=== block 1 ===
### Metal 3, block 1

Scale: 4 px per um.
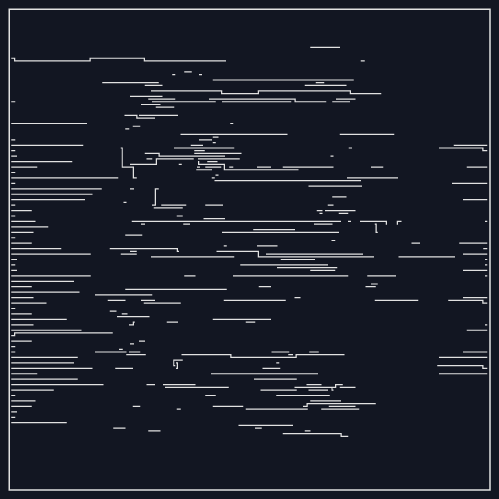

**config.mk**
```make
export PLATFORM = sky130hd
export DESIGN_NAME = mips_fetch_unit
export DESIGN_NICKNAME = d
export VERILOG_FILES = /design/src/rtl/mips_pkg.sv /design/src/rtl/mips_pc_next.sv /design/src/rtl/mips_fetch_unit.sv
export SDC_FILE = /design/constraint.sdc
export NUM_CORES = 1
export LEC_CHECK = 0
export CORE_MARGIN = 5
export CORE_UTILIZATION = 47
export DETAILED_ROUTE_END_ITERATION = 10
export PLACE_DENSITY = 0.8
export REMOVE_ABC_BUFFERS = 1
export SLEW_MARGIN = 20
export SYNTH_ARGS = -nofsm -noshare
export SYNTH_HDL_FRONTEND = slang
export SYNTH_SLANG_ARGS = --single-unit
```
**constraint.sdc**
```tcl
create_clock -name clk -period 2.54 [get_ports clk]
set_input_delay 0.254 -clock clk [delete_from_list [all_inputs] [get_ports clk]]
set_output_delay 0.254 -clock clk [all_outputs]
set_load 0.05 [all_outputs]
```
**src/rtl/mips_pkg.sv**
```systemverilog
// Shared definitions for the mini MIPS datapath: widths, special encodings and the
// IF/ID pipeline register layout reused by decode.
package mips_pkg;

  localparam int unsigned INSTR_W = 16;
  localparam int unsigned ADDR_W  = 32;

  localparam logic [INSTR_W-1:0] NOP_INSTR_DEF = 16'h0000;
  localparam logic [INSTR_W-1:0] HALT_INSTR    = 16'hFFFF;

  typedef struct packed {
    logic [INSTR_W-1:0] instr;
    logic [ADDR_W-1:0]  pc;
    logic               valid;
  } if_id_t;

  // Word addressing, so the sequential successor is +1 and simply wraps.
  function automatic logic [ADDR_W-1:0] pc_incr(input logic [ADDR_W-1:0] pc);
    return pc + ADDR_W'(1);
  endfunction

endpackage

```
**src/rtl/mips_pc_next.sv**
```systemverilog
// Combinational next-PC select: jump beats branch beats sequential increment.
// Redirects only count when the instruction in IF/ID is valid.
module mips_pc_next
  import mips_pkg::*;
#(
  parameter int unsigned BR_OFF_W = 6,
  parameter int unsigned JMP_W    = 12
) (
  input  logic [ADDR_W-1:0]   pc,
  input  logic [ADDR_W-1:0]   if_id_pc,
  input  logic                if_id_valid,
  input  logic                branch_taken,
  input  logic [BR_OFF_W-1:0] branch_offset,
  input  logic                jump_en,
  input  logic [JMP_W-1:0]    jump_target,
  output logic [ADDR_W-1:0]   next_pc,
  output logic                redirect
);

  logic [ADDR_W-1:0] br_tgt;
  logic [ADDR_W-1:0] jmp_tgt;
  logic              take_jump;
  logic              take_branch;

  always_comb begin
    br_tgt      = if_id_pc + {{(ADDR_W-BR_OFF_W){branch_offset[BR_OFF_W-1]}}, branch_offset};
    jmp_tgt     = {if_id_pc[ADDR_W-1:JMP_W], jump_target};
    take_jump   = if_id_valid & jump_en;
    take_branch = if_id_valid & branch_taken;
    redirect    = take_jump | take_branch;
    if (take_jump) begin
      next_pc = jmp_tgt;
    end else if (take_branch) begin
      next_pc = br_tgt;
    end else begin
      next_pc = pc_incr(pc);
    end
  end

endmodule

```
**src/rtl/mips_fetch_unit.sv**
```systemverilog
// Instruction-fetch stage: owns the PC, drives the instruction memory address and
// fills IF/ID. Define MIPS_FETCH_HALT_EN to stop fetch when 16'hFFFF reaches IF/ID.
module mips_fetch_unit
  import mips_pkg::*;
#(
  parameter logic [ADDR_W-1:0]  RESET_PC  = 32'h0000_0000,
  parameter int unsigned        BR_OFF_W  = 6,
  parameter int unsigned        JMP_W     = 12,
  parameter logic [INSTR_W-1:0] NOP_INSTR = NOP_INSTR_DEF
) (
  input  logic                clk,
  input  logic                rst,
  input  logic                stall,
  input  logic                branch_taken,
  input  logic [BR_OFF_W-1:0] branch_offset,
  input  logic                jump_en,
  input  logic [JMP_W-1:0]    jump_target,
  input  logic [INSTR_W-1:0]  instr_mem_data,
  output logic [ADDR_W-1:0]   instr_mem_addr,
  output logic [INSTR_W-1:0]  if_id_instr,
  output logic [ADDR_W-1:0]   if_id_pc,
  output logic                if_id_valid,
  output logic                halted
);

  logic [ADDR_W-1:0] pc_q;
  if_id_t            if_id_q;
  logic [ADDR_W-1:0] next_pc;
  logic              redirect;
  logic              freeze;

  mips_pc_next #(
    .BR_OFF_W (BR_OFF_W),
    .JMP_W    (JMP_W)
  ) u_pc_next (
    .pc            (pc_q),
    .if_id_pc      (if_id_q.pc),
    .if_id_valid   (if_id_q.valid),
    .branch_taken  (branch_taken),
    .branch_offset (branch_offset),
    .jump_en       (jump_en),
    .jump_target   (jump_target),
    .next_pc       (next_pc),
    .redirect      (redirect)
  );

`ifdef MIPS_FETCH_HALT_EN
  logic halted_q;
  logic halt_hit;

  assign halt_hit = if_id_q.valid && (if_id_q.instr == HALT_INSTR);
  // The edge that sees the halt word already freezes everything.
  assign freeze   = halted_q | halt_hit;
  assign halted   = halted_q;

  always_ff @(posedge clk) begin
    if (rst) begin
      halted_q <= 1'b0;
    end else if (halt_hit) begin
      halted_q <= 1'b1;
    end
  end
`else
  assign freeze = 1'b0;
  assign halted = 1'b0;
`endif

  always_ff @(posedge clk) begin
    if (rst) begin
      pc_q          <= RESET_PC;
      if_id_q.instr <= NOP_INSTR;
      if_id_q.pc    <= '0;
      if_id_q.valid <= 1'b0;
    end else if (!freeze) begin
      if (redirect) begin
        // Flush the wrong-path word; if_id_pc is left as is.
        pc_q          <= next_pc;
        if_id_q.instr <= NOP_INSTR;
        if_id_q.valid <= 1'b0;
      end else if (!stall) begin
        pc_q          <= next_pc;
        if_id_q.instr <= instr_mem_data;
        if_id_q.pc    <= next_pc;
        if_id_q.valid <= 1'b1;
      end
    end
  end

  assign instr_mem_addr = pc_q;
  assign if_id_instr    = if_id_q.instr;
  assign if_id_pc       = if_id_q.pc;
  assign if_id_valid    = if_id_q.valid;

endmodule

```
=== block 2 ===
==> src/rtl/fb_pkg.sv <==
// Shared definitions for the fb writeback stage: default data width,
// RISC-V load funct3 encodings and the writeback FSM state encoding.
package fb_pkg;

  localparam int XLEN_DEF = 32;

  localparam logic [2:0] F3_LB  = 3'b000;
  localparam logic [2:0] F3_LH  = 3'b001;
  localparam logic [2:0] F3_LW  = 3'b010;
  localparam logic [2:0] F3_LBU = 3'b100;
  localparam logic [2:0] F3_LHU = 3'b101;

  typedef enum logic {
    ST_IDLE      = 1'b0,
    ST_WAIT_LOAD = 1'b1
  } wb_state_e;

endpackage

==> src/rtl/fb_load_align.sv <==
// Combinational load data extraction: selects the byte/halfword addressed by
// addr_lo and sign- or zero-extends it; flags funct3 values that are not loads.
module fb_load_align
  import fb_pkg::*;
#(
  parameter int XLEN = XLEN_DEF
) (
  input  logic [2:0]      funct3,
  input  logic [1:0]      addr_lo,
  input  logic [XLEN-1:0] rdata,
  output logic [XLEN-1:0] data,
  output logic            illegal
);

  logic [7:0]  byte_sel;
  logic [15:0] half_sel;

  always_comb begin
    case (addr_lo)
      2'd0:    byte_sel = rdata[7:0];
      2'd1:    byte_sel = rdata[15:8];
      2'd2:    byte_sel = rdata[23:16];
      default: byte_sel = rdata[31:24];
    endcase
    half_sel = addr_lo[1] ? rdata[31:16] : rdata[15:0];

    data    = '0;
    illegal = 1'b0;
    case (funct3)
      F3_LB:   data = {{(XLEN-8){byte_sel[7]}}, byte_sel};
      F3_LBU:  data = {{(XLEN-8){1'b0}}, byte_sel};
      F3_LH:   data = {{(XLEN-16){half_sel[15]}}, half_sel};
      F3_LHU:  data = {{(XLEN-16){1'b0}}, half_sel};
      F3_LW:   data = rdata;
      default: illegal = 1'b1;
    endcase
  end

endmodule

==> src/rtl/fb_writeback.sv <==
// Writeback stage: retires MEM-stage results to the register file, waiting
// for the data-memory response on loads. Optional decode forwarding is
// enabled by defining FB_WB_BYPASS_EN.
module fb_writeback
  import fb_pkg::*;
#(
  parameter int XLEN = XLEN_DEF
) (
  input  logic            clk,
  input  logic            reset,
  input  logic            mem_valid,
  output logic            mem_ready,
  input  logic [4:0]      mem_rd,
  input  logic            mem_rd_we,
  input  logic [XLEN-1:0] mem_result,
  input  logic            mem_is_load,
  input  logic [2:0]      mem_funct3,
  input  logic [1:0]      mem_addr_lo,
  input  logic            dmem_rvalid,
  input  logic [XLEN-1:0] dmem_rdata,
  output logic            rf_we,
  output logic [4:0]      rf_waddr,
  output logic [XLEN-1:0] rf_wdata,
  output logic            retire_valid,
  output logic [31:0]     retire_count,
  output logic            load_err,
  output logic            byp_valid,
  output logic [4:0]      byp_rd,
  output logic [XLEN-1:0] byp_data
);

  wb_state_e       state_q, state_d;
  logic [4:0]      ld_rd_q;
  logic            ld_we_q;
  logic [2:0]      ld_f3_q;
  logic [1:0]      ld_lo_q;
  logic [XLEN-1:0] ld_data;
  logic            ld_illegal;
  logic            accept;
  logic            ld_done;

  assign accept  = mem_valid && (state_q == ST_IDLE);
  assign ld_done = dmem_rvalid && (state_q == ST_WAIT_LOAD);

  fb_load_align #(.XLEN(XLEN)) u_align (
    .funct3  (ld_f3_q),
    .addr_lo (ld_lo_q),
    .rdata   (dmem_rdata),
    .data    (ld_data),
    .illegal (ld_illegal)
  );

  always_ff @(posedge clk or negedge reset) begin
    if (!reset) state_q <= ST_IDLE;
    else        state_q <= state_d;
  end

  always_comb begin
    state_d   = state_q;
    mem_ready = 1'b0;
    case (state_q)
      ST_IDLE: begin
        mem_ready = 1'b1;
        if (mem_valid && mem_is_load) state_d = ST_WAIT_LOAD;
      end
      ST_WAIT_LOAD: begin
        if (dmem_rvalid) state_d = ST_IDLE;
      end
      default: state_d = ST_IDLE;
    endcase
  end

  // Load context held while the memory response is outstanding
  always_ff @(posedge clk) begin
    if (accept && mem_is_load) begin
      ld_rd_q <= mem_rd;
      ld_we_q <= mem_rd_we;
      ld_f3_q <= mem_funct3;
      ld_lo_q <= mem_addr_lo;
    end
  end

  // Register-file write port and retire pulses
  always_ff @(posedge clk or negedge reset) begin
    if (!reset) begin
      rf_we        <= 1'b0;
      rf_waddr     <= '0;
      rf_wdata     <= '0;
      retire_valid <= 1'b0;
      load_err     <= 1'b0;
      retire_count <= '0;
    end else begin
      rf_we        <= 1'b0;
      retire_valid <= 1'b0;
      load_err     <= 1'b0;
      if (accept && !mem_is_load) begin
        rf_we        <= mem_rd_we && (mem_rd != 5'd0);
        rf_waddr     <= mem_rd;
        rf_wdata     <= mem_result;
        retire_valid <= 1'b1;
        retire_count <= retire_count + 32'd1;
      end else if (ld_done) begin
        retire_valid <= 1'b1;
        retire_count <= retire_count + 32'd1;
        if (ld_illegal) begin
          load_err <= 1'b1;
        end else begin
          rf_we    <= ld_we_q && (ld_rd_q != 5'd0);
          rf_waddr <= ld_rd_q;
          rf_wdata <= ld_data;
        end
      end
    end
  end

`ifdef FB_WB_BYPASS_EN
  assign byp_valid = rf_we;
  assign byp_rd    = rf_waddr;
  assign byp_data  = rf_wdata;
`else
  assign byp_valid = 1'b0;
  assign byp_rd    = '0;
  assign byp_data  = '0;
`endif

endmodule
==> config.mk <==
export PLATFORM = sky130hd
export DESIGN_NAME = fb_writeback
export DESIGN_NICKNAME = d
export VERILOG_FILES = /design/src/rtl/fb_pkg.sv /design/src/rtl/fb_load_align.sv /design/src/rtl/fb_writeback.sv
export SDC_FILE = /design/constraint.sdc
export NUM_CORES = 1
export LEC_CHECK = 0
export CAP_MARGIN = 20
export CORE_MARGIN = 10
export CORE_UTILIZATION = 45
export CTS_CLUSTER_DIAMETER = 200
export DETAILED_ROUTE_END_ITERATION = 10
export PLACE_DENSITY = 0.86
export SLEW_MARGIN = 10
export SYNTH_ARGS = -nofsm -noshare
export SYNTH_HDL_FRONTEND = slang
export SYNTH_SLANG_ARGS = --single-unit
export TNS_END_PERCENT = 50
==> constraint.sdc <==
create_clock -name clk -period 5.12 [get_ports clk]
set_input_delay 1.024 -clock clk [delete_from_list [all_inputs] [get_ports clk]]
set_output_delay 1.024 -clock clk [all_outputs]
set_load 0.01 [all_outputs]
=== block 3 ===
--- src/rtl/cprv_stage_buffer.sv ---
// Elastic valid/ready buffer placed between cprv pipeline stages.
// Circular store of DEPTH payloads with flush, occupancy status and a high-water mark.
module cprv_stage_buffer #(
   parameter int DATA_WIDTH = 64,
   parameter int DEPTH      = 2,
   localparam int CW        = $clog2(DEPTH + 1)
) (
   input  logic                  clk,
   input  logic                  rst,
   input  logic                  flush_i,
   input  logic                  valid_up_i,
   output logic                  ready_up_o,
   input  logic [DATA_WIDTH-1:0] data_up_i,
   output logic                  valid_dn_o,
   input  logic                  ready_dn_i,
   output logic [DATA_WIDTH-1:0] data_dn_o,
   output logic [CW-1:0]         count_o,
   output logic                  full_o,
   output logic                  empty_o,
   output logic [CW-1:0]         hwm_o
);

   localparam int AW = $clog2(DEPTH);

   logic [AW-1:0]         wr_ptr_q, wr_ptr_d;
   logic [AW-1:0]         rd_ptr_q, rd_ptr_d;
   logic [CW-1:0]         count_q, count_d;
   logic [CW-1:0]         hwm_q, hwm_d;
   logic [DATA_WIDTH-1:0] mem [DEPTH];
   logic                  full, empty, push, pop;

   assign full    = (count_q == CW'(DEPTH));
   assign empty   = (count_q == '0);
   assign full_o  = full;
   assign empty_o = empty;
   assign count_o = count_q;
   assign hwm_o   = hwm_q;

   // Readiness comes only from registered occupancy, so no ready/valid path crosses the buffer.
   assign ready_up_o = !full && !flush_i;
   assign valid_dn_o = !empty && !flush_i;
   assign push       = valid_up_i && ready_up_o;
   assign pop        = valid_dn_o && ready_dn_i;
   assign data_dn_o  = mem[rd_ptr_q];

   always_comb begin
      wr_ptr_d = wr_ptr_q;
      rd_ptr_d = rd_ptr_q;
      count_d  = count_q;
      if (flush_i) begin
         wr_ptr_d = '0;
         rd_ptr_d = '0;
         count_d  = '0;
      end else begin
         if (push) begin
            wr_ptr_d = wr_ptr_q + AW'(1);
         end
         if (pop) begin
            rd_ptr_d = rd_ptr_q + AW'(1);
         end
         if (push && !pop) begin
            count_d = count_q + CW'(1);
         end else if (pop && !push) begin
            count_d = count_q - CW'(1);
         end
      end
      hwm_d = (count_d > hwm_q) ? count_d : hwm_q;
   end

   always_ff @(posedge clk) begin
      if (rst) begin
         wr_ptr_q <= '0;
         rd_ptr_q <= '0;
         count_q  <= '0;
         hwm_q    <= '0;
      end else begin
         wr_ptr_q <= wr_ptr_d;
         rd_ptr_q <= rd_ptr_d;
         count_q  <= count_d;
         hwm_q    <= hwm_d;
      end
   end

   // Entries are individual registers so reset can define the post-reset payload.
   genvar gi;
   generate
      for (gi = 0; gi < DEPTH; gi++) begin : g_entry
         logic [DATA_WIDTH-1:0] entry_q;
         always_ff @(posedge clk) begin
            if (rst) begin
               entry_q <= '0;
            end else if (push && (wr_ptr_q == AW'(gi))) begin
               entry_q <= data_up_i;
            end
         end
         assign mem[gi] = entry_q;
      end
   endgenerate

endmodule

--- config.mk ---
export PLATFORM = sky130hd
export DESIGN_NAME = cprv_stage_buffer
export DESIGN_NICKNAME = d
export VERILOG_FILES = /design/src/rtl/cprv_stage_buffer.sv
export SDC_FILE = /design/constraint.sdc
export NUM_CORES = 1
export LEC_CHECK = 0
export CAP_MARGIN = 15
export CORE_MARGIN = 1
export CORE_UTILIZATION = 53
export CTS_BUF_LIST = sky130_fd_sc_hd__clkbuf_16
export DETAILED_ROUTE_END_ITERATION = 16
export PLACE_DENSITY_LB_ADDON = 0.1
export REMOVE_ABC_BUFFERS = 1
export SLEW_MARGIN = 30
export SYNTH_ARGS = -nofsm -noshare
export SYNTH_HDL_FRONTEND = slang
export SYNTH_SLANG_ARGS = --single-unit
--- constraint.sdc ---
create_clock -name clk -period 4.6 [get_ports clk]
set_clock_uncertainty 0.1 [all_clocks]
set_input_delay 0.69 -clock clk [delete_from_list [all_inputs] [get_ports clk]]
set_output_delay 0.69 -clock clk [all_outputs]
set_load 0.005 [all_outputs]
### Clock wires, drivers and flops, block 1

Scale: 4 px per um.
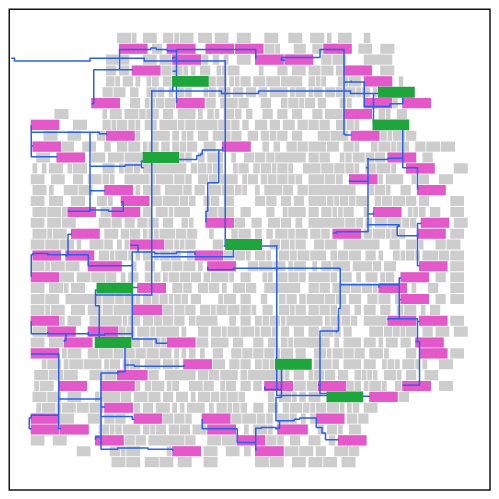
legend:
  clock drivers:
    color: green
    count: 9
  flip-flops:
    color: magenta
    count: 81
  clock wires:
    color: blue
    length: 1190 um
flops lie: spread over the die
routed clock nets: 10

## Picture notes: 'Metal 3' of block 1
longest straight run: 52.0 um
wire length on this layer: 1970 um
main direction: horizontal
nets with wire on the layer: 174

==> ci_impl_report.md, block 1 <==
### Metrics collected by this job

| Metric | Value |
|---|---|
| Asr flop ratio synth | `0%` |
| Detailed Routing Iterations Pass 1 | `6` |
| Signal buffers | `between 200 and 300` |
| Sequential fraction of total cell area | `roughly a fifth` |
| Initial core utilization | `47.6%` |
| Simple-gate share of the synthesized area | `23.1%` |
| Status | `finished, final reports clean` |
| Clock Tree Buf Depth | `2` |
| Synth-to-layout area growth | `54.6%` |
| Hold Buf Count CTS | `0` |
| Sw Pwr | `1880 uW` |
| Fillers | `between 800 and 900` |
| Fin cells | `1147` |
| Most Crowded Layer GR | `met2` |
| Top power group | `combinational logic` |
| Final WL | `21.1 mm` |
| Avg Inst Size Synth | `7.70 sq um` |
| Grt met2 use | `46.3%` |
| Most frequent cells after synthesis | `nor2_1, dfxtp_1, nand2_1` |
| Yosys warns | `0` |
| Dominant comb cell | `AND-OR/OR-AND gates` |
| Reg clk slew, reported paths | `roughly 70 ps` |
| Met3 usage | `about 7.3%` |
| Hold path start | `rst` |
| Final worst-path cycle share | `99.6%` |
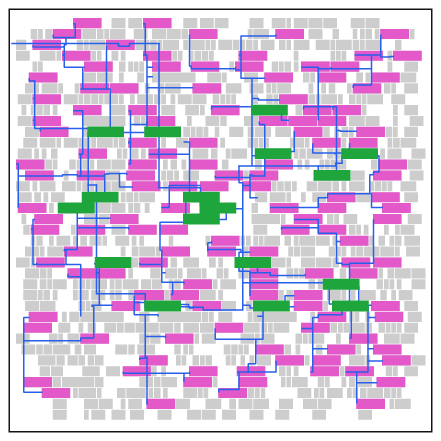
*Clock wires, drivers and flops, block 3*
Scale: 4 px per um.
legend:
  clock drivers:
    color: green
    count: 17
  clock wires:
    color: blue
    length: 1460 um
  flip-flops:
    color: magenta
    count: 134
routed clock nets: 18

==> ci_impl_report.md, block 3 <==
### Metrics collected by this job

| Metric | Value |
|---|---|
| DR top layer | `met4` |
| Fmax | `~300 MHz` |
| Non-clk invs | `3` |
| Status | `finished, final reports clean` |
| Worst Tran Pin Value | `900 ps` |
| Synth top cell by count | `nand2_1` |
| Asr flop ratio synth | `0%` |
| Vias | `4952` |
| ClkCell Share | `8.32%` |
| Critical path's largest stage delay | `910 ps` |
| Global Route Usage Sum | `25.2%` |
| WP data required | `between 3000 and 4000 ps` |
| Simple-gate share of the synthesized area | `approximately 19%` |
| Die X | `between 100 and 150 um` |
| Ant. Diodes | `0` |
| Sw Ratio | `21.7%` |
| Seq power | `~1200 uW` |
| Max-cap viol count | `0` |
| Dominant cell area share | `47.5%` |
| Combinational share of power | `10.3%` |
| Clock buffer count | `17` |
| Signal buffers | `roughly 150` |
| Sw Pwr | `644 uW` |
| Final hold slack | `roughly 350 ps` |
| Synth-to-layout area growth | `34.4%` |
| DRC viols | `0` |
| Wire per inst | `14.6 um` |
| Minimum clock period | `3280 ps` |
| Slowest CP cell | `dfxtp_2` |
### Wiring by layer, block 2

Scale: 2 px per um.
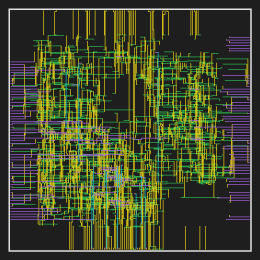
legend:
  metal 4:
    color: cyan
    wire_length: 399 um
  metal 3:
    color: purple
    wire_length: 1680 um
  metal 1:
    color: green
    wire_length: 5240 um
  metal 2:
    color: yellow
    wire_length: 6700 um

### Clock wires, drivers and flops, block 2

Scale: 4 px per um.
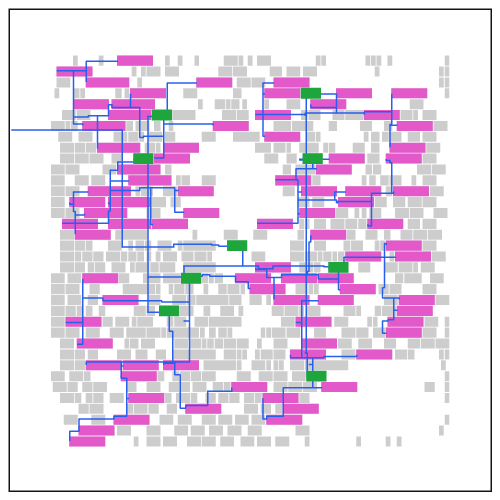
legend:
  clock drivers:
    color: green
    count: 9
  clock wires:
    color: blue
    length: 1040 um
  flip-flops:
    color: magenta
    count: 84
flops lie: spread over the die

==> ci_impl_report.md, block 2 <==
### Metrics collected by this job

| Metric | Value |
|---|---|
| Clk latency of the worst-skew pair | `360 ps` |
| Yosys chip area | `around 0.0045 sq mm` |
| Wire per inst | `between 20 and 25 um` |
| Largest net degree at the start of global routing | `74` |
| Status | `finished, final reports clean` |
| ClkCell Share | `under 10%` |
| Metal3 WL | `~1.7 mm` |
| Die H | `120 um` |
| Most Crowded Layer GR | `met2` |
| Synth cell types | `approximately 48` |
| Worst path cell trace | `clkdlybuf4s50_1 -> nor3b_4 -> o2111ai_2 -> nor4_1 -> xor2_1` |
| CP max FO | `17` |
| Max-area cell class | `sequential cells` |
| I/O pin total | `roughly 190` |
| Sw Ratio | `29.4%` |
| Critical path's largest stage delay | `about 720 ps` |
| Asr flop ratio synth | `a little under 90%` |
| Detailed Routing Iterations Pass 1 | `6` |

==> gallery <==
Clock routing.
(a)
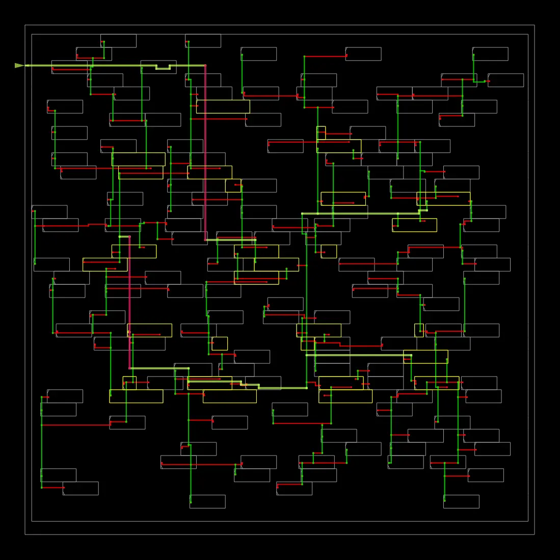
(b)
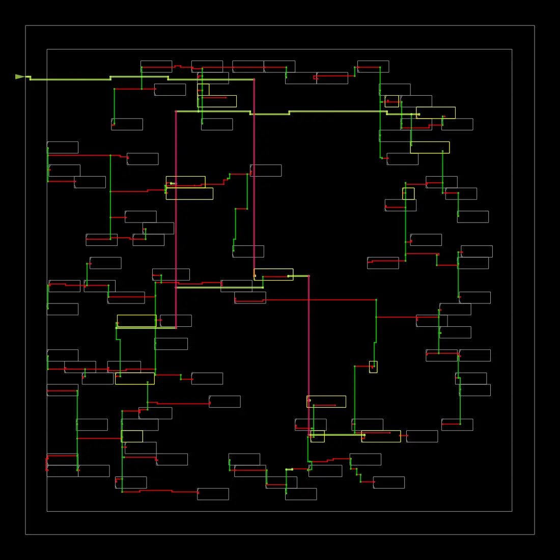
(c)
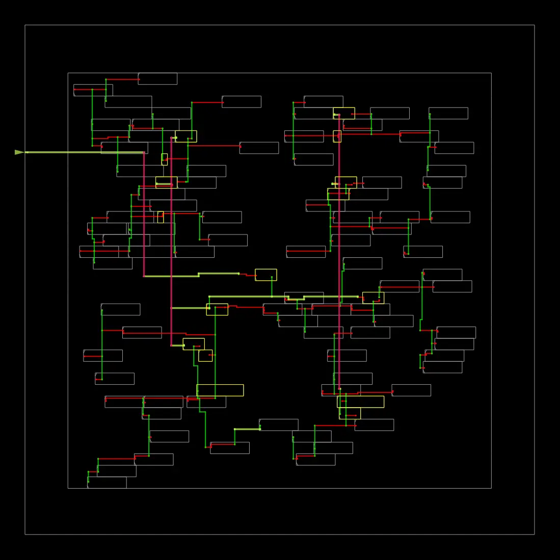
(b) -> block 1
(a) -> block 3
(c) -> block 2
The one with the most sequential cells is (a).
The one with the most clock buffers is (a).


=== block 4 ===
### Gate-type map, block 4

Scale: 2 px per um.
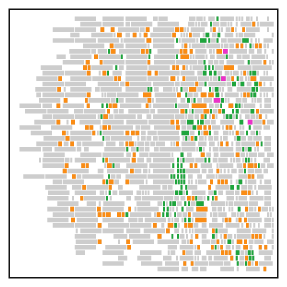

<file path="src/rtl/integral_image_builder_pkg.sv">
// Shared widths, default frame geometry and width helpers for the
// integral image stage.
package integral_image_builder_pkg;

    localparam int unsigned DEF_BYTE_WIDTH        = 8;
    localparam int unsigned DEF_BYTE_DOUBLE_WIDTH = 16;
    localparam int unsigned DEF_FRAME_WIDTH       = 10;
    localparam int unsigned DEF_FRAME_HEIGHT      = 10;
    localparam int unsigned DEF_INTEGRAL_WIDTH    = 16;

    // Ceiling log2; clog2(1) == 0.
    function automatic int unsigned clog2(input int unsigned value);
        int unsigned result;
        result = 0;
        for (int unsigned n = 1; n < value; n = n << 1) begin
            result = result + 1;
        end
        return result;
    endfunction

    // Width of a counter that must hold 0..value-1; never narrower than 1 bit.
    function automatic int unsigned cnt_width(input int unsigned value);
        return (clog2(value) == 0) ? 1 : clog2(value);
    endfunction

    // Smallest integral word that cannot overflow on a full frame of max pixels.
    function automatic int unsigned min_integral_width(input int unsigned byte_width,
                                                        input int unsigned frame_w,
                                                        input int unsigned frame_h);
        return byte_width + clog2(frame_w * frame_h);
    endfunction

endpackage

</file>
<file path="src/rtl/integral_image_builder_line.sv">
// One-row store of integral values: combinational read, synchronous write.
// A read and write to the same address on one edge returns the old contents.
module integral_line_buffer
    import integral_image_builder_pkg::*;
#(
    parameter int unsigned DEPTH      = DEF_FRAME_WIDTH,
    parameter int unsigned WIDTH      = DEF_INTEGRAL_WIDTH,
    parameter int unsigned ADDR_WIDTH = cnt_width(DEF_FRAME_WIDTH)
) (
    input  logic                  clk,
    input  logic                  wr_en,
    input  logic [ADDR_WIDTH-1:0] addr,
    input  logic [WIDTH-1:0]      wr_data,
    output logic [WIDTH-1:0]      rd_data
);

    logic [WIDTH-1:0] mem [DEPTH];

    assign rd_data = mem[addr];

    // Write the new integral value over the previous row's entry.
    always_ff @(posedge clk) begin
        if (wr_en) begin
            mem[addr] <= wr_data;
        end
    end

endmodule

</file>
<file path="src/rtl/integral_image_builder.sv">
// Integral image builder: consumes a raster-order pixel stream and emits
// ii(x,y) one cycle after each accepted pixel, with its coordinates.
module integral_image_builder
    import integral_image_builder_pkg::*;
#(
    parameter int unsigned BYTE_WIDTH        = DEF_BYTE_WIDTH,
    parameter int unsigned BYTE_DOUBLE_WIDTH = DEF_BYTE_DOUBLE_WIDTH,
    parameter int unsigned FRAME_WIDTH       = DEF_FRAME_WIDTH,
    parameter int unsigned FRAME_HEIGHT      = DEF_FRAME_HEIGHT,
    parameter int unsigned INTEGRAL_WIDTH    = DEF_INTEGRAL_WIDTH
) (
    input  logic                         clk,
    input  logic                         reset_n,
    input  logic                         i_valid,
    input  logic                         i_sof,
    input  logic [BYTE_WIDTH-1:0]        i_pixel,
    output logic                         o_valid,
    output logic [INTEGRAL_WIDTH-1:0]    o_integral,
    output logic [BYTE_DOUBLE_WIDTH-1:0] o_xcoord,
    output logic [BYTE_DOUBLE_WIDTH-1:0] o_ycoord,
    output logic                         o_frame_done
);

    localparam int unsigned XW = cnt_width(FRAME_WIDTH);
    localparam int unsigned YW = cnt_width(FRAME_HEIGHT);
    localparam logic [XW-1:0] X_LAST = XW'(FRAME_WIDTH - 1);
    localparam logic [YW-1:0] Y_LAST = YW'(FRAME_HEIGHT - 1);

    logic [XW-1:0]             x_cnt, x_cur, x_next;
    logic [YW-1:0]             y_cnt, y_cur, y_next;
    logic [INTEGRAL_WIDTH-1:0] acc, rowsum, above, ii, line_rd;
    logic                      last_pixel, line_we;

    // Resolve the current pixel position, its integral value and the next position.
    always_comb begin
        x_cur      = i_sof ? '0 : x_cnt;
        y_cur      = i_sof ? '0 : y_cnt;
        rowsum     = ((x_cur == '0) ? '0 : acc) + INTEGRAL_WIDTH'(i_pixel);
        above      = (y_cur == '0) ? '0 : line_rd;
        ii         = rowsum + above;
        last_pixel = (x_cur == X_LAST) && (y_cur == Y_LAST);
        line_we    = i_valid && reset_n;
        x_next     = x_cur + XW'(1);
        y_next     = y_cur;
        if (x_cur == X_LAST) begin
            x_next = '0;
            y_next = (y_cur == Y_LAST) ? '0 : y_cur + YW'(1);
        end
    end

    integral_line_buffer #(
        .DEPTH      (FRAME_WIDTH),
        .WIDTH      (INTEGRAL_WIDTH),
        .ADDR_WIDTH (XW)
    ) u_line (
        .clk     (clk),
        .wr_en   (line_we),
        .addr    (x_cur),
        .wr_data (ii),
        .rd_data (line_rd)
    );

    // Advance coordinates and row accumulator, and register the outputs.
    always_ff @(posedge clk) begin
        if (!reset_n) begin
            x_cnt        <= '0;
            y_cnt        <= '0;
            acc          <= '0;
            o_valid      <= 1'b0;
            o_integral   <= '0;
            o_xcoord     <= '0;
            o_ycoord     <= '0;
            o_frame_done <= 1'b0;
        end else begin
            o_valid      <= i_valid;
            o_frame_done <= i_valid && last_pixel;
            if (i_valid) begin
                x_cnt      <= x_next;
                y_cnt      <= y_next;
                acc        <= rowsum;
                o_integral <= ii;
                o_xcoord   <= BYTE_DOUBLE_WIDTH'(x_cur);
                o_ycoord   <= BYTE_DOUBLE_WIDTH'(y_cur);
            end
        end
    end

endmodule

</file>
<file path="config.mk">
export PLATFORM = sky130hd
export DESIGN_NAME = integral_image_builder
export DESIGN_NICKNAME = d
export VERILOG_FILES = /design/src/rtl/integral_image_builder_pkg.sv /design/src/rtl/integral_image_builder_line.sv /design/src/rtl/integral_image_builder.sv
export SDC_FILE = /design/constraint.sdc
export NUM_CORES = 1
export LEC_CHECK = 0
export ABC_AREA = 1
export CAP_MARGIN = 20
export CORE_MARGIN = 1.5
export CORE_UTILIZATION = 55
export CTS_BUF_LIST = sky130_fd_sc_hd__clkbuf_2 sky130_fd_sc_hd__clkbuf_4 sky130_fd_sc_hd__clkbuf_8
export CTS_CLUSTER_SIZE = 24
export DETAILED_ROUTE_END_ITERATION = 7
export PLACE_DENSITY = 0.78
export SYNTH_ARGS = -nofsm -noshare
export SYNTH_HDL_FRONTEND = slang
export SYNTH_SLANG_ARGS = --single-unit
</file>
<file path="constraint.sdc">
create_clock -name clk -period 4.3 [get_ports clk]
set_clock_uncertainty 0.1 [all_clocks]
set_input_delay 0.86 -clock clk [delete_from_list [all_inputs] [get_ports clk]]
set_output_delay 0.86 -clock clk [all_outputs]
set_load 0.005 [all_outputs]
</file>
=== block 5 ===
[src/rtl/hazard_control_unit.sv]
// Hazard controller for the 5-stage RV32I pipeline: stall/flush/forward decode,
// data-memory wait FSM with timeout, and saturating hazard performance counters.
module hazard_control_unit #(
  parameter int unsigned MISS_TIMEOUT = 64,
  parameter int unsigned CNT_W        = 16,
  parameter logic [2:0]  LOAD_SRC     = 3'b001
) (
  input  logic             iClk,
  input  logic             iRst,
  input  logic [4:0]       iRs1D,
  input  logic [4:0]       iRs2D,
  input  logic [4:0]       iRs1E,
  input  logic [4:0]       iRs2E,
  input  logic [4:0]       iRdE,
  input  logic [2:0]       iResultSrcE,
  input  logic             iRegWriteEnE,
  input  logic [4:0]       iRdM,
  input  logic             iRegWriteEnM,
  input  logic [4:0]       iRdW,
  input  logic             iRegWriteEnW,
  input  logic             iBranchTakenE,
  input  logic             iMemReqM,
  input  logic             iMemReadyM,
  output logic             oStallF,
  output logic             oStallD,
  output logic             oStallE,
  output logic             oStallM,
  output logic             oFlushD,
  output logic             oFlushE,
  output logic             oFlushW,
  output logic [1:0]       oForwardAE,
  output logic [1:0]       oForwardBE,
  output logic             oMemTimeout,
  output logic [CNT_W-1:0] oStallCycles,
  output logic [CNT_W-1:0] oFlushCount
);

  localparam int unsigned      WAIT_W    = $clog2(MISS_TIMEOUT) + 1;
  localparam logic [WAIT_W-1:0] WAIT_LAST = WAIT_W'(MISS_TIMEOUT - 1);

  typedef enum logic {RUN, MEM_WAIT} state_e;

  state_e             state_q, state_d;
  logic [WAIT_W-1:0]  wait_cnt_q, wait_cnt_d;
  logic               mem_timeout_q, mem_timeout_d;
  logic [CNT_W-1:0]   stall_cnt_q, stall_cnt_d;
  logic [CNT_W-1:0]   flush_cnt_q, flush_cnt_d;

  logic mem_stall;
  logic mem_abandon;
  logic load_use;

  // E-stage operand forwarding; M result is younger and wins over W
  always_comb begin
    oForwardAE = 2'b00;
    oForwardBE = 2'b00;
    if (!iRst) begin
      if (iRegWriteEnM && iRdM != 5'd0 && iRdM == iRs1E)      oForwardAE = 2'b10;
      else if (iRegWriteEnW && iRdW != 5'd0 && iRdW == iRs1E) oForwardAE = 2'b01;
      if (iRegWriteEnM && iRdM != 5'd0 && iRdM == iRs2E)      oForwardBE = 2'b10;
      else if (iRegWriteEnW && iRdW != 5'd0 && iRdW == iRs2E) oForwardBE = 2'b01;
    end
  end

  always_comb begin
    mem_stall   = 1'b0;
    mem_abandon = 1'b0;
    if (state_q == RUN) begin
      mem_stall = iMemReqM && !iMemReadyM;
    end else if (!iMemReadyM) begin
      mem_stall   = wait_cnt_q < WAIT_LAST;
      mem_abandon = !(wait_cnt_q < WAIT_LAST);
    end
    load_use = (iResultSrcE == LOAD_SRC) && iRegWriteEnE && (iRdE != 5'd0) &&
               ((iRdE == iRs1D) || (iRdE == iRs2D));
  end

  // Stall/flush priority: memory wait, then branch redirect, then load-use bubble
  always_comb begin
    oStallF = 1'b0;
    oStallD = 1'b0;
    oStallE = 1'b0;
    oStallM = 1'b0;
    oFlushD = 1'b0;
    oFlushE = 1'b0;
    oFlushW = 1'b0;
    if (iRst) begin
      oFlushD = 1'b1;
      oFlushE = 1'b1;
      oFlushW = 1'b1;
    end else begin
      if (mem_stall) begin
        oStallF = 1'b1;
        oStallD = 1'b1;
        oStallE = 1'b1;
        oStallM = 1'b1;
        oFlushW = 1'b1;
      end else if (iBranchTakenE) begin
        oFlushD = 1'b1;
        oFlushE = 1'b1;
      end else if (load_use) begin
        oStallF = 1'b1;
        oStallD = 1'b1;
        oFlushE = 1'b1;
      end
      // Abandoned access: squash whatever M would hand to W
      if (mem_abandon) oFlushW = 1'b1;
    end
  end

  always_comb begin
    state_d       = state_q;
    wait_cnt_d    = wait_cnt_q;
    mem_timeout_d = mem_timeout_q;
    case (state_q)
      RUN: begin
        if (iMemReqM && !iMemReadyM) begin
          state_d    = MEM_WAIT;
          wait_cnt_d = WAIT_W'(1);
        end
      end
      MEM_WAIT: begin
        if (iMemReadyM) begin
          state_d    = RUN;
          wait_cnt_d = '0;
        end else if (wait_cnt_q < WAIT_LAST) begin
          wait_cnt_d = wait_cnt_q + WAIT_W'(1);
        end else begin
          state_d       = RUN;
          wait_cnt_d    = '0;
          mem_timeout_d = 1'b1;
        end
      end
      default: begin
        state_d    = RUN;
        wait_cnt_d = '0;
      end
    endcase
  end

  // Saturating perf counters sampled from the decoded outputs
  always_comb begin
    stall_cnt_d = stall_cnt_q;
    flush_cnt_d = flush_cnt_q;
    if ((oStallF || oStallD || oStallE || oStallM) && stall_cnt_q != '1)
      stall_cnt_d = stall_cnt_q + CNT_W'(1);
    if ((oFlushD || oFlushE) && flush_cnt_q != '1)
      flush_cnt_d = flush_cnt_q + CNT_W'(1);
  end

  always_ff @(posedge iClk or posedge iRst) begin
    if (iRst) begin
      state_q       <= RUN;
      wait_cnt_q    <= '0;
      mem_timeout_q <= 1'b0;
      stall_cnt_q   <= '0;
      flush_cnt_q   <= '0;
    end else begin
      state_q       <= state_d;
      wait_cnt_q    <= wait_cnt_d;
      mem_timeout_q <= mem_timeout_d;
      stall_cnt_q   <= stall_cnt_d;
      flush_cnt_q   <= flush_cnt_d;
    end
  end

  assign oMemTimeout  = mem_timeout_q;
  assign oStallCycles = stall_cnt_q;
  assign oFlushCount  = flush_cnt_q;

endmodule
[config.mk]
export PLATFORM = sky130hd
export DESIGN_NAME = hazard_control_unit
export DESIGN_NICKNAME = d
export VERILOG_FILES = /design/src/rtl/hazard_control_unit.sv
export SDC_FILE = /design/constraint.sdc
export NUM_CORES = 1
export LEC_CHECK = 0
export CAP_MARGIN = 20
export CORE_MARGIN = 8
export CORE_UTILIZATION = 45
export DETAILED_ROUTE_END_ITERATION = 7
export GPL_TIMING_DRIVEN = 0
export PLACE_DENSITY_LB_ADDON = 0.05
export SYNTH_ARGS = -nofsm -noshare
export SYNTH_HDL_FRONTEND = slang
export SYNTH_SLANG_ARGS = --single-unit
[constraint.sdc]
create_clock -name iClk -period 3.75 [get_ports iClk]
set_input_delay 0.75 -clock iClk [delete_from_list [all_inputs] [get_ports iClk]]
set_output_delay 0.75 -clock iClk [all_outputs]
set_load 0.01 [all_outputs]
### Wiring by layer, block 4

Scale: 2 px per um.
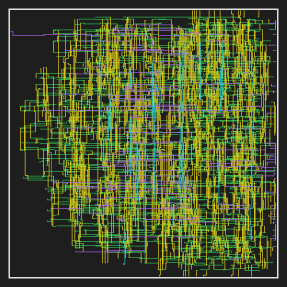
legend:
  metal 1:
    color: green
    wire_length: 9810 um
  metal 3:
    color: purple
    wire_length: 2090 um
  metal 4:
    color: cyan
    wire_length: 880 um
  metal 2:
    color: yellow
    wire_length: 11700 um

## Picture notes: 'Gate-type map' of block 4
legend:
  aoi and oai cells:
    color: orange
    cells: 208
    where: spread over the die
  non-inverting ao/oa cells:
    color: magenta
    cells: 4
  nand cells:
    color: green
    cells: 162

==> ci_impl_report.md, block 4 <==
### Metrics collected by this job

| Metric | Value |
|---|---|
| Status | `finished, final reports clean` |
| WL met1 | `between 9 and 10 mm` |
| DP HPWL | `15.4 mm` |
| Wire per inst | `18.5 um` |
| Full die area | `0.0178 sq mm` |
| Max VDD drop | `0.000199 V` |
| CORE AREA | `0.0166 sq mm` |
| Yosys Instances | `about 900` |
| Die H | `134 um` |
| RSZ-0062 raised after global routing | `false` |
| Clock buffer count from CTS | `35` |
| CP startpoint kind | `flop` |
| CP Data Arrival Time | `between 4000 and 5000 ps` |
| Setup ws final | `between 400 and 500 ps` |
| Critical R2R Capture | `u_line.mem[3][14]` |
| CP Class | `flop to flop` |
| Final hold slack | `359 ps` |
| Combinational share of power | `12.2%` |
| Reg2Reg Depth | `20` |
| Fillers | `1104` |
| Post-cts resize count | `6` |
| R2R setup slack | `between 400 and 500 ps` |
| Dominant logic cell type in the layout | `edfxtp_1` |
| Top reg by flops | `u_line.mem` |
| Largest net degree at the start of global routing | `48` |
| ClkCell Share | `around 5.5%` |
| XOR/XNOR Area Share | `2.24%` |
### Metal 3, block 5

Scale: 6 px per um.
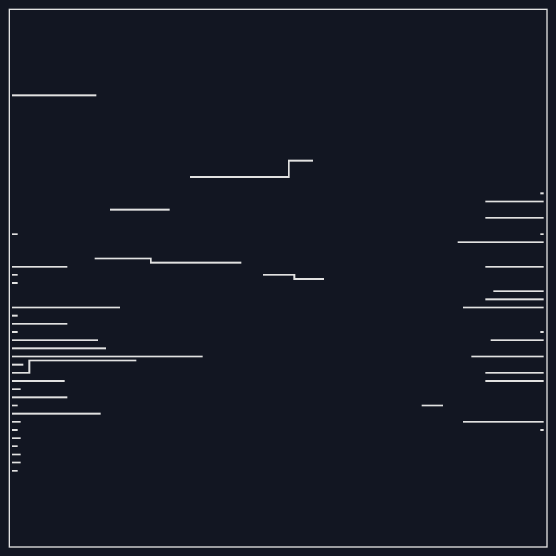
main direction: horizontal
longest straight run: 31.5 um

==> ci_impl_report.md, block 5 <==
### Metrics collected by this job

| Metric | Value |
|---|---|
| Status | `finished, final reports clean` |
| H-tree levels | `2` |
| Worst Skew | `between 10 and 15 ps` |
| Yosys warns | `0` |
| Post-synth top area cell | `dfrtp_1` |
| Hold path start | `oMemTimeout` |
| Synth-to-layout area growth | `46.1%` |
| Critical path's largest stage delay | `roughly 540 ps` |
| Sequential share of power | `between 40% and 50%` |
| Detailed Routing Iterations Pass 1 | `4` |
| Yosys chip area | `0.00242 sq mm` |
| Asr flop ratio synth | `100%` |
| HP Class | `flop to flop` |
| WP data required | `3000 ps` |
| RSZ-0062 raised after global routing | `false` |
| Simple-gate share of the synthesized area | `22.3%` |
| Sw Ratio | `31.7%` |
| Synth Seq Share | `42.4%` |
| Synth Instances | `roughly 240` |
| Hold Buf Count CTS | `0` |
| Fin cells | `405` |
| Rel. slew slack | `67.8%` |
| R2R setup slack | `1660 ps` |
| Gpl congestion | `about 0.8` |
| Minimum clock period | `3460 ps` |
| Placed insts | `396` |
| Reg clk slew, reported paths | `80 ps` |
| Post-Place Setup Slack | `-670 ps` |

## Gallery

Clock routing.
image #1
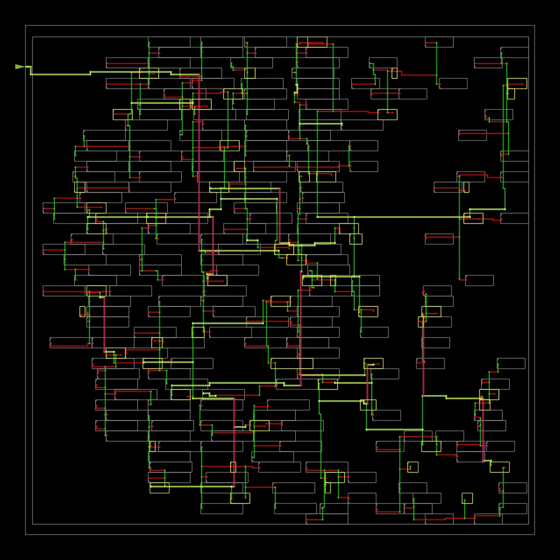
image #2
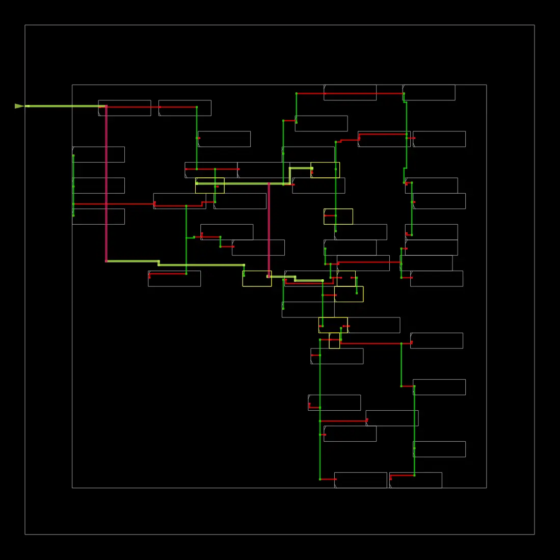
For block 5, see image #2.
For block 4, see image #1.


=== block 6 ===
### Gate-type map, block 6

Scale: 1.5 px per um.
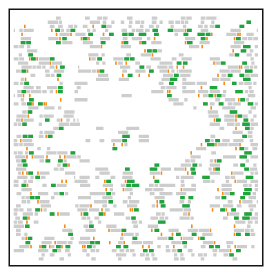

<file path="config.mk">
export PLATFORM = sky130hd
export DESIGN_NAME = id_ex_stage
export DESIGN_NICKNAME = d
export VERILOG_FILES = /design/src/rtl/riscv_pkg.sv /design/src/rtl/forward_unit.sv /design/src/rtl/id_ex_stage.sv
export SDC_FILE = /design/constraint.sdc
export NUM_CORES = 1
export LEC_CHECK = 0
export ABC_CLOCK_PERIOD_IN_PS = 1800
export CAP_MARGIN = 0
export CORE_AREA = 2 2 166 168
export CTS_BUF_LIST = sky130_fd_sc_hd__clkbuf_16
export DETAILED_ROUTE_END_ITERATION = 16
export DIE_AREA = 0 0 168 170
export HOLD_SLACK_MARGIN = 0.1
export PLACE_DENSITY_LB_ADDON = 0.05
export REMOVE_ABC_BUFFERS = 1
export SKIP_CTS_REPAIR_TIMING = 1
export SYNTH_ARGS = -nofsm -noshare
export SYNTH_HDL_FRONTEND = slang
export SYNTH_SLANG_ARGS = --single-unit
</file>
<file path="constraint.sdc">
create_clock -name clk -period 1.8 [get_ports clk]
set_clock_uncertainty 0.2 [all_clocks]
set_input_delay 0.27 -clock clk [delete_from_list [all_inputs] [get_ports clk]]
set_output_delay 0.27 -clock clk [all_outputs]
set_load 0.05 [all_outputs]
</file>
<file path="src/rtl/riscv_pkg.sv">
// Shared constants for the pipelined RISC-V core: ALU opcodes, forward selects
// and default datapath widths.
package riscv_pkg;

  localparam int XLEN_DEFAULT   = 32;
  localparam int REG_AW_DEFAULT = 5;

  typedef enum logic [2:0] {
    ALU_ADD = 3'b000,
    ALU_SUB = 3'b001,
    ALU_AND = 3'b010,
    ALU_OR  = 3'b011,
    ALU_XOR = 3'b100,
    ALU_SLT = 3'b101
  } alu_op_e;

  typedef enum logic [1:0] {
    FWD_RF  = 2'b00,
    FWD_WB  = 2'b01,
    FWD_MEM = 2'b10
  } fwd_sel_e;

endpackage

</file>
<file path="src/rtl/forward_unit.sv">
// Combinational RAW-hazard forward selection for the two E-stage source
// operands; the MEM stage wins over WB and x0 is never forwarded.
module forward_unit
  import riscv_pkg::*;
#(
  parameter int REG_AW = REG_AW_DEFAULT
) (
  input  logic [REG_AW-1:0] rs1E,
  input  logic [REG_AW-1:0] rs2E,
  input  logic [REG_AW-1:0] rdM,
  input  logic [REG_AW-1:0] rdW,
  input  logic              regWriteM,
  input  logic              regWriteW,
  output logic [1:0]        forwardAE,
  output logic [1:0]        forwardBE
);

  function automatic logic [1:0] select_src(input logic [REG_AW-1:0] rs);
    if (regWriteM && (rdM != '0) && (rdM == rs))
      return FWD_MEM;
    else if (regWriteW && (rdW != '0) && (rdW == rs))
      return FWD_WB;
    else
      return FWD_RF;
  endfunction

  assign forwardAE = select_src(rs1E);
  assign forwardBE = select_src(rs2E);

endmodule

</file>
<file path="src/rtl/id_ex_stage.sv">
// ID/EX pipeline register fused with the ALU operand-forwarding muxes.
// Define ALU_FWD_EN to build the forwarding path; otherwise operands come
// straight from the register-file values captured in decode.
module id_ex_stage
  import riscv_pkg::*;
#(
  parameter int XLEN   = XLEN_DEFAULT,
  parameter int REG_AW = REG_AW_DEFAULT
) (
  input  logic              clk,
  input  logic              rst,
  input  logic              stallE,
  input  logic              flushE,
  input  logic [XLEN-1:0]   RD1D,
  input  logic [XLEN-1:0]   RD2D,
  input  logic [XLEN-1:0]   immExtD,
  input  logic [XLEN-1:0]   PCD,
  input  logic [REG_AW-1:0] rs1D,
  input  logic [REG_AW-1:0] rs2D,
  input  logic [REG_AW-1:0] rdD,
  input  logic [2:0]        ALUControlD,
  input  logic              ALUSrcD,
  input  logic              regWriteD,
  input  logic              memWriteD,
  input  logic              jumpD,
  input  logic              branchD,
  input  logic [1:0]        resultSrcD,
  input  logic [XLEN-1:0]   ALUResultM,
  input  logic              regWriteM,
  input  logic [REG_AW-1:0] rdM,
  input  logic [XLEN-1:0]   resultW,
  input  logic              regWriteW,
  input  logic [REG_AW-1:0] rdW,
  output logic [XLEN-1:0]   srcA,
  output logic [XLEN-1:0]   srcB,
  output logic [2:0]        ALUControlE,
  output logic [XLEN-1:0]   writeDataE,
  output logic [XLEN-1:0]   PCE,
  output logic [XLEN-1:0]   immExtE,
  output logic [REG_AW-1:0] rs1E,
  output logic [REG_AW-1:0] rs2E,
  output logic [REG_AW-1:0] rdE,
  output logic              regWriteE,
  output logic              memWriteE,
  output logic              jumpE,
  output logic              branchE,
  output logic              validE,
  output logic [1:0]        resultSrcE,
  output logic [1:0]        forwardAE,
  output logic [1:0]        forwardBE
);

  logic [XLEN-1:0] RD1E;
  logic [XLEN-1:0] RD2E;
  logic            ALUSrcE;

  // Flush wins over stall so a simultaneous request always yields a bubble.
  // NOTE: state is updated with non-blocking assignments and the reset is
  // sampled on the clock edge, so every E register clears on the same edge.
  always_ff @(posedge clk) begin
    if (rst || flushE) begin
      RD1E        <= '0;
      RD2E        <= '0;
      immExtE     <= '0;
      PCE         <= '0;
      rs1E        <= '0;
      rs2E        <= '0;
      rdE         <= '0;
      ALUControlE <= ALU_ADD;
      ALUSrcE     <= 1'b0;
      regWriteE   <= 1'b0;
      memWriteE   <= 1'b0;
      jumpE       <= 1'b0;
      branchE     <= 1'b0;
      resultSrcE  <= '0;
      validE      <= 1'b0;
    end else if (!stallE) begin
      RD1E        <= RD1D;
      RD2E        <= RD2D;
      immExtE     <= immExtD;
      PCE         <= PCD;
      rs1E        <= rs1D;
      rs2E        <= rs2D;
      rdE         <= rdD;
      ALUControlE <= ALUControlD;
      ALUSrcE     <= ALUSrcD;
      regWriteE   <= regWriteD;
      memWriteE   <= memWriteD;
      jumpE       <= jumpD;
      branchE     <= branchD;
      resultSrcE  <= resultSrcD;
      validE      <= 1'b1;
    end
  end

`ifdef ALU_FWD_EN
  forward_unit #(.REG_AW(REG_AW)) u_forward_unit (
    .rs1E      (rs1E),
    .rs2E      (rs2E),
    .rdM       (rdM),
    .rdW       (rdW),
    .regWriteM (regWriteM),
    .regWriteW (regWriteW),
    .forwardAE (forwardAE),
    .forwardBE (forwardBE)
  );

  // NOTE: every output gets a default first so no latch is inferred.
  always_comb begin
    srcA       = RD1E;
    writeDataE = RD2E;
    case (forwardAE)
      FWD_WB:  srcA = resultW;
      FWD_MEM: srcA = ALUResultM;
      default: ;
    endcase
    case (forwardBE)
      FWD_WB:  writeDataE = resultW;
      FWD_MEM: writeDataE = ALUResultM;
      default: ;
    endcase
  end
`else
  // Without forwarding the hazard unit stalls on every RAW dependency.
  logic unused_fwd;
  assign unused_fwd = ^{ALUResultM, resultW, regWriteM, regWriteW, rdM, rdW};

  assign forwardAE  = FWD_RF;
  assign forwardBE  = FWD_RF;
  assign srcA       = RD1E;
  assign writeDataE = RD2E;
`endif

  assign srcB = ALUSrcE ? immExtE : writeDataE;

endmodule

</file>
=== block 7 ===
## config.mk

```make
export PLATFORM = sky130hd
export DESIGN_NAME = pipe_skid_buffer_flat
export DESIGN_NICKNAME = d
export VERILOG_FILES = /design/src/rtl/pipe_skid_buffer_if.sv /design/src/rtl/pipe_skid_buffer.sv /design/src/flat_wrapper.sv
export SDC_FILE = /design/constraint.sdc
export NUM_CORES = 1
export LEC_CHECK = 0
export CORE_MARGIN = 3
export CORE_UTILIZATION = 53
export CTS_CLUSTER_DIAMETER = 40
export CTS_CLUSTER_SIZE = 24
export DETAILED_ROUTE_END_ITERATION = 16
export GPL_ROUTABILITY_DRIVEN = 0
export GPL_TIMING_DRIVEN = 0
export PLACE_DENSITY = 0.85
export RECOVER_POWER = 100
export SLEW_MARGIN = 30
export SYNTH_ARGS = -nofsm -noshare
export SYNTH_HDL_FRONTEND = slang
export SYNTH_SLANG_ARGS = --single-unit
```

## constraint.sdc

```tcl
create_clock -name clk -period 3.6 [get_ports clk]
set_input_delay 0.9 -clock clk [delete_from_list [all_inputs] [get_ports clk]]
set_output_delay 0.9 -clock clk [all_outputs]
set_load 0.02 [all_outputs]
```

## src/rtl/pipe_skid_buffer_if.sv

```systemverilog
// Ready/valid handshake bundle for the two-entry pipeline skid stage.
// The producer/consumer side (tb or neighbouring stages) uses master; the stage uses slave.
interface pipe_skid_buffer_if #(
  parameter int SIZE = 32
);
  logic            in_valid;
  logic [SIZE-1:0] in_data;
  logic            in_ready;
  logic            out_valid;
  logic [SIZE-1:0] out_data;
  logic            out_ready;
  logic [1:0]      count;

  modport master (
    output in_valid, in_data, out_ready,
    input  in_ready, out_valid, out_data, count
  );

  modport slave (
    input  in_valid, in_data, out_ready,
    output in_ready, out_valid, out_data, count
  );
endinterface

```

## src/rtl/pipe_skid_buffer.sv

```systemverilog
// Two-entry (main + skid) ready/valid stage register between pipeline stages.
// in_ready comes purely from registered state, so no out_ready -> in_ready combinational path exists.
module pipe_skid_buffer #(
  parameter int SIZE = 32
) (
  input  logic               clk,
  input  logic               rst,
  input  logic               flush,
  pipe_skid_buffer_if.slave  bus
);

  // Encoding equals occupancy, so count is the state register itself.
  typedef enum logic [1:0] {
    EMPTY = 2'd0,
    ONE   = 2'd1,
    FULL  = 2'd2
  } state_t;

  state_t          r_state;
  logic [SIZE-1:0] r_main;
  logic [SIZE-1:0] r_skid;
  logic            w_accept;
  logic            w_drain;

  assign bus.in_ready  = (r_state != FULL);
  assign bus.out_valid = (r_state != EMPTY);
  assign bus.out_data  = r_main;
  assign bus.count     = r_state;

  assign w_accept = bus.in_valid & bus.in_ready;
  assign w_drain  = bus.out_valid & bus.out_ready;

  always_ff @(posedge clk or negedge rst) begin
    if (!rst) begin
      r_state <= EMPTY;
      r_main  <= '0;
      r_skid  <= '0;
    end else if (flush) begin
      r_state <= EMPTY;
      r_main  <= '0;
      r_skid  <= '0;
    end else begin
      case (r_state)
        EMPTY: begin
          if (w_accept) begin
            r_main  <= bus.in_data;
            r_state <= ONE;
          end
        end
        ONE: begin
          // A drain with no accept leaves main stale; out_valid=0 marks it.
          if (w_accept && w_drain) begin
            r_main <= bus.in_data;
          end else if (w_accept) begin
            r_skid  <= bus.in_data;
            r_state <= FULL;
          end else if (w_drain) begin
            r_state <= EMPTY;
          end
        end
        FULL: begin
          if (w_drain) begin
            r_main  <= r_skid;
            r_state <= ONE;
          end
        end
        default: r_state <= EMPTY;
      endcase
    end
  end

endmodule

```

## src/flat_wrapper.sv

```systemverilog
// flat-port wrapper written by rule: the top's interface ports become plain ports
module pipe_skid_buffer_flat 
#(
  parameter int SIZE = 32
)
  (clk, rst, flush, bus_in_valid, bus_in_data, bus_out_ready, bus_in_ready, bus_out_valid, bus_out_data, bus_count);
  pipe_skid_buffer_if #(.SIZE(SIZE)) bus_i ();
  input  logic clk;
  input  logic rst;
  input  logic flush;
  input wire logic [$bits(bus_i.in_valid)-1:0] bus_in_valid;
  input wire logic [$bits(bus_i.in_data)-1:0] bus_in_data;
  input wire logic [$bits(bus_i.out_ready)-1:0] bus_out_ready;
  output wire logic [$bits(bus_i.in_ready)-1:0] bus_in_ready;
  output wire logic [$bits(bus_i.out_valid)-1:0] bus_out_valid;
  output wire logic [$bits(bus_i.out_data)-1:0] bus_out_data;
  output wire logic [$bits(bus_i.count)-1:0] bus_count;
  assign bus_i.in_valid = bus_in_valid;
  assign bus_i.in_data = bus_in_data;
  assign bus_i.out_ready = bus_out_ready;
  assign bus_in_ready = bus_i.in_ready;
  assign bus_out_valid = bus_i.out_valid;
  assign bus_out_data = bus_i.out_data;
  assign bus_count = bus_i.count;
  pipe_skid_buffer #(.SIZE(SIZE)) u_core (.clk(clk), .rst(rst), .flush(flush), .bus(bus_i));
endmodule
```

=== block 8 ===
`src/rtl/arb_pkg.sv`:
```
// arb_pkg: shared state encoding and select-width helper for the round-robin mux arbiter.
package arb_pkg;

    typedef enum logic {IDLE, GRANT} state_e;

    function automatic int sel_w(input int n);
        return (n > 1) ? $clog2(n) : 1;
    endfunction

endpackage

```
`src/rtl/rr_priority_pick.sv`:
```
// rr_priority_pick: combinational rotating-priority search over req, starting at ptr and wrapping.
module rr_priority_pick #(
    parameter int INS = 5,
    parameter int W   = 3
) (
    input  logic [INS-1:0] req,
    input  logic [W-1:0]   ptr,
    output logic           found,
    output logic [W-1:0]   idx,
    output logic [INS-1:0] onehot
);
    // Walk offsets from farthest to nearest so the nearest set bit wins.
    always_comb begin
        found = |req;
        idx = '0;
        for (int i = INS - 1; i >= 0; i--)
            if (req[(int'(ptr) + i) % INS]) idx = W'((int'(ptr) + i) % INS);
        onehot = found ? (INS'(1) << idx) : '0;
    end

endmodule

```
`src/rtl/rr_mux_arbiter.sv`:
```
// rr_mux_arbiter: round-robin arbiter that owns the select of a shared INS:1 mux.
// Optional per-owner hold limit is enabled by defining ARB_HOLD_LIMIT_EN.
module rr_mux_arbiter
    import arb_pkg::*;
#(
    parameter int INS      = 5,
    parameter int MAX_HOLD = 8
) (
    input  logic                  clk,
    input  logic                  reset_n,
    input  logic [INS-1:0]        req,
    output logic [INS-1:0]        gnt,
    output logic [sel_w(INS)-1:0] sel,
    output logic                  busy
);
    localparam int W = sel_w(INS);

    state_e         state_q;
    logic [INS-1:0] gnt_q, pick_oh;
    logic [W-1:0]   sel_q, ptr_q, ptr_d, pick_idx;
    logic           busy_q, found, expire, rel;

    rr_priority_pick #(.INS(INS), .W(W)) u_pick (
        .req    (req),
        .ptr    (ptr_q),
        .found  (found),
        .idx    (pick_idx),
        .onehot (pick_oh)
    );

    // Arbitration runs whenever there is no owner to keep: idle, owner dropped, or hold expired.
    assign rel   = (state_q == IDLE) || !req[sel_q] || expire;
    assign ptr_d = (pick_idx == W'(INS - 1)) ? '0 : pick_idx + 1'b1;

`ifdef ARB_HOLD_LIMIT_EN
    logic [7:0] hold_q;

    always_ff @(posedge clk or negedge reset_n)
        if (!reset_n) hold_q <= '0;
        else          hold_q <= rel ? '0 : hold_q + 8'd1;

    assign expire = (state_q == GRANT) && (hold_q == 8'(MAX_HOLD - 1));
`else
    assign expire = MAX_HOLD < 0;
`endif

    always_ff @(posedge clk or negedge reset_n) begin
        if (!reset_n) begin
            state_q <= IDLE;
            gnt_q   <= '0;
            sel_q   <= '0;
            ptr_q   <= '0;
            busy_q  <= 1'b0;
        end else if (rel) begin
            state_q <= found ? GRANT : IDLE;
            gnt_q   <= pick_oh;
            busy_q  <= found;
            if (found) begin
                sel_q <= pick_idx;
                ptr_q <= ptr_d;
            end
        end
    end

    assign gnt  = gnt_q;
    assign sel  = sel_q;
    assign busy = busy_q;

endmodule

```
`config.mk`:
```
export PLATFORM = sky130hd
export DESIGN_NAME = rr_mux_arbiter
export DESIGN_NICKNAME = d
export VERILOG_FILES = /design/src/rtl/arb_pkg.sv /design/src/rtl/rr_priority_pick.sv /design/src/rtl/rr_mux_arbiter.sv
export SDC_FILE = /design/constraint.sdc
export NUM_CORES = 1
export LEC_CHECK = 0
export ABC_AREA = 1
export CORE_ASPECT_RATIO = 1.2
export CORE_MARGIN = 1
export CORE_UTILIZATION = 30
export CTS_CLUSTER_DIAMETER = 120
export DETAILED_ROUTE_END_ITERATION = 6
export PLACE_DENSITY_LB_ADDON = 0.05
export SLEW_MARGIN = 0
export SYNTH_ARGS = -nofsm -noshare
export SYNTH_HDL_FRONTEND = slang
export SYNTH_SLANG_ARGS = --single-unit
export TNS_END_PERCENT = 50
```
`constraint.sdc`:
```
create_clock -name clk -period 3.6 [get_ports clk]
set_input_delay 0.36 -clock clk [delete_from_list [all_inputs] [get_ports clk]]
set_output_delay 0.36 -clock clk [all_outputs]
set_load 0.02 [all_outputs]
```
=== block 9 ===
<file path="src/rtl/debouncer_multi.sv">
`default_nettype none
// ============================================================================
// Module   : debouncer_multi
// Purpose  : CHANNELS independent contact debouncers with per-channel polarity,
//            giving a debounced level plus one-cycle press/release pulses.
//            Auto-repeat of press while held is built when DEBOUNCER_REPEAT_EN
//            is defined.
// Revision : 1.0  initial release
// ============================================================================
module debouncer_multi #(
    parameter int unsigned            CHANNELS        = 4,
    parameter int unsigned            COUNT_WIDTH     = 16,
    parameter logic [COUNT_WIDTH-1:0] COUNT_END       = 16'd50000,
    parameter logic [CHANNELS-1:0]    ACTIVE_LOW_MASK = '0,
    parameter logic [23:0]            REPEAT_DELAY    = 24'd5000000,
    parameter logic [23:0]            REPEAT_PERIOD   = 24'd1000000
) (
    input  logic                clk,
    input  logic                reset,
    input  logic [CHANNELS-1:0] in,
    output logic [CHANNELS-1:0] level,
    output logic [CHANNELS-1:0] press,
    output logic [CHANNELS-1:0] release_pulse,
    output logic                any_event
);

    localparam logic [1:0] c_ST_IDLE      = 2'd0;
    localparam logic [1:0] c_ST_PRESSED   = 2'd1;
    localparam logic [1:0] c_ST_HELD      = 2'd2;
    localparam logic [1:0] c_ST_RELEASING = 2'd3;

    logic r_any_event;

    genvar gi;
    generate
        for (gi = 0; gi < CHANNELS; gi++) begin : g_ch
            logic                   r_sync1;
            logic                   r_sync2;
            logic [1:0]             r_state;
            logic [1:0]             w_state_nxt;
            logic [COUNT_WIDTH-1:0] r_cnt;
            logic [COUNT_WIDTH-1:0] w_cnt_nxt;
            logic                   r_level;
            logic                   r_press;
            logic                   r_release;
            logic                   w_level_nxt;
            logic                   w_press_nxt;
            logic                   w_release_nxt;
            logic                   w_s;
            logic                   w_cnt_done;
            logic                   w_rep_fire;

            assign w_s        = r_sync2;
            assign w_cnt_done = (r_cnt == COUNT_END);

            // Polarity is corrected before synchronising, so reset leaves "not pressed".
            always_ff @(posedge clk) begin
                if (reset) begin
                    r_sync1 <= 1'b0;
                    r_sync2 <= 1'b0;
                end else begin
                    r_sync1 <= in[gi] ^ ACTIVE_LOW_MASK[gi];
                    r_sync2 <= r_sync1;
                end
            end

            always_ff @(posedge clk) begin
                if (reset) begin
                    r_state   <= c_ST_IDLE;
                    r_cnt     <= '0;
                    r_level   <= 1'b0;
                    r_press   <= 1'b0;
                    r_release <= 1'b0;
                end else begin
                    r_state   <= w_state_nxt;
                    r_cnt     <= w_cnt_nxt;
                    r_level   <= w_level_nxt;
                    r_press   <= w_press_nxt;
                    r_release <= w_release_nxt;
                end
            end

            always_comb begin
                w_state_nxt = r_state;
                w_cnt_nxt   = '0;
                case (r_state)
                    c_ST_IDLE: begin
                        if (w_s) w_state_nxt = c_ST_PRESSED;
                    end
                    c_ST_PRESSED: begin
                        if (!w_s)           w_state_nxt = c_ST_IDLE;
                        else if (w_cnt_done) w_state_nxt = c_ST_HELD;
                        else                 w_cnt_nxt   = r_cnt + 1'b1;
                    end
                    c_ST_HELD: begin
                        if (!w_s) w_state_nxt = c_ST_RELEASING;
                    end
                    c_ST_RELEASING: begin
                        if (w_s)             w_state_nxt = c_ST_HELD;
                        else if (w_cnt_done) w_state_nxt = c_ST_IDLE;
                        else                 w_cnt_nxt   = r_cnt + 1'b1;
                    end
                    default: begin
                        w_state_nxt = c_ST_IDLE;
                    end
                endcase
            end

            always_comb begin
                w_level_nxt   = r_level;
                w_press_nxt   = w_rep_fire;
                w_release_nxt = 1'b0;
                case (r_state)
                    c_ST_PRESSED: begin
                        if (w_s && w_cnt_done) begin
                            w_level_nxt = 1'b1;
                            w_press_nxt = 1'b1;
                        end
                    end
                    c_ST_RELEASING: begin
                        if (!w_s && w_cnt_done) begin
                            w_level_nxt   = 1'b0;
                            w_release_nxt = 1'b1;
                        end
                    end
                    default: begin
                        w_level_nxt = r_level;
                    end
                endcase
            end

`ifdef DEBOUNCER_REPEAT_EN
            logic [23:0] r_rep_cnt;
            logic        r_rep_first;
            logic        w_in_held;
            logic [23:0] w_rep_target;

            // Counting only while HELD with the input still active means any exit,
            // including a bounce through RELEASING, restarts from the full delay.
            assign w_in_held    = (r_state == c_ST_HELD) && w_s;
            assign w_rep_target = r_rep_first ? REPEAT_DELAY : REPEAT_PERIOD;
            assign w_rep_fire   = w_in_held && (r_rep_cnt == (w_rep_target - 24'd1));

            always_ff @(posedge clk) begin
                if (reset || !w_in_held) begin
                    r_rep_cnt   <= '0;
                    r_rep_first <= 1'b1;
                end else if (w_rep_fire) begin
                    r_rep_cnt   <= '0;
                    r_rep_first <= 1'b0;
                end else begin
                    r_rep_cnt   <= r_rep_cnt + 24'd1;
                end
            end
`else
            assign w_rep_fire = 1'b0;
`endif

            assign level[gi]         = r_level;
            assign press[gi]         = r_press;
            assign release_pulse[gi] = r_release;
        end
    endgenerate

`ifndef DEBOUNCER_REPEAT_EN
    logic w_unused_repeat;
    assign w_unused_repeat = ^{REPEAT_DELAY, REPEAT_PERIOD};
`endif

    always_ff @(posedge clk) begin
        if (reset) r_any_event <= 1'b0;
        else       r_any_event <= |(press | release_pulse);
    end

    assign any_event = r_any_event;

endmodule
`default_nettype wire

</file>
<file path="config.mk">
export PLATFORM = sky130hd
export DESIGN_NAME = debouncer_multi
export DESIGN_NICKNAME = d
export VERILOG_FILES = /design/src/rtl/debouncer_multi.sv
export SDC_FILE = /design/constraint.sdc
export NUM_CORES = 1
export LEC_CHECK = 0
export ABC_AREA = 1
export CAP_MARGIN = 20
export CORE_MARGIN = 2
export CORE_UTILIZATION = 45
export CTS_CLUSTER_SIZE = 10
export DETAILED_ROUTE_END_ITERATION = 16
export HOLD_SLACK_MARGIN = 0.02
export SLEW_MARGIN = 5
export SYNTH_ARGS = -nofsm -noshare
export SYNTH_HDL_FRONTEND = slang
export SYNTH_SLANG_ARGS = --single-unit
</file>
<file path="constraint.sdc">
create_clock -name clk -period 2.7 [get_ports clk]
set_input_delay 0.54 -clock clk [delete_from_list [all_inputs] [get_ports clk]]
set_output_delay 0.54 -clock clk [all_outputs]
set_load 0.03 [all_outputs]
</file>

## Gallery

Clock routing.
panel A
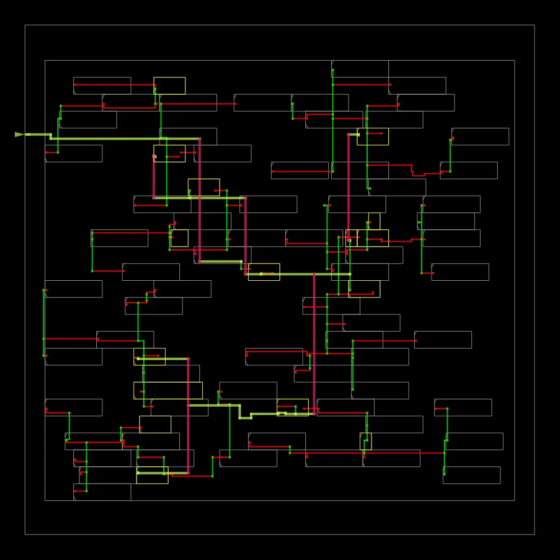
panel B
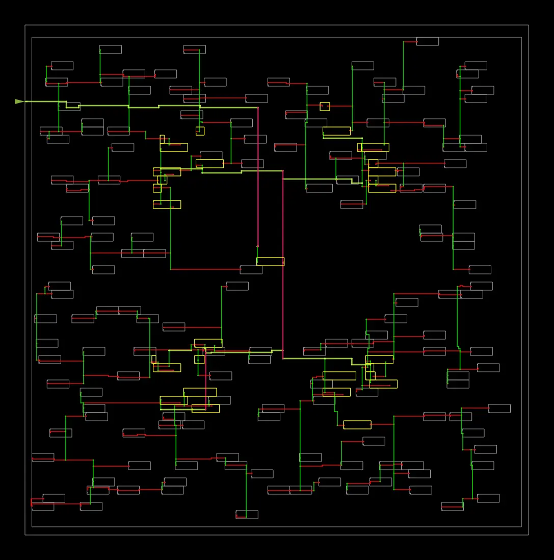
panel C
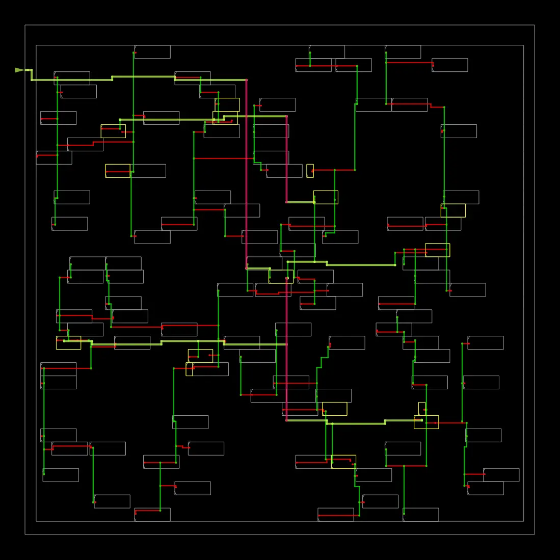
panel D
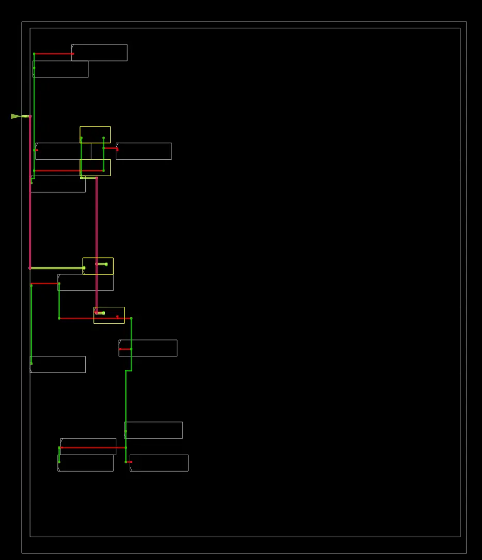
Panel C comes from block 9.
Panel D comes from block 8.
Panel B comes from block 6.
Panel A comes from block 7.
- fewest sequential cells: panel D

### Clock wires, drivers and flops, block 9

Scale: 4 px per um.
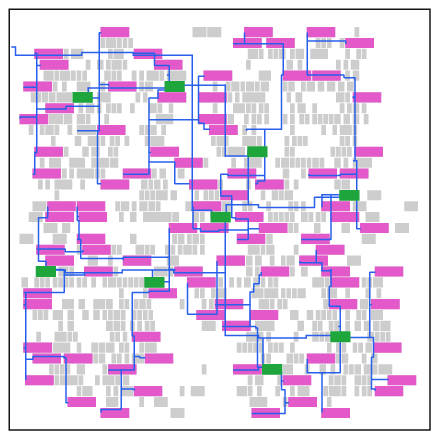
legend:
  clock wires:
    color: blue
    length: 1210 um
  flip-flops:
    color: magenta
    count: 93
  clock drivers:
    color: green
    count: 9
routed clock nets: 10

==> ci_impl_report.md, block 9 <==
### Metrics collected by this job

| Metric | Value |
|---|---|
| Detailed Routing Iterations Pass 1 | `4` |
| Post-synth top area cell | `dfxtp_1` |
| Status | `finished, final reports clean` |
| Gate Area | `0.00223 sq mm` |
| Pins Over Slew Limit | `0` |
| Met3 usage | `5.68%` |
| Crit end category | `output pin` |
| Final Hold Violating Endpoints | `0` |
| Number of flip-flops under the largest register name | `64` |
| Worst Path Buf+Inv | `1` |
| Synth Instances | `643` |
| Top reg by flops | `g_ch.r_cnt` |
| Grt met2 use | `~27%` |
### Metal 3, block 7

Scale: 6 px per um.
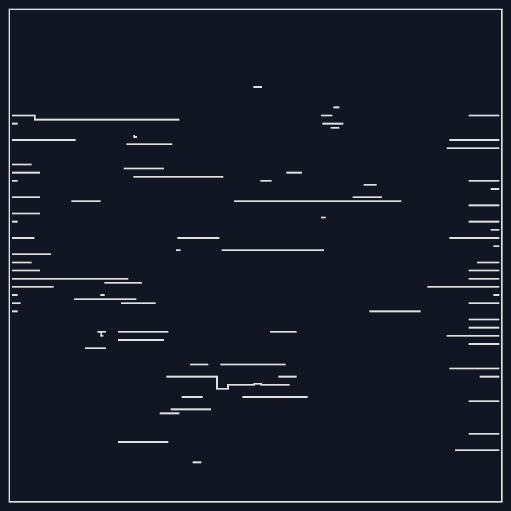
nets with wire on the layer: 67
share of all routed wire: 6.0%
wire length on this layer: 460 um
longest straight run: 27.6 um

### Clock wires, drivers and flops, block 7

Scale: 6 px per um.
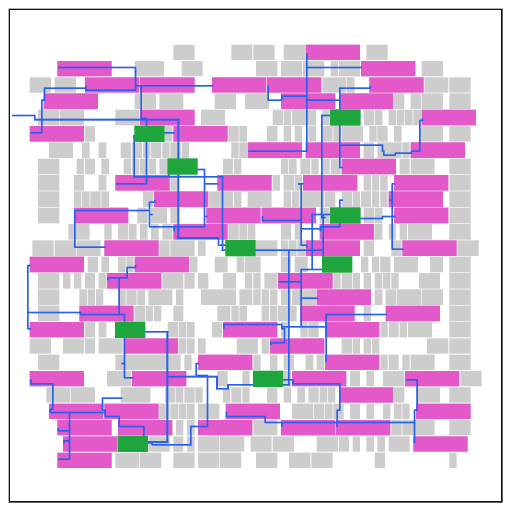
legend:
  clock drivers:
    color: green
    count: 9
  clock wires:
    color: blue
    length: 782 um
  flip-flops:
    color: magenta
    count: 66
routed clock nets: 10

==> ci_impl_report.md, block 7 <==
### Metrics collected by this job

| Metric | Value |
|---|---|
| Flop area | `0.00165 sq mm` |
| Initial core utilization | `57.2%` |
| H-tree levels | `3` |
| Pins Over Slew Limit | `0` |
| GR Util met1 | `31.5%` |
| WL met1 | `about 3.2 mm` |
| Critical path's largest stage delay | `700 ps` |
| MI comb cells | `approximately 240` |
| Synth Seq Share | `approximately 54%` |
| CP max FO | `10` |
| Post-layout util | `approximately three quarters` |
| Ys flops | `66` |
| Status | `finished, final reports clean` |
| Asr flop ratio synth | `100%` |
| Metal3 WL | `459 um` |
| Final ANT Viol Nets | `0` |
| Worst Skew | `7.44 ps` |
| Reg clk slew, reported paths | `70 ps` |
| Critical R2R Capture | `u_core.bus.out_data[10]` |
| Post-CTS setup buffers | `0` |
| Count of final setup violators | `0` |
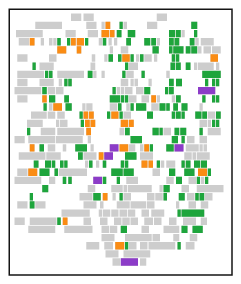
*Gate-type map, block 8*
Scale: 3 px per um.
legend:
  nand cells:
    color: green
    cells: 144
  aoi and oai cells:
    color: orange
    cells: 32
  xor and xnor cells:
    color: purple
    cells: 6
    where: center

### Clock wires, drivers and flops, block 8

Scale: 6 px per um.
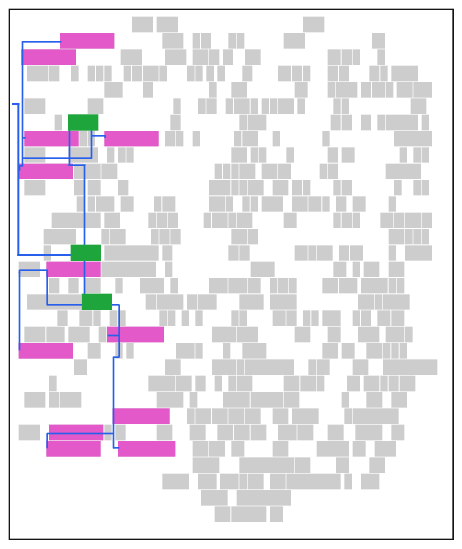
legend:
  flip-flops:
    color: magenta
    count: 12
  clock wires:
    color: blue
    length: 197 um
  clock drivers:
    color: green
    count: 3
routed clock nets: 4

==> ci_impl_report.md, block 8 <==
### Metrics collected by this job

| Metric | Value |
|---|---|
| Multiplexer share of the synthesized area | `0%` |
| Reg2Reg Depth | `26` |
| Largest net degree at the start of global routing | `13` |
| Share of layout cells above drive strength 1 | `38.6%` |
| WL met1 | `2.30 mm` |
| Initial core utilization | `30.8%` |
| WP depth | `26` |
| Critical R2R Capture | `ptr_q[2]` |
| Clock Tree Buf Depth | `2` |
| Clock root cell | `clkbuf_8` |
| CP Data Arrival Time | `3700 ps` |
| Worst Path Buf+Inv | `3` |
| CP startpoint kind | `flop` |
| Worst Skew | `3.75 ps` |
| Post-Syn Area | `0.00185 sq mm` |
| Pins Over Slew Limit | `0` |
| Well-tap cell count | `82` |
| Grt met2 use | `a little over a third` |
| GR Util met1 | `19.8%` |
| CP top delay family | `adder cells` |
| Status | `finished, final reports clean` |
### Wiring by layer, block 6

Scale: 1.5 px per um.
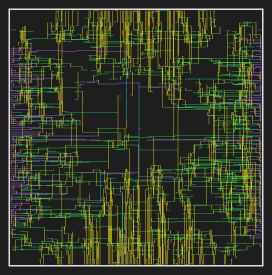
legend:
  metal 2:
    color: yellow
    wire_length: 9430 um
  metal 1:
    color: green
    wire_length: 8180 um
  metal 4:
    color: cyan
    wire_length: 175 um
  metal 3:
    color: purple
    wire_length: 1810 um

About 'Gate-type map' of block 6:
legend:
  nor cells:
    color: orange
    cells: 153
    where: spread over the die
  mux cells:
    color: green
    cells: 185
    where: spread over the die

==> ci_impl_report.md, block 6 <==
### Metrics collected by this job

| Metric | Value |
|---|---|
| Std cell rows | `approximately 60` |
| Met2 routed WL | `between 9 and 10 mm` |
| Top cells excl fill/tap | `buf_4, clkdlybuf4s50_1, dfxtp_1, mux2i_1, nor2_1` |
| Global Route Usage Sum | `13.0%` |
| Yosys warns | `0` |
| Worst Path Buf+Inv | `2` |
| Adders+Majority by Area | `0%` |
| Status | `finished, violations left` |
| Flop Count | `154` |
| Multiplexer share of the synthesized area | `roughly a third` |
| Setup ws final | `-202 ps` |
| Failing checks | `negative setup slack` |
| CTS tree | `done` |
| Post-Syn Area | `roughly 0.0059 sq mm` |
| DP HPWL | `14.2 mm` |
| Count of final setup violators | `32` |
| Primary FF master, synth | `dfxtp_1` |

=== block 10 ===
### Wiring by layer, block 10

Scale: 2 px per um.
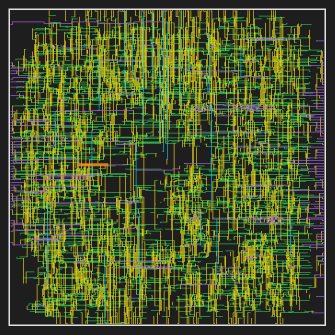

**src/rtl/udp_rx_kernel_packer.sv**
```systemverilog
// Packs OUT_WORDS consecutive 64-bit RX payload words into one wide kernel word, with idle flush.
// Define UDP_RX_BYTESWAP_EN to byte-reverse each lane on capture (network to host order).
module udp_rx_kernel_packer #(
    parameter int unsigned OUT_WORDS     = 2,
    parameter int unsigned FLUSH_TIMEOUT = 256,
    parameter int unsigned CNT_W         = 32
) (
    input  logic                      kernel_clk,
    input  logic                      kernel_resetn,
    input  logic                      in_valid,
    input  logic [63:0]               in_data,
    output logic                      in_ready,
    output logic                      out_valid,
    output logic [64*OUT_WORDS-1:0]   out_data,
    output logic [OUT_WORDS-1:0]      out_keep,
    input  logic                      out_ready,
    input  logic                      flush_en,
    output logic [CNT_W-1:0]          word_count,
    output logic [15:0]               flush_count
);

    localparam int unsigned      IDX_W    = (OUT_WORDS > 1) ? $clog2(OUT_WORDS) : 1;
    localparam logic [IDX_W-1:0] LAST_IDX = IDX_W'(OUT_WORDS - 1);
    localparam logic [15:0]      TMO_MAX  = 16'(FLUSH_TIMEOUT - 1);

    logic [OUT_WORDS-1:0][63:0] r_acc;
    logic [OUT_WORDS-1:0][63:0] w_acc_nxt;
    logic [OUT_WORDS-1:0][63:0] r_out_data;
    logic [OUT_WORDS-1:0]       r_out_keep;
    logic [OUT_WORDS-1:0]       w_flush_keep;
    logic [IDX_W-1:0]           r_fill_idx;
    logic [15:0]                r_timer;
    logic                       r_out_valid;
    logic [CNT_W-1:0]           r_word_count;
    logic [15:0]                r_flush_count;
    logic [63:0]                w_lane;
    logic                       w_accept;
    logic                       w_load;
    logic                       w_flush;
    logic                       w_oacc;
    logic                       w_out_free;

`ifdef UDP_RX_BYTESWAP_EN
    always_comb begin
        w_lane = '0;
        for (int b = 0; b < 8; b++) begin
            w_lane[8*b +: 8] = in_data[8*(7-b) +: 8];
        end
    end
`else
    assign w_lane = in_data;
`endif

    assign w_out_free = ~r_out_valid | out_ready;
    assign in_ready   = w_out_free | (r_fill_idx != LAST_IDX);
    assign w_accept   = in_valid & in_ready;
    assign w_oacc     = r_out_valid & out_ready;
    assign w_load     = w_accept & (r_fill_idx == LAST_IDX);
    // Input has priority over the timeout, so a flush never races an arriving word.
    assign w_flush    = flush_en & (r_fill_idx != '0) & (r_timer == TMO_MAX) & ~in_valid &
                        w_out_free;

    always_comb begin
        w_acc_nxt = r_acc;
        if (w_accept) begin
            w_acc_nxt[r_fill_idx] = w_lane;
        end
    end

    always_comb begin
        w_flush_keep = '0;
        for (int i = 0; i < OUT_WORDS; i++) begin
            w_flush_keep[i] = (i[IDX_W-1:0] < r_fill_idx);
        end
    end

    always_ff @(posedge kernel_clk or negedge kernel_resetn) begin
        if (!kernel_resetn) begin
            r_acc         <= '0;
            r_fill_idx    <= '0;
            r_timer       <= '0;
            r_out_valid   <= 1'b0;
            r_out_data    <= '0;
            r_out_keep    <= '0;
            r_word_count  <= '0;
            r_flush_count <= '0;
        end else begin
            // Accumulator is cleared on hand-off so a later flush sees zero in unfilled lanes.
            if (w_load || w_flush) begin
                r_acc      <= '0;
                r_fill_idx <= '0;
            end else begin
                r_acc <= w_acc_nxt;
                if (w_accept) begin
                    r_fill_idx <= r_fill_idx + 1'b1;
                end
            end

            if (w_load) begin
                r_out_valid <= 1'b1;
                r_out_data  <= w_acc_nxt;
                r_out_keep  <= '1;
            end else if (w_flush) begin
                r_out_valid <= 1'b1;
                r_out_data  <= r_acc;
                r_out_keep  <= w_flush_keep;
            end else if (w_oacc) begin
                r_out_valid <= 1'b0;
            end

            // Timer saturates at the expiry value so a stalled flush stays armed.
            if (w_accept || w_flush || r_fill_idx == '0) begin
                r_timer <= '0;
            end else if (r_timer != TMO_MAX) begin
                r_timer <= r_timer + 16'd1;
            end

            if (w_accept) begin
                r_word_count <= r_word_count + 1'b1;
            end
            if (w_flush && r_flush_count != 16'hFFFF) begin
                r_flush_count <= r_flush_count + 16'd1;
            end
        end
    end

    assign out_valid   = r_out_valid;
    assign out_data    = r_out_data;
    assign out_keep    = r_out_keep;
    assign word_count  = r_word_count;
    assign flush_count = r_flush_count;

endmodule

```
**config.mk**
```make
export PLATFORM = sky130hd
export DESIGN_NAME = udp_rx_kernel_packer
export DESIGN_NICKNAME = d
export VERILOG_FILES = /design/src/rtl/udp_rx_kernel_packer.sv
export SDC_FILE = /design/constraint.sdc
export NUM_CORES = 1
export LEC_CHECK = 0
export CAP_MARGIN = 5
export CORE_MARGIN = 1.5
export CORE_UTILIZATION = 57
export CTS_CLUSTER_SIZE = 40
export DETAILED_ROUTE_END_ITERATION = 10
export PLACE_DENSITY_LB_ADDON = 0.25
export SETUP_SLACK_MARGIN = 0.1
export SYNTH_ARGS = -nofsm -noshare
export SYNTH_HDL_FRONTEND = slang
export SYNTH_SLANG_ARGS = --single-unit
```
**constraint.sdc**
```tcl
create_clock -name kernel_clk -period 7.15 [get_ports kernel_clk]
set_clock_uncertainty 0.15 [all_clocks]
set_input_delay 1.43 -clock kernel_clk [delete_from_list [all_inputs] [get_ports kernel_clk]]
set_output_delay 1.43 -clock kernel_clk [all_outputs]
set_load 0.005 [all_outputs]
```
=== block 11 ===
**src/rtl/fg_dac_spi_driver.sv**
```systemverilog
// Decimates the function generator's sample stream and drives a 16-bit SPI DAC
// over cs_n/sclk/mosi, with a single-entry hold buffer and overrun counting.
module fg_dac_spi_driver #(
    parameter int SAMPLE_DIV    = 100,
    parameter int SCLK_DIV      = 2,
    parameter int CS_GAP        = 4,
    parameter int OFFSET_BINARY = 1
) (
    input  logic        clk,
    input  logic        rst,
    input  logic        enable,
    input  logic [31:0] data_in,
    output logic        dac_cs_n,
    output logic        dac_sclk,
    output logic        dac_mosi,
    output logic        busy,
    output logic        hold_valid,
    output logic [7:0]  overrun_count
);

    localparam logic [15:0] RATE_LAST  = 16'(SAMPLE_DIV - 1);
    localparam logic [7:0]  HALF_LAST  = 8'(SCLK_DIV - 1);
    localparam logic [7:0]  GAP_LAST   = 8'(CS_GAP - 1);
    localparam logic [4:0]  FRAME_BITS = 5'd16;

    typedef enum logic [1:0] {
        IDLE  = 2'd0,
        SHIFT = 2'd1,
        GAP   = 2'd2
    } state_t;

    state_t      state_reg, state_next;
    logic [15:0] rate_cnt_reg, rate_cnt_next;
    logic [15:0] hold_word_reg, hold_word_next;
    logic        hold_valid_reg, hold_valid_next;
    logic [7:0]  overrun_reg, overrun_next;
    logic [15:0] shift_reg, shift_next;
    logic [4:0]  bit_cnt_reg, bit_cnt_next;
    logic [7:0]  phase_cnt_reg, phase_cnt_next;
    logic        cs_n_reg, cs_n_next;
    logic        sclk_reg, sclk_next;
    logic        mosi_reg, mosi_next;

    logic [15:0] capture_word;
    logic        rate_tick;
    logic        consume;
    logic        unused_low_bits;

    // Only the upper half of the generator bus carries the sample value.
    assign unused_low_bits = ^data_in[15:0];

    genvar gi;
    generate
        for (gi = 0; gi < 16; gi++) begin : g_fmt
            if (gi == 15 && OFFSET_BINARY != 0) begin : g_flip
                assign capture_word[gi] = ~data_in[16 + gi];
            end else begin : g_pass
                assign capture_word[gi] = data_in[16 + gi];
            end
        end
    endgenerate

    assign rate_tick = enable && (rate_cnt_reg == RATE_LAST);
    assign consume   = (state_reg == IDLE) && hold_valid_reg;

    always_comb begin
        state_next      = state_reg;
        rate_cnt_next   = rate_cnt_reg;
        hold_word_next  = hold_word_reg;
        hold_valid_next = hold_valid_reg;
        overrun_next    = overrun_reg;
        shift_next      = shift_reg;
        bit_cnt_next    = bit_cnt_reg;
        phase_cnt_next  = phase_cnt_reg;
        cs_n_next       = cs_n_reg;
        sclk_next       = sclk_reg;
        mosi_next       = mosi_reg;

        if (!enable || rate_tick) begin
            rate_cnt_next = 16'd0;
        end else begin
            rate_cnt_next = rate_cnt_reg + 16'd1;
        end

        // A capture coinciding with consumption is not an overrun: the FSM
        // takes the old word this cycle while the new one lands in the buffer.
        if (rate_tick) begin
            hold_word_next  = capture_word;
            hold_valid_next = 1'b1;
            if (hold_valid_reg && !consume && overrun_reg != 8'hFF) begin
                overrun_next = overrun_reg + 8'd1;
            end
        end else if (!enable || consume) begin
            hold_valid_next = 1'b0;
        end

        case (state_reg)
            IDLE: begin
                if (hold_valid_reg) begin
                    state_next     = SHIFT;
                    shift_next     = hold_word_reg;
                    mosi_next      = hold_word_reg[15];
                    cs_n_next      = 1'b0;
                    sclk_next      = 1'b0;
                    bit_cnt_next   = 5'd0;
                    phase_cnt_next = 8'd0;
                end
            end
            SHIFT: begin
                if (phase_cnt_reg == HALF_LAST) begin
                    phase_cnt_next = 8'd0;
                    if (!sclk_reg) begin
                        sclk_next    = 1'b1;
                        bit_cnt_next = bit_cnt_reg + 5'd1;
                    end else begin
                        sclk_next = 1'b0;
                        // The falling edge after the last rising edge closes the frame.
                        if (bit_cnt_reg == FRAME_BITS) begin
                            cs_n_next  = 1'b1;
                            mosi_next  = 1'b0;
                            state_next = GAP;
                        end else begin
                            shift_next = {shift_reg[14:0], 1'b0};
                            mosi_next  = shift_reg[14];
                        end
                    end
                end else begin
                    phase_cnt_next = phase_cnt_reg + 8'd1;
                end
            end
            GAP: begin
                if (phase_cnt_reg == GAP_LAST) begin
                    phase_cnt_next = 8'd0;
                    state_next     = IDLE;
                end else begin
                    phase_cnt_next = phase_cnt_reg + 8'd1;
                end
            end
            default: begin
                state_next = IDLE;
                cs_n_next  = 1'b1;
                sclk_next  = 1'b0;
                mosi_next  = 1'b0;
            end
        endcase
    end

    always_ff @(posedge clk or posedge rst) begin
        if (rst) begin
            state_reg      <= IDLE;
            rate_cnt_reg   <= 16'd0;
            hold_word_reg  <= 16'd0;
            hold_valid_reg <= 1'b0;
            overrun_reg    <= 8'd0;
            shift_reg      <= 16'd0;
            bit_cnt_reg    <= 5'd0;
            phase_cnt_reg  <= 8'd0;
            cs_n_reg       <= 1'b1;
            sclk_reg       <= 1'b0;
            mosi_reg       <= 1'b0;
        end else begin
            state_reg      <= state_next;
            rate_cnt_reg   <= rate_cnt_next;
            hold_word_reg  <= hold_word_next;
            hold_valid_reg <= hold_valid_next;
            overrun_reg    <= overrun_next;
            shift_reg      <= shift_next;
            bit_cnt_reg    <= bit_cnt_next;
            phase_cnt_reg  <= phase_cnt_next;
            cs_n_reg       <= cs_n_next;
            sclk_reg       <= sclk_next;
            mosi_reg       <= mosi_next;
        end
    end

    assign dac_cs_n      = cs_n_reg;
    assign dac_sclk      = sclk_reg;
    assign dac_mosi      = mosi_reg;
    assign busy          = (state_reg == SHIFT) || (state_reg == GAP);
    assign hold_valid    = hold_valid_reg;
    assign overrun_count = overrun_reg;

endmodule

```
**config.mk**
```make
export PLATFORM = sky130hd
export DESIGN_NAME = fg_dac_spi_driver
export DESIGN_NICKNAME = d
export VERILOG_FILES = /design/src/rtl/fg_dac_spi_driver.sv
export SDC_FILE = /design/constraint.sdc
export NUM_CORES = 1
export LEC_CHECK = 0
export ABC_AREA = 1
export CAP_MARGIN = 20
export CORE_MARGIN = 8
export CORE_UTILIZATION = 41
export CTS_CLUSTER_DIAMETER = 80
export DETAILED_ROUTE_END_ITERATION = 6
export DONT_BUFFER_PORTS = 1
export SLEW_MARGIN = 20
export SYNTH_ARGS = -nofsm -noshare
export SYNTH_HDL_FRONTEND = slang
export SYNTH_SLANG_ARGS = --single-unit
```
**constraint.sdc**
```tcl
create_clock -name clk -period 2.8 [get_ports clk]
set_input_delay 0.56 -clock clk [delete_from_list [all_inputs] [get_ports clk]]
set_output_delay 0.56 -clock clk [all_outputs]
set_load 0.02 [all_outputs]
```
=== block 12 ===
`src/rtl/instr_fetch_fsm.sv`:
```
// Instruction fetch/sequencer: owns the PC, fetches program words into the IR and
// hands them to the execute FSMs, advancing on their pc_inc/exec_done strobes.
module instr_fetch_fsm #(
  parameter int unsigned       ADDR_W   = 8,
  parameter int unsigned       MEM_LAT  = 1,
  parameter int unsigned       TIMEOUT  = 15,
  parameter logic [3:0]        HALT_OP  = 4'b1111,
  parameter logic [ADDR_W-1:0] RESET_PC = '0
) (
  input  logic              clk,
  input  logic              rst,
  input  logic [15:0]       mem_data,
  input  logic              exec_done,
  input  logic              pc_inc,
  output logic [ADDR_W-1:0] mem_addr,
  output logic              mem_rd,
  output logic [15:0]       instruction,
  output logic              IF_active,
  output logic              illegal_op,
  output logic              halted
);

  localparam int unsigned WAIT_W = (MEM_LAT > 1) ? $clog2(MEM_LAT) : 1;
  localparam int unsigned TMO_W  = $clog2(TIMEOUT + 1);
  localparam logic [WAIT_W-1:0] WAIT_LAST = WAIT_W'(MEM_LAT - 1);
  localparam logic [TMO_W-1:0]  TMO_LAST  = TMO_W'(TIMEOUT - 1);

  typedef enum logic [1:0] {
    S_ADDR,
    S_WAIT,
    S_EXEC,
    S_HALT
  } state_t;

  state_t              state_q, state_d;
  logic [ADDR_W-1:0]   pc_q, pc_d;
  logic [15:0]         ir_q, ir_d;
  logic [WAIT_W-1:0]   wait_cnt_q, wait_cnt_d;
  logic [TMO_W-1:0]    tmo_cnt_q, tmo_cnt_d;
  logic                mem_rd_q, mem_rd_d;
  logic                illegal_q, illegal_d;

  always_ff @(posedge clk or posedge rst) begin
    if (rst) begin
      state_q    <= S_ADDR;
      pc_q       <= RESET_PC;
      ir_q       <= '0;
      wait_cnt_q <= '0;
      tmo_cnt_q  <= '0;
      mem_rd_q   <= 1'b0;
      illegal_q  <= 1'b0;
    end else begin
      state_q    <= state_d;
      pc_q       <= pc_d;
      ir_q       <= ir_d;
      wait_cnt_q <= wait_cnt_d;
      tmo_cnt_q  <= tmo_cnt_d;
      mem_rd_q   <= mem_rd_d;
      illegal_q  <= illegal_d;
    end
  end

  always_comb begin
    state_d    = state_q;
    pc_d       = pc_q;
    ir_d       = ir_q;
    wait_cnt_d = wait_cnt_q;
    tmo_cnt_d  = tmo_cnt_q;
    illegal_d  = 1'b0;

    case (state_q)
      S_ADDR: begin
        wait_cnt_d = '0;
        // mem_rd is registered and resets low, so the first S_ADDR after reset
        // spends one extra cycle raising it before moving on.
        if (mem_rd_q) state_d = S_WAIT;
      end
      S_WAIT: begin
        tmo_cnt_d = '0;
        if (wait_cnt_q == WAIT_LAST) begin
          ir_d    = mem_data;
          state_d = (mem_data[15:12] == HALT_OP) ? S_HALT : S_EXEC;
        end else begin
          wait_cnt_d = wait_cnt_q + 1'b1;
        end
      end
      S_EXEC: begin
        tmo_cnt_d = tmo_cnt_q + 1'b1;
        if (pc_inc) pc_d = pc_q + ADDR_W'(1);
        if (exec_done) begin
          state_d = S_ADDR;
        end else if (tmo_cnt_q == TMO_LAST) begin
          state_d   = S_ADDR;
          illegal_d = 1'b1;
          pc_d      = pc_d + ADDR_W'(1);
        end
      end
      S_HALT: begin
        state_d = S_HALT;
      end
      default: state_d = S_ADDR;
    endcase

    mem_rd_d = (state_d == S_ADDR);
  end

  assign mem_addr    = pc_q;
  assign mem_rd      = mem_rd_q;
  assign instruction = ir_q;
  assign IF_active   = (state_q != S_EXEC);
  assign illegal_op  = illegal_q;
  assign halted      = (state_q == S_HALT);

endmodule
```
`config.mk`:
```
export PLATFORM = sky130hd
export DESIGN_NAME = instr_fetch_fsm
export DESIGN_NICKNAME = d
export VERILOG_FILES = /design/src/rtl/instr_fetch_fsm.sv
export SDC_FILE = /design/constraint.sdc
export NUM_CORES = 1
export LEC_CHECK = 0
export CORE_UTILIZATION = 46
export CTS_CLUSTER_SIZE = 14
export DETAILED_ROUTE_END_ITERATION = 10
export PLACE_DENSITY = 0.75
export SLEW_MARGIN = 0
export SYNTH_ARGS = -nofsm -noshare
export SYNTH_HDL_FRONTEND = slang
export SYNTH_SLANG_ARGS = --single-unit
```
`constraint.sdc`:
```
create_clock -name clk -period 2.1 [get_ports clk]
set_clock_uncertainty 0.2 [all_clocks]
set_input_delay 0.525 -clock clk [delete_from_list [all_inputs] [get_ports clk]]
set_output_delay 0.525 -clock clk [all_outputs]
set_load 0.02 [all_outputs]
```
=== block 13 ===
**src/rtl/product_accumulator_pkg.sv**
```systemverilog
// Shared definitions for the product accumulator.
// - state_e : FSM state encoding (StIdle, StAccum)
// - clog2   : constant ceil(log2(n)), used to size the sum and the frame counter
package product_accumulator_pkg;

  typedef enum logic {
    StIdle  = 1'b0,
    StAccum = 1'b1
  } state_e;

  // ceil(log2(n)); returns 0 for n <= 1.
  function automatic int unsigned clog2(input int unsigned n);
    int unsigned r;
    int unsigned v;
    r = 0;
    v = 1;
    while (v < n) begin
      v = v << 1;
      r = r + 1;
    end
    return r;
  endfunction

endpackage

```
**src/rtl/product_accumulator_frame_counter.sv**
```systemverilog
// Loadable up-counter tracking how many products of the current frame were taken.
// Ports:
//   clk_i      rising-edge clock
//   reset_i    synchronous active-high reset
//   clear_i    synchronous clear to zero
//   load_i     load load_val_i (lower priority than clear)
//   load_val_i value to load
//   inc_i      increment enable (lowest priority)
//   last_o     high when count == Max-1
module frame_counter
  import product_accumulator_pkg::*;
#(
  parameter int unsigned Max   = 4,
  parameter int unsigned Width = clog2(Max + 1)
) (
  input  logic             clk_i,
  input  logic             reset_i,
  input  logic             clear_i,
  input  logic             load_i,
  input  logic [Width-1:0] load_val_i,
  input  logic             inc_i,
  output logic             last_o
);

  logic [Width-1:0] count_q, count_d;

  always_comb begin
    count_d = count_q;
    if (clear_i) begin
      count_d = '0;
    end else if (load_i) begin
      count_d = load_val_i;
    end else if (inc_i) begin
      count_d = count_q + Width'(1);
    end
  end

  always_ff @(posedge clk_i) begin
    if (reset_i) begin
      count_q <= '0;
    end else begin
      count_q <= count_d;
    end
  end

  assign last_o = (count_q == Width'(Max - 1));

endmodule

```
**src/rtl/product_accumulator.sv**
```systemverilog
// Sums fixed-length frames of AccCount products and emits one registered sum per frame.
// Ports:
//   clk_i        rising-edge clock
//   reset_i      synchronous active-high reset
//   product_i    unsigned product from the multiplier
//   in_valid_i   qualifies product_i this cycle
//   clear_i      abort the current frame (beats in_valid_i)
//   sum_o        last completed frame sum, held until the next frame completes
//   sum_valid_o  one-cycle pulse when sum_o updates
//   busy_o       a frame is partially accumulated
module product_accumulator
  import product_accumulator_pkg::*;
#(
  parameter int unsigned WordLength = 4,
  parameter int unsigned AccCount   = 4,
  parameter int unsigned AccWidth   = 2 * WordLength + clog2(AccCount)
) (
  input  logic                    clk_i,
  input  logic                    reset_i,
  input  logic [2*WordLength-1:0] product_i,
  input  logic                    in_valid_i,
  input  logic                    clear_i,
  output logic [AccWidth-1:0]     sum_o,
  output logic                    sum_valid_o,
  output logic                    busy_o
);

  localparam int unsigned CntWidth = clog2(AccCount + 1);

  state_e              state_q, state_d;
  logic [AccWidth-1:0] acc_q, acc_d;
  logic [AccWidth-1:0] sum_q, sum_d;
  logic                sum_valid_q, sum_valid_d;
  logic                cnt_clear, cnt_load, cnt_inc, cnt_last;
  logic [AccWidth-1:0] prod_ext;

  assign prod_ext = AccWidth'(product_i);

  frame_counter #(
    .Max   (AccCount),
    .Width (CntWidth)
  ) u_frame_counter (
    .clk_i      (clk_i),
    .reset_i    (reset_i),
    .clear_i    (cnt_clear),
    .load_i     (cnt_load),
    .load_val_i (CntWidth'(1)),
    .inc_i      (cnt_inc),
    .last_o     (cnt_last)
  );

  always_comb begin
    state_d     = state_q;
    acc_d       = acc_q;
    sum_d       = sum_q;
    sum_valid_d = 1'b0;
    cnt_clear   = 1'b0;
    cnt_load    = 1'b0;
    cnt_inc     = 1'b0;
    if (clear_i) begin
      // Abort drops this cycle's product and leaves the last sum untouched.
      state_d   = StIdle;
      acc_d     = '0;
      cnt_clear = 1'b1;
    end else if (in_valid_i) begin
      unique case (state_q)
        StIdle: begin
          if (AccCount == 1) begin
            // Single-product frames complete immediately; never enter StAccum.
            sum_d       = prod_ext;
            sum_valid_d = 1'b1;
          end else begin
            acc_d    = prod_ext;
            cnt_load = 1'b1;
            state_d  = StAccum;
          end
        end
        StAccum: begin
          if (cnt_last) begin
            sum_d       = acc_q + prod_ext;
            sum_valid_d = 1'b1;
            acc_d       = '0;
            cnt_clear   = 1'b1;
            state_d     = StIdle;
          end else begin
            acc_d   = acc_q + prod_ext;
            cnt_inc = 1'b1;
          end
        end
        default: state_d = StIdle;
      endcase
    end
  end

  always_ff @(posedge clk_i) begin
    if (reset_i) begin
      state_q     <= StIdle;
      acc_q       <= '0;
      sum_q       <= '0;
      sum_valid_q <= 1'b0;
    end else begin
      state_q     <= state_d;
      acc_q       <= acc_d;
      sum_q       <= sum_d;
      sum_valid_q <= sum_valid_d;
    end
  end

  assign sum_o       = sum_q;
  assign sum_valid_o = sum_valid_q;
  assign busy_o      = (state_q == StAccum);

endmodule
```
**config.mk**
```make
export PLATFORM = sky130hd
export DESIGN_NAME = product_accumulator
export DESIGN_NICKNAME = d
export VERILOG_FILES = /design/src/rtl/product_accumulator_pkg.sv /design/src/rtl/product_accumulator_frame_counter.sv /design/src/rtl/product_accumulator.sv
export SDC_FILE = /design/constraint.sdc
export NUM_CORES = 1
export LEC_CHECK = 0
export ABC_AREA = 1
export CAP_MARGIN = 20
export CORE_ASPECT_RATIO = 0.7
export CORE_MARGIN = 10
export CORE_UTILIZATION = 40
export DETAILED_ROUTE_END_ITERATION = 16
export PLACE_DENSITY = 0.6
export REMOVE_ABC_BUFFERS = 1
export SETUP_SLACK_MARGIN = 0.5
export SYNTH_ARGS = -nofsm -noshare
export SYNTH_HDL_FRONTEND = slang
export SYNTH_SLANG_ARGS = --single-unit
```
**constraint.sdc**
```tcl
create_clock -name clk_i -period 6 [get_ports clk_i]
set_input_delay 1.8 -clock clk_i [delete_from_list [all_inputs] [get_ports clk_i]]
set_output_delay 1.8 -clock clk_i [all_outputs]
set_load 0.01 [all_outputs]
```
### Wiring by layer, block 13

Scale: 3 px per um.
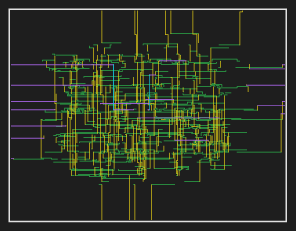
legend:
  metal 4:
    color: cyan
    wire_length: 26.5 um
  metal 3:
    color: purple
    wire_length: 237 um
  metal 1:
    color: green
    wire_length: 1810 um
  metal 2:
    color: yellow
    wire_length: 1450 um

### Clock routing, block 13

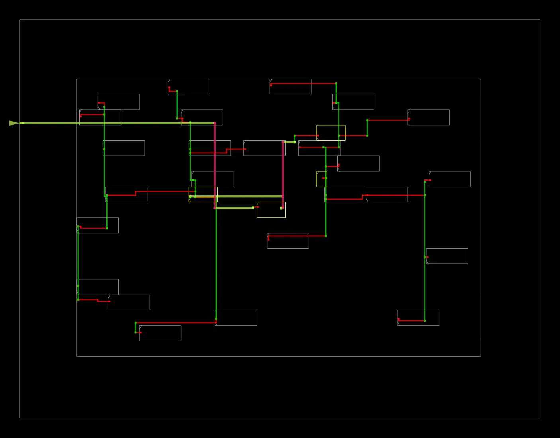
Clk. pwr: 103 uW
Flop Count: 25
Worst Skew: 5.50 ps
clock buffer count: 3

==> ci_impl_report.md, block 13 <==
### Metrics collected by this job

| Metric | Value |
|---|---|
| GR Util met1 | `14.8%` |
| Synth cell types | `29` |
| Dominant logic cell type in the layout | `nand2_1` |
| Final worst-path cycle share | `58.6%` |
| Flop area | `500 sq um` |
| DP HPWL | `2.79 mm` |
| Status | `finished, final reports clean` |
| Synth Seq Share | `approximately a third` |
| Cell area after layout | `0.00176 sq mm` |
| Post-layout util | `50.5%` |
| Multiplexer share of the synthesized area | `0%` |
| CP Class | `primary input to flop` |
| Global Route Usage Sum | `approximately 11%` |
| Worst Tran Pin Value | `528 ps` |
| Crit end category | `flop` |
| DRC viols | `0` |
| Sequential fraction of total cell area | `28.4%` |
| CP top delay family | `adder cells` |
| CP max FO | `3` |
| CTS tree | `done` |
| P_comb | `51.0 uW` |
| Setup ws final | `2490 ps` |
| Post-cts resize count | `0` |
| Critical R2R Capture | `sum_o[4]` |
| H-tree levels | `1` |
| Initial antenna violation count | `0` |
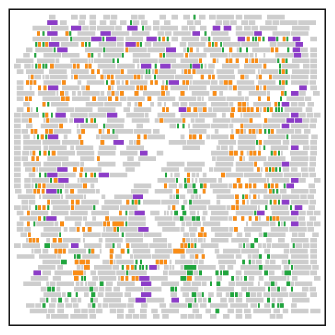
*Gate-type map, block 10*
Scale: 2 px per um.
legend:
  aoi and oai cells:
    color: orange
    cells: 282
  nand cells:
    color: green
    cells: 210
    where: spread over the die
  mux cells:
    color: purple
    cells: 67
    where: spread over the die

### Clock routing, block 10

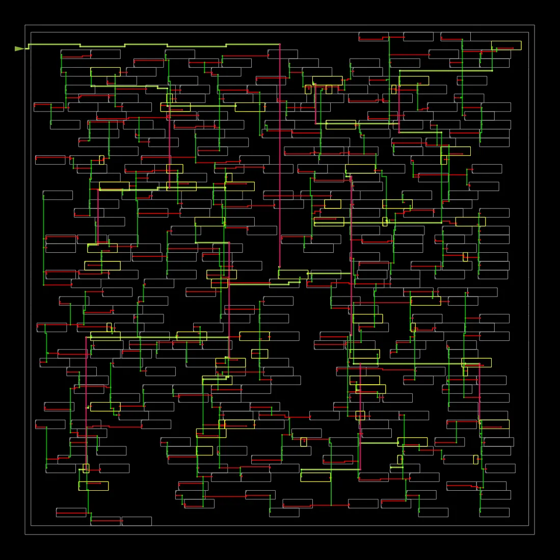
Clk. pwr: 1740 uW
clk latency of the worst-skew pair: 490 ps
clock buffer count: 51

Notes on 'Wiring by layer' of block 10 above:
legend:
  metal 1:
    color: green
    wire_length: 14400 um
  metal 5:
    color: orange
    wire_length: 13.8 um
  metal 2:
    color: yellow
    wire_length: 16000 um
  metal 4:
    color: cyan
    wire_length: 775 um
  metal 3:
    color: purple
    wire_length: 1990 um

==> ci_impl_report.md, block 10 <==
### Metrics collected by this job

| Metric | Value |
|---|---|
| Placed cell areas | `about 0.016 sq mm` |
| H-tree levels | `2` |
| Leak | `0.00761 uW` |
| Final ANT Viol Nets | `0` |
| Fin cells | `1790` |
| Sequential share of power | `between 40% and 50%` |
| Final WL | `between 30 and 40 mm` |
| Flop Count | `about 320` |
| Vias in the first global route | `10276` |
| Status | `finished, final reports clean` |
| Clock group share of total power | `29.2%` |
| Worst Path Buf+Inv | `2` |
| Full die area | `around 0.025 sq mm` |
| Synth Seq Share | `59.8%` |
| Worst Tran Pin Value | `1010 ps` |
| DR iter-0 viols | `628` |
| Hold Buf Count CTS | `0` |
| Post-Syn Nets | `about 1300` |
| Adders+Majority by Area | `0.277%` |
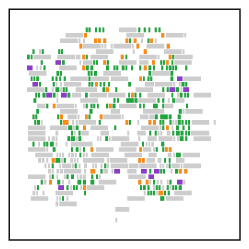
*Gate-type map, block 11*
Scale: 2 px per um.
legend:
  xor and xnor cells:
    color: purple
    cells: 14
  aoi and oai cells:
    color: orange
    cells: 50
  nand cells:
    color: green
    cells: 223

==> ci_impl_report.md, block 11 <==
### Metrics collected by this job

| Metric | Value |
|---|---|
| Final Hold Violating Endpoints | `0` |
| Total power | `3560 uW` |
| Clock buffer count from CTS | `9` |
| Worst Setup EP | `overrun_count[2]` |
| CTS sink count | `74` |
| WL met1 | `3.98 mm` |
| Top power group | `sequential cells` |
| Share of layout cells above drive strength 1 | `about 5.8%` |
| Die H | `115 um` |
| Yosys chip area | `0.00399 sq mm` |
| Status | `finished, final reports clean` |
| Full die area | `0.0131 sq mm` |
| CP max FO | `9` |
| Reg clk slew, reported paths | `80 ps` |
| Post-cts resize count | `0` |
| Ys flops | `~74` |
| CORE AREA | `0.00959 sq mm` |
| Top cells excl fill/tap | `nand2_1, dfrtp_1, inv_1` |
| Avg Inst Size Synth | `between 7 and 8 sq um` |
| Dominant comb cell | `simple AND/OR/NAND/NOR gates` |
| Count of final setup violators | `0` |
| Log Warnings | `48` |
| P_comb | `between 1000 and 1500 uW` |
| H-tree levels | `3` |
### Gate-type map, block 12

Scale: 4 px per um.
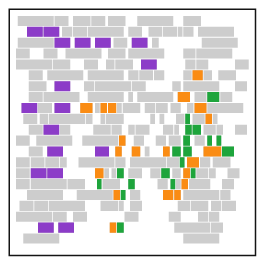
legend:
  aoi and oai cells:
    color: orange
    cells: 20
  mux cells:
    color: purple
    cells: 17
  nand cells:
    color: green
    cells: 19

==> ci_impl_report.md, block 12 <==
### Metrics collected by this job

| Metric | Value |
|---|---|
| Full die area | `approximately 0.0037 sq mm` |
| Sequential share of power | `32.6%` |
| Gate Area | `743 sq um` |
| Clock group share of total power | `11.3%` |
| Status | `finished, final reports clean` |
| WP data required | `1370 ps` |
| CTS sink count | `32` |
| Post-Place Setup Slack | `-371 ps` |
| Die X | `61.2 um` |
| ClkCell Share | `under 10%` |
| P_comb | `1720 uW` |
| Asr flop ratio synth | `100%` |
| Clk latency of the worst-skew pair | `330 ps` |
| Final ANT Viol Nets | `0` |
| CP max FO | `2` |
| Met2 routed WL | `around 1.8 mm` |
| Top cells excl fill/tap | `dfrtp_1, clkdlybuf4s50_1, mux2_2` |
| Signal buffers | `62` |
| Clk. pwr | `about 350 uW` |
| Worst Tran Pin Value | `about 400 ps` |
| Critical path's largest stage delay | `620 ps` |
| Worst Setup EP | `instruction[2]` |
| CP startpoint kind | `flop` |
| Grt met2 use | `36.0%` |
| Worst path cell trace | `clkdlybuf4s50_1` |
| Dominant comb cell | `simple AND/OR/NAND/NOR gates` |
| Largest net degree at the start of global routing | `33` |
| Total power | `3060 uW` |
| Post-layout util | `approximately two thirds` |

==> layout pictures side by side <==
Metal 3.
picture 1
Scale: 3 px per um.
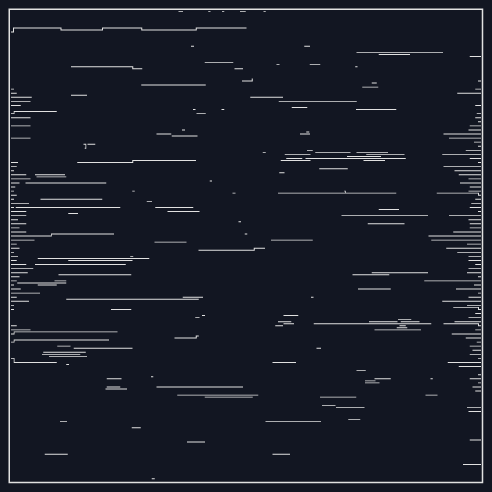
picture 2
Scale: 4 px per um.
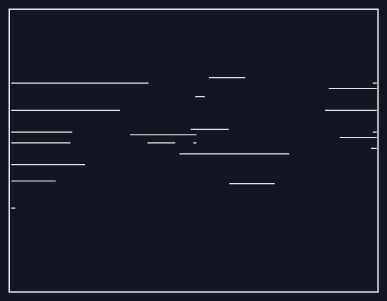
picture 3
Scale: 8 px per um.
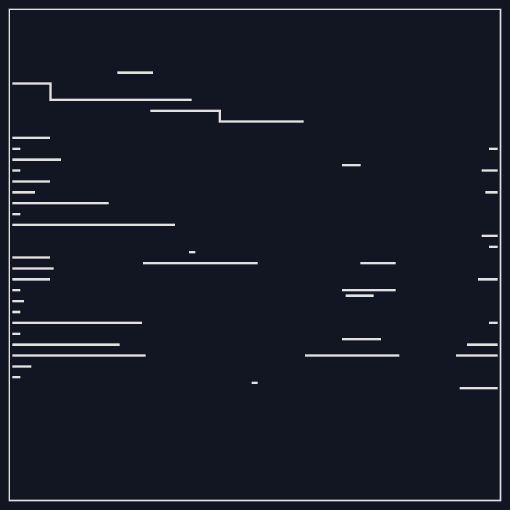
picture 4
Scale: 4 px per um.
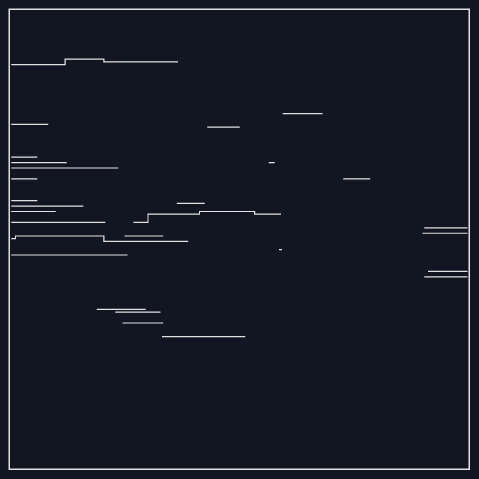
| from | picture |
|---|---|
| block 11 | picture 4 |
| block 12 | picture 3 |
| block 13 | picture 2 |
| block 10 | picture 1 |
The one with the largest die is picture 1.
The one with the smallest die is picture 3.


=== block 14 ===
### Wiring by layer, block 14

Scale: 2 px per um.
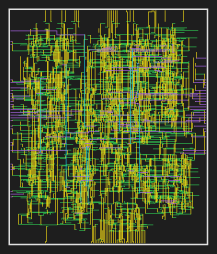
### Clock wires, drivers and flops, block 14

Scale: 4 px per um.
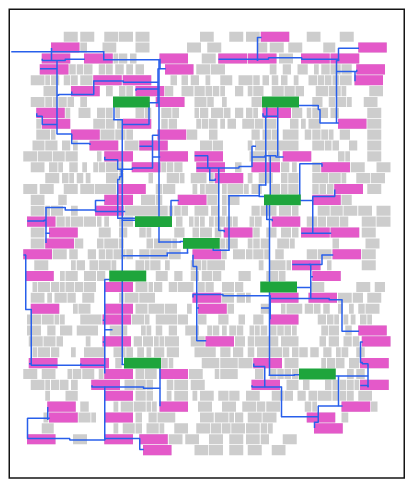
### config.mk
export PLATFORM = sky130hd
export DESIGN_NAME = dispense_controller
export DESIGN_NICKNAME = d
export VERILOG_FILES = /design/src/rtl/dispense_controller.sv
export SDC_FILE = /design/constraint.sdc
export NUM_CORES = 1
export LEC_CHECK = 0
export CAP_MARGIN = 20
export CORE_ASPECT_RATIO = 1.2
export CORE_MARGIN = 3
export CORE_UTILIZATION = 50
export CTS_CLUSTER_SIZE = 30
export DETAILED_ROUTE_END_ITERATION = 8
export HOLD_SLACK_MARGIN = 0.08
export PLACE_DENSITY_LB_ADDON = 0.08
export SETUP_SLACK_MARGIN = 0.3
export SLEW_MARGIN = 25
export SYNTH_ARGS = -nofsm -noshare
export SYNTH_HDL_FRONTEND = slang
export SYNTH_SLANG_ARGS = --single-unit
### constraint.sdc
create_clock -name clock -period 5 [get_ports clock]
set_input_delay 0.75 -clock clock [delete_from_list [all_inputs] [get_ports clock]]
set_output_delay 0.75 -clock clock [all_outputs]
set_load 0.02 [all_outputs]
### src/rtl/dispense_controller.sv
// Valve controller for one fill: accepts a clamped unit count, opens the valve for
// amount x CLOCKS_PER_UNIT cup-present cycles, pauses without a cup, and aborts on cancel or timeout.
module dispense_controller #(
    parameter int AMOUNT_WIDTH    = 32,
    parameter int CLOCKS_PER_UNIT = 1000,
    parameter int MAX_AMOUNT      = 999,
    parameter int HOLD_TIMEOUT    = 5000
) (
    input  logic                    clock,
    input  logic                    reset,
    input  logic [AMOUNT_WIDTH-1:0] amount,
    input  logic                    start,
    output logic                    ready,
    input  logic                    cancel,
    input  logic                    cup_present,
    output logic                    valve,
    output logic                    busy,
    output logic [AMOUNT_WIDTH-1:0] remaining,
    output logic [AMOUNT_WIDTH-1:0] dispensed,
    output logic                    done,
    output logic                    aborted
);

    localparam int TICK_W = (CLOCKS_PER_UNIT > 1) ? $clog2(CLOCKS_PER_UNIT) : 1;
    localparam int HOLD_W = (HOLD_TIMEOUT > 1) ? $clog2(HOLD_TIMEOUT) : 1;
    localparam logic [TICK_W-1:0]       TICK_LAST = TICK_W'(CLOCKS_PER_UNIT - 1);
    localparam logic [HOLD_W-1:0]       HOLD_LAST = HOLD_W'(HOLD_TIMEOUT - 1);
    localparam logic [AMOUNT_WIDTH-1:0] AMT_MAX   = AMOUNT_WIDTH'(MAX_AMOUNT);
    localparam logic [AMOUNT_WIDTH-1:0] AMT_ONE   = AMOUNT_WIDTH'(1);

    typedef enum logic [1:0] {
        S_IDLE,
        S_FILL,
        S_HOLD,
        S_DONE
    } state_t;

    state_t                  r_state;
    state_t                  w_next;
    logic [TICK_W-1:0]       r_tick;
    logic [HOLD_W-1:0]       r_hold;
    logic [AMOUNT_WIDTH-1:0] r_remaining;
    logic [AMOUNT_WIDTH-1:0] r_dispensed;
    logic                    r_aborted;

    logic [AMOUNT_WIDTH-1:0] w_latched;
    logic                    w_unit_done;
    logic                    w_hold_expired;

    assign w_latched      = (amount > AMT_MAX) ? AMT_MAX : amount;
    assign w_unit_done    = cup_present && (r_tick == TICK_LAST);
    assign w_hold_expired = !cup_present && (r_hold == HOLD_LAST);

    assign valve     = (r_state == S_FILL) && cup_present;
    assign ready     = (r_state == S_IDLE);
    assign busy      = (r_state == S_FILL) || (r_state == S_HOLD);
    assign done      = (r_state == S_DONE);
    assign remaining = r_remaining;
    assign dispensed = r_dispensed;
    assign aborted   = r_aborted;

    always_ff @(posedge clock) begin
        if (!reset) begin
            r_state <= S_IDLE;
        end else begin
            r_state <= w_next;
        end
    end

    always_comb begin
        w_next = r_state;
        case (r_state)
            S_IDLE: begin
                if (start) begin
                    w_next = (w_latched == '0) ? S_DONE : S_FILL;
                end
            end
            S_FILL: begin
                if (cancel) begin
                    w_next = S_DONE;
                end else if (!cup_present) begin
                    w_next = S_HOLD;
                end else if (w_unit_done && (r_remaining == AMT_ONE)) begin
                    w_next = S_DONE;
                end
            end
            S_HOLD: begin
                if (cancel || w_hold_expired) begin
                    w_next = S_DONE;
                end else if (cup_present) begin
                    w_next = S_FILL;
                end
            end
            S_DONE: begin
                w_next = S_IDLE;
            end
            default: begin
                w_next = S_IDLE;
            end
        endcase
    end

    // Cancel is checked first in FILL so a coincident unit completion leaves the counts untouched.
    always_ff @(posedge clock) begin
        if (!reset) begin
            r_tick      <= '0;
            r_hold      <= '0;
            r_remaining <= '0;
            r_dispensed <= '0;
            r_aborted   <= 1'b0;
        end else begin
            case (r_state)
                S_IDLE: begin
                    if (start) begin
                        r_remaining <= w_latched;
                        r_dispensed <= '0;
                        r_aborted   <= 1'b0;
                        r_tick      <= '0;
                        r_hold      <= '0;
                    end
                end
                S_FILL: begin
                    if (cancel) begin
                        r_aborted <= 1'b1;
                    end else if (!cup_present) begin
                        r_hold <= '0;
                    end else if (w_unit_done) begin
                        r_tick      <= '0;
                        r_remaining <= r_remaining - AMT_ONE;
                        r_dispensed <= r_dispensed + AMT_ONE;
                    end else begin
                        r_tick <= r_tick + TICK_W'(1);
                    end
                end
                S_HOLD: begin
                    if (cancel || w_hold_expired) begin
                        r_aborted <= 1'b1;
                    end else if (cup_present) begin
                        r_hold <= '0;
                    end else begin
                        r_hold <= r_hold + HOLD_W'(1);
                    end
                end
                default: begin
                end
            endcase
        end
    end

endmodule

==> ci_impl_report.md <==
### Metrics collected by this job

| Metric | Value |
|---|---|
| DR top layer | `met4` |
| Avg Inst Size Synth | `approximately 8.1 sq um` |
| Adders+Majority by Area | `2.20%` |
| Data buffer area share | `roughly 16%` |
| Leak | `0.00211 uW` |
| Dominant comb cell | `simple AND/OR/NAND/NOR gates` |
| Std cell rows | `39` |
| Power Density | `431 mW/mm^2` |
| Detailed Routing Iterations Pass 1 | `5` |
| Synth Area in Compound Gates | `23.5%` |
| Largest net degree at the start of global routing | `44` |
| I/O pin total | `106` |
| Total power | `2830 uW` |
| Post-cts resize count | `0` |
| Share of layout cells above drive strength 1 | `5.62%` |
| Clock group share of total power | `26.1%` |
| Vias | `5360` |
| Post-synth EDFFs | `0` |
| Status | `finished, final reports clean` |
| Final hold slack | `between 400 and 500 ps` |
Notes on 'Wiring by layer' of block 14 above:
legend:
  metal 3:
    color: purple
    wire_length: 986 um
  metal 1:
    color: green
    wire_length: 6600 um
  metal 4:
    color: cyan
    wire_length: 337 um
  metal 2:
    color: yellow
    wire_length: 7430 um

Notes on 'Clock wires, drivers and flops' of block 14 above:
legend:
  flip-flops:
    color: magenta
    count: 90
  clock wires:
    color: blue
    length: 1110 um
  clock drivers:
    color: green
    count: 9
routed clock nets: 10
flops lie: spread over the die



==> gallery <==
Metal 3.
Plate I
Scale: 4 px per um.
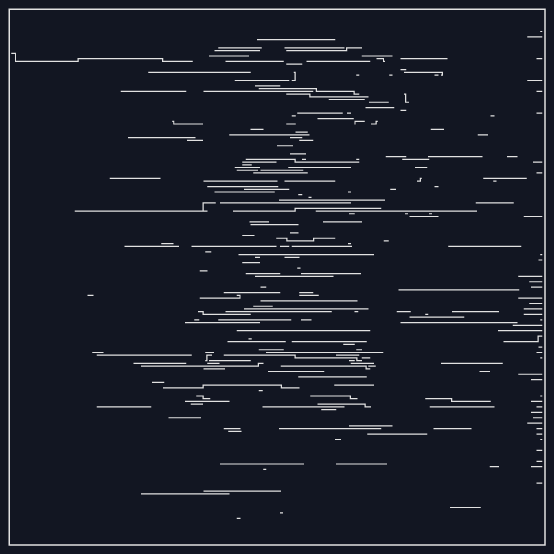
Plate II
Scale: 4 px per um.
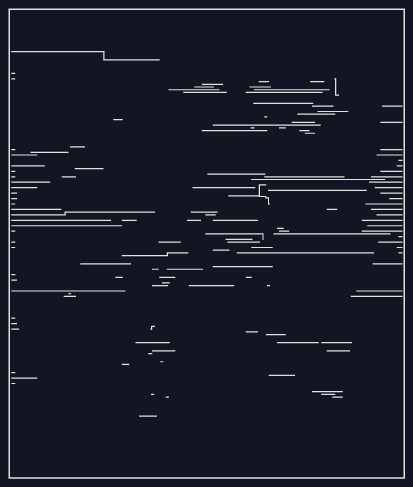
Plate III
Scale: 4 px per um.
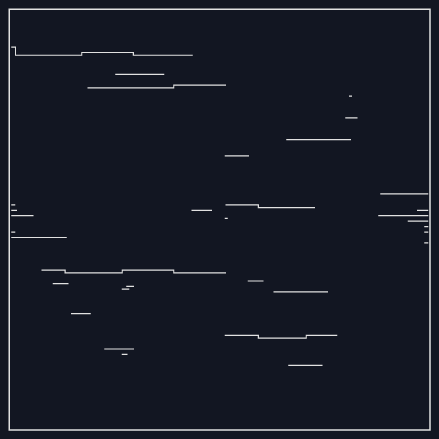
Plate IV
Scale: 4 px per um.
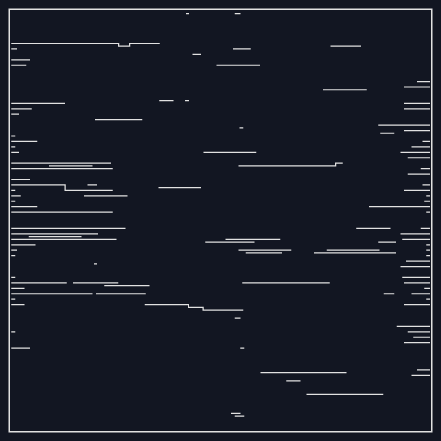
Plate V
Scale: 3 px per um.
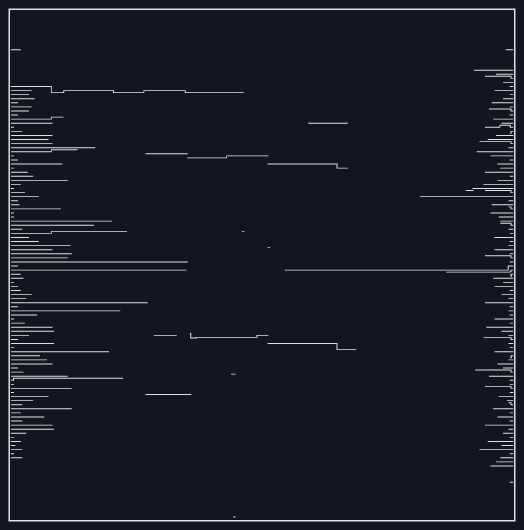
Plate VI
Scale: 4 px per um.
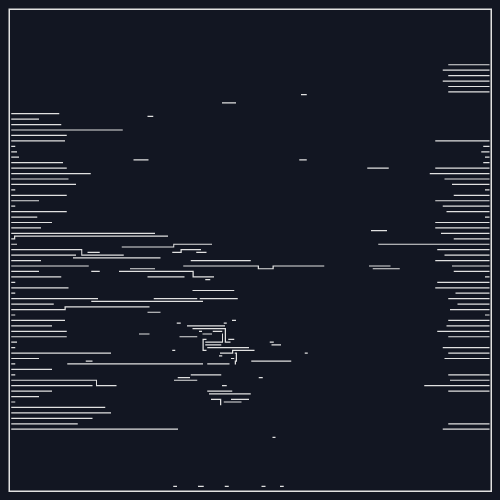
block 14: Plate II
block 6: Plate V
block 9: Plate III
block 3: Plate IV
block 4: Plate I
block 2: Plate VI


==> screenshots <==
Clock routing.
shot_01.png
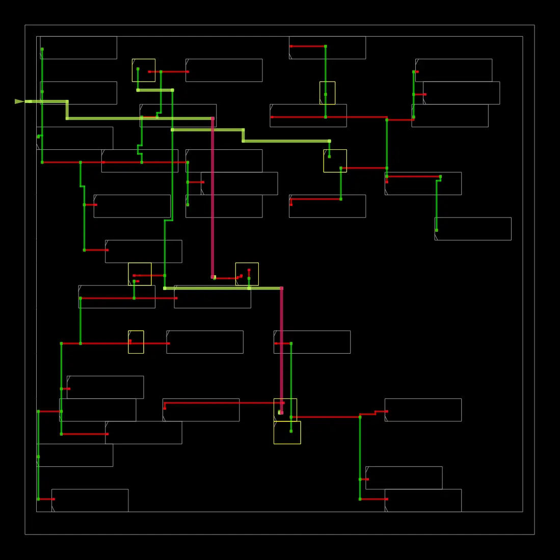
shot_02.png
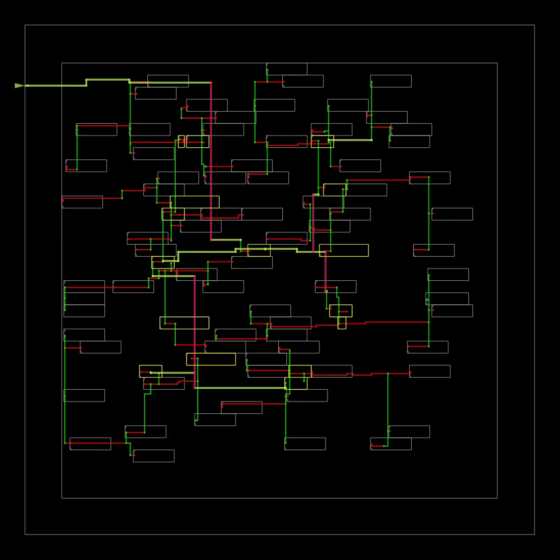
shot_03.png
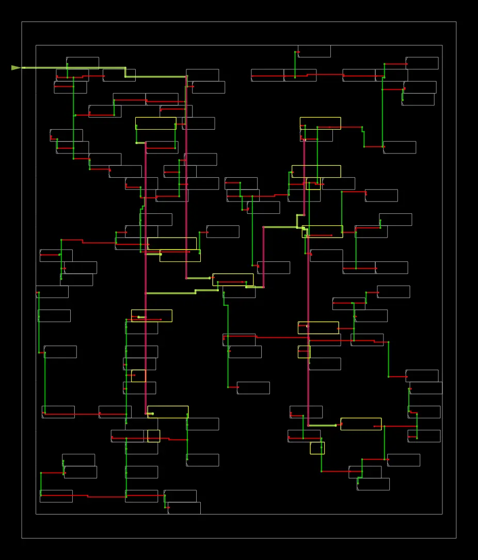
The one with the fewest clock buffers is shot_01.png.
The one with the most sequential cells is shot_03.png.
shot_02.png -> block 11
shot_03.png -> block 14
shot_01.png -> block 12

Power is estimated from default activity; no workload was simulated.
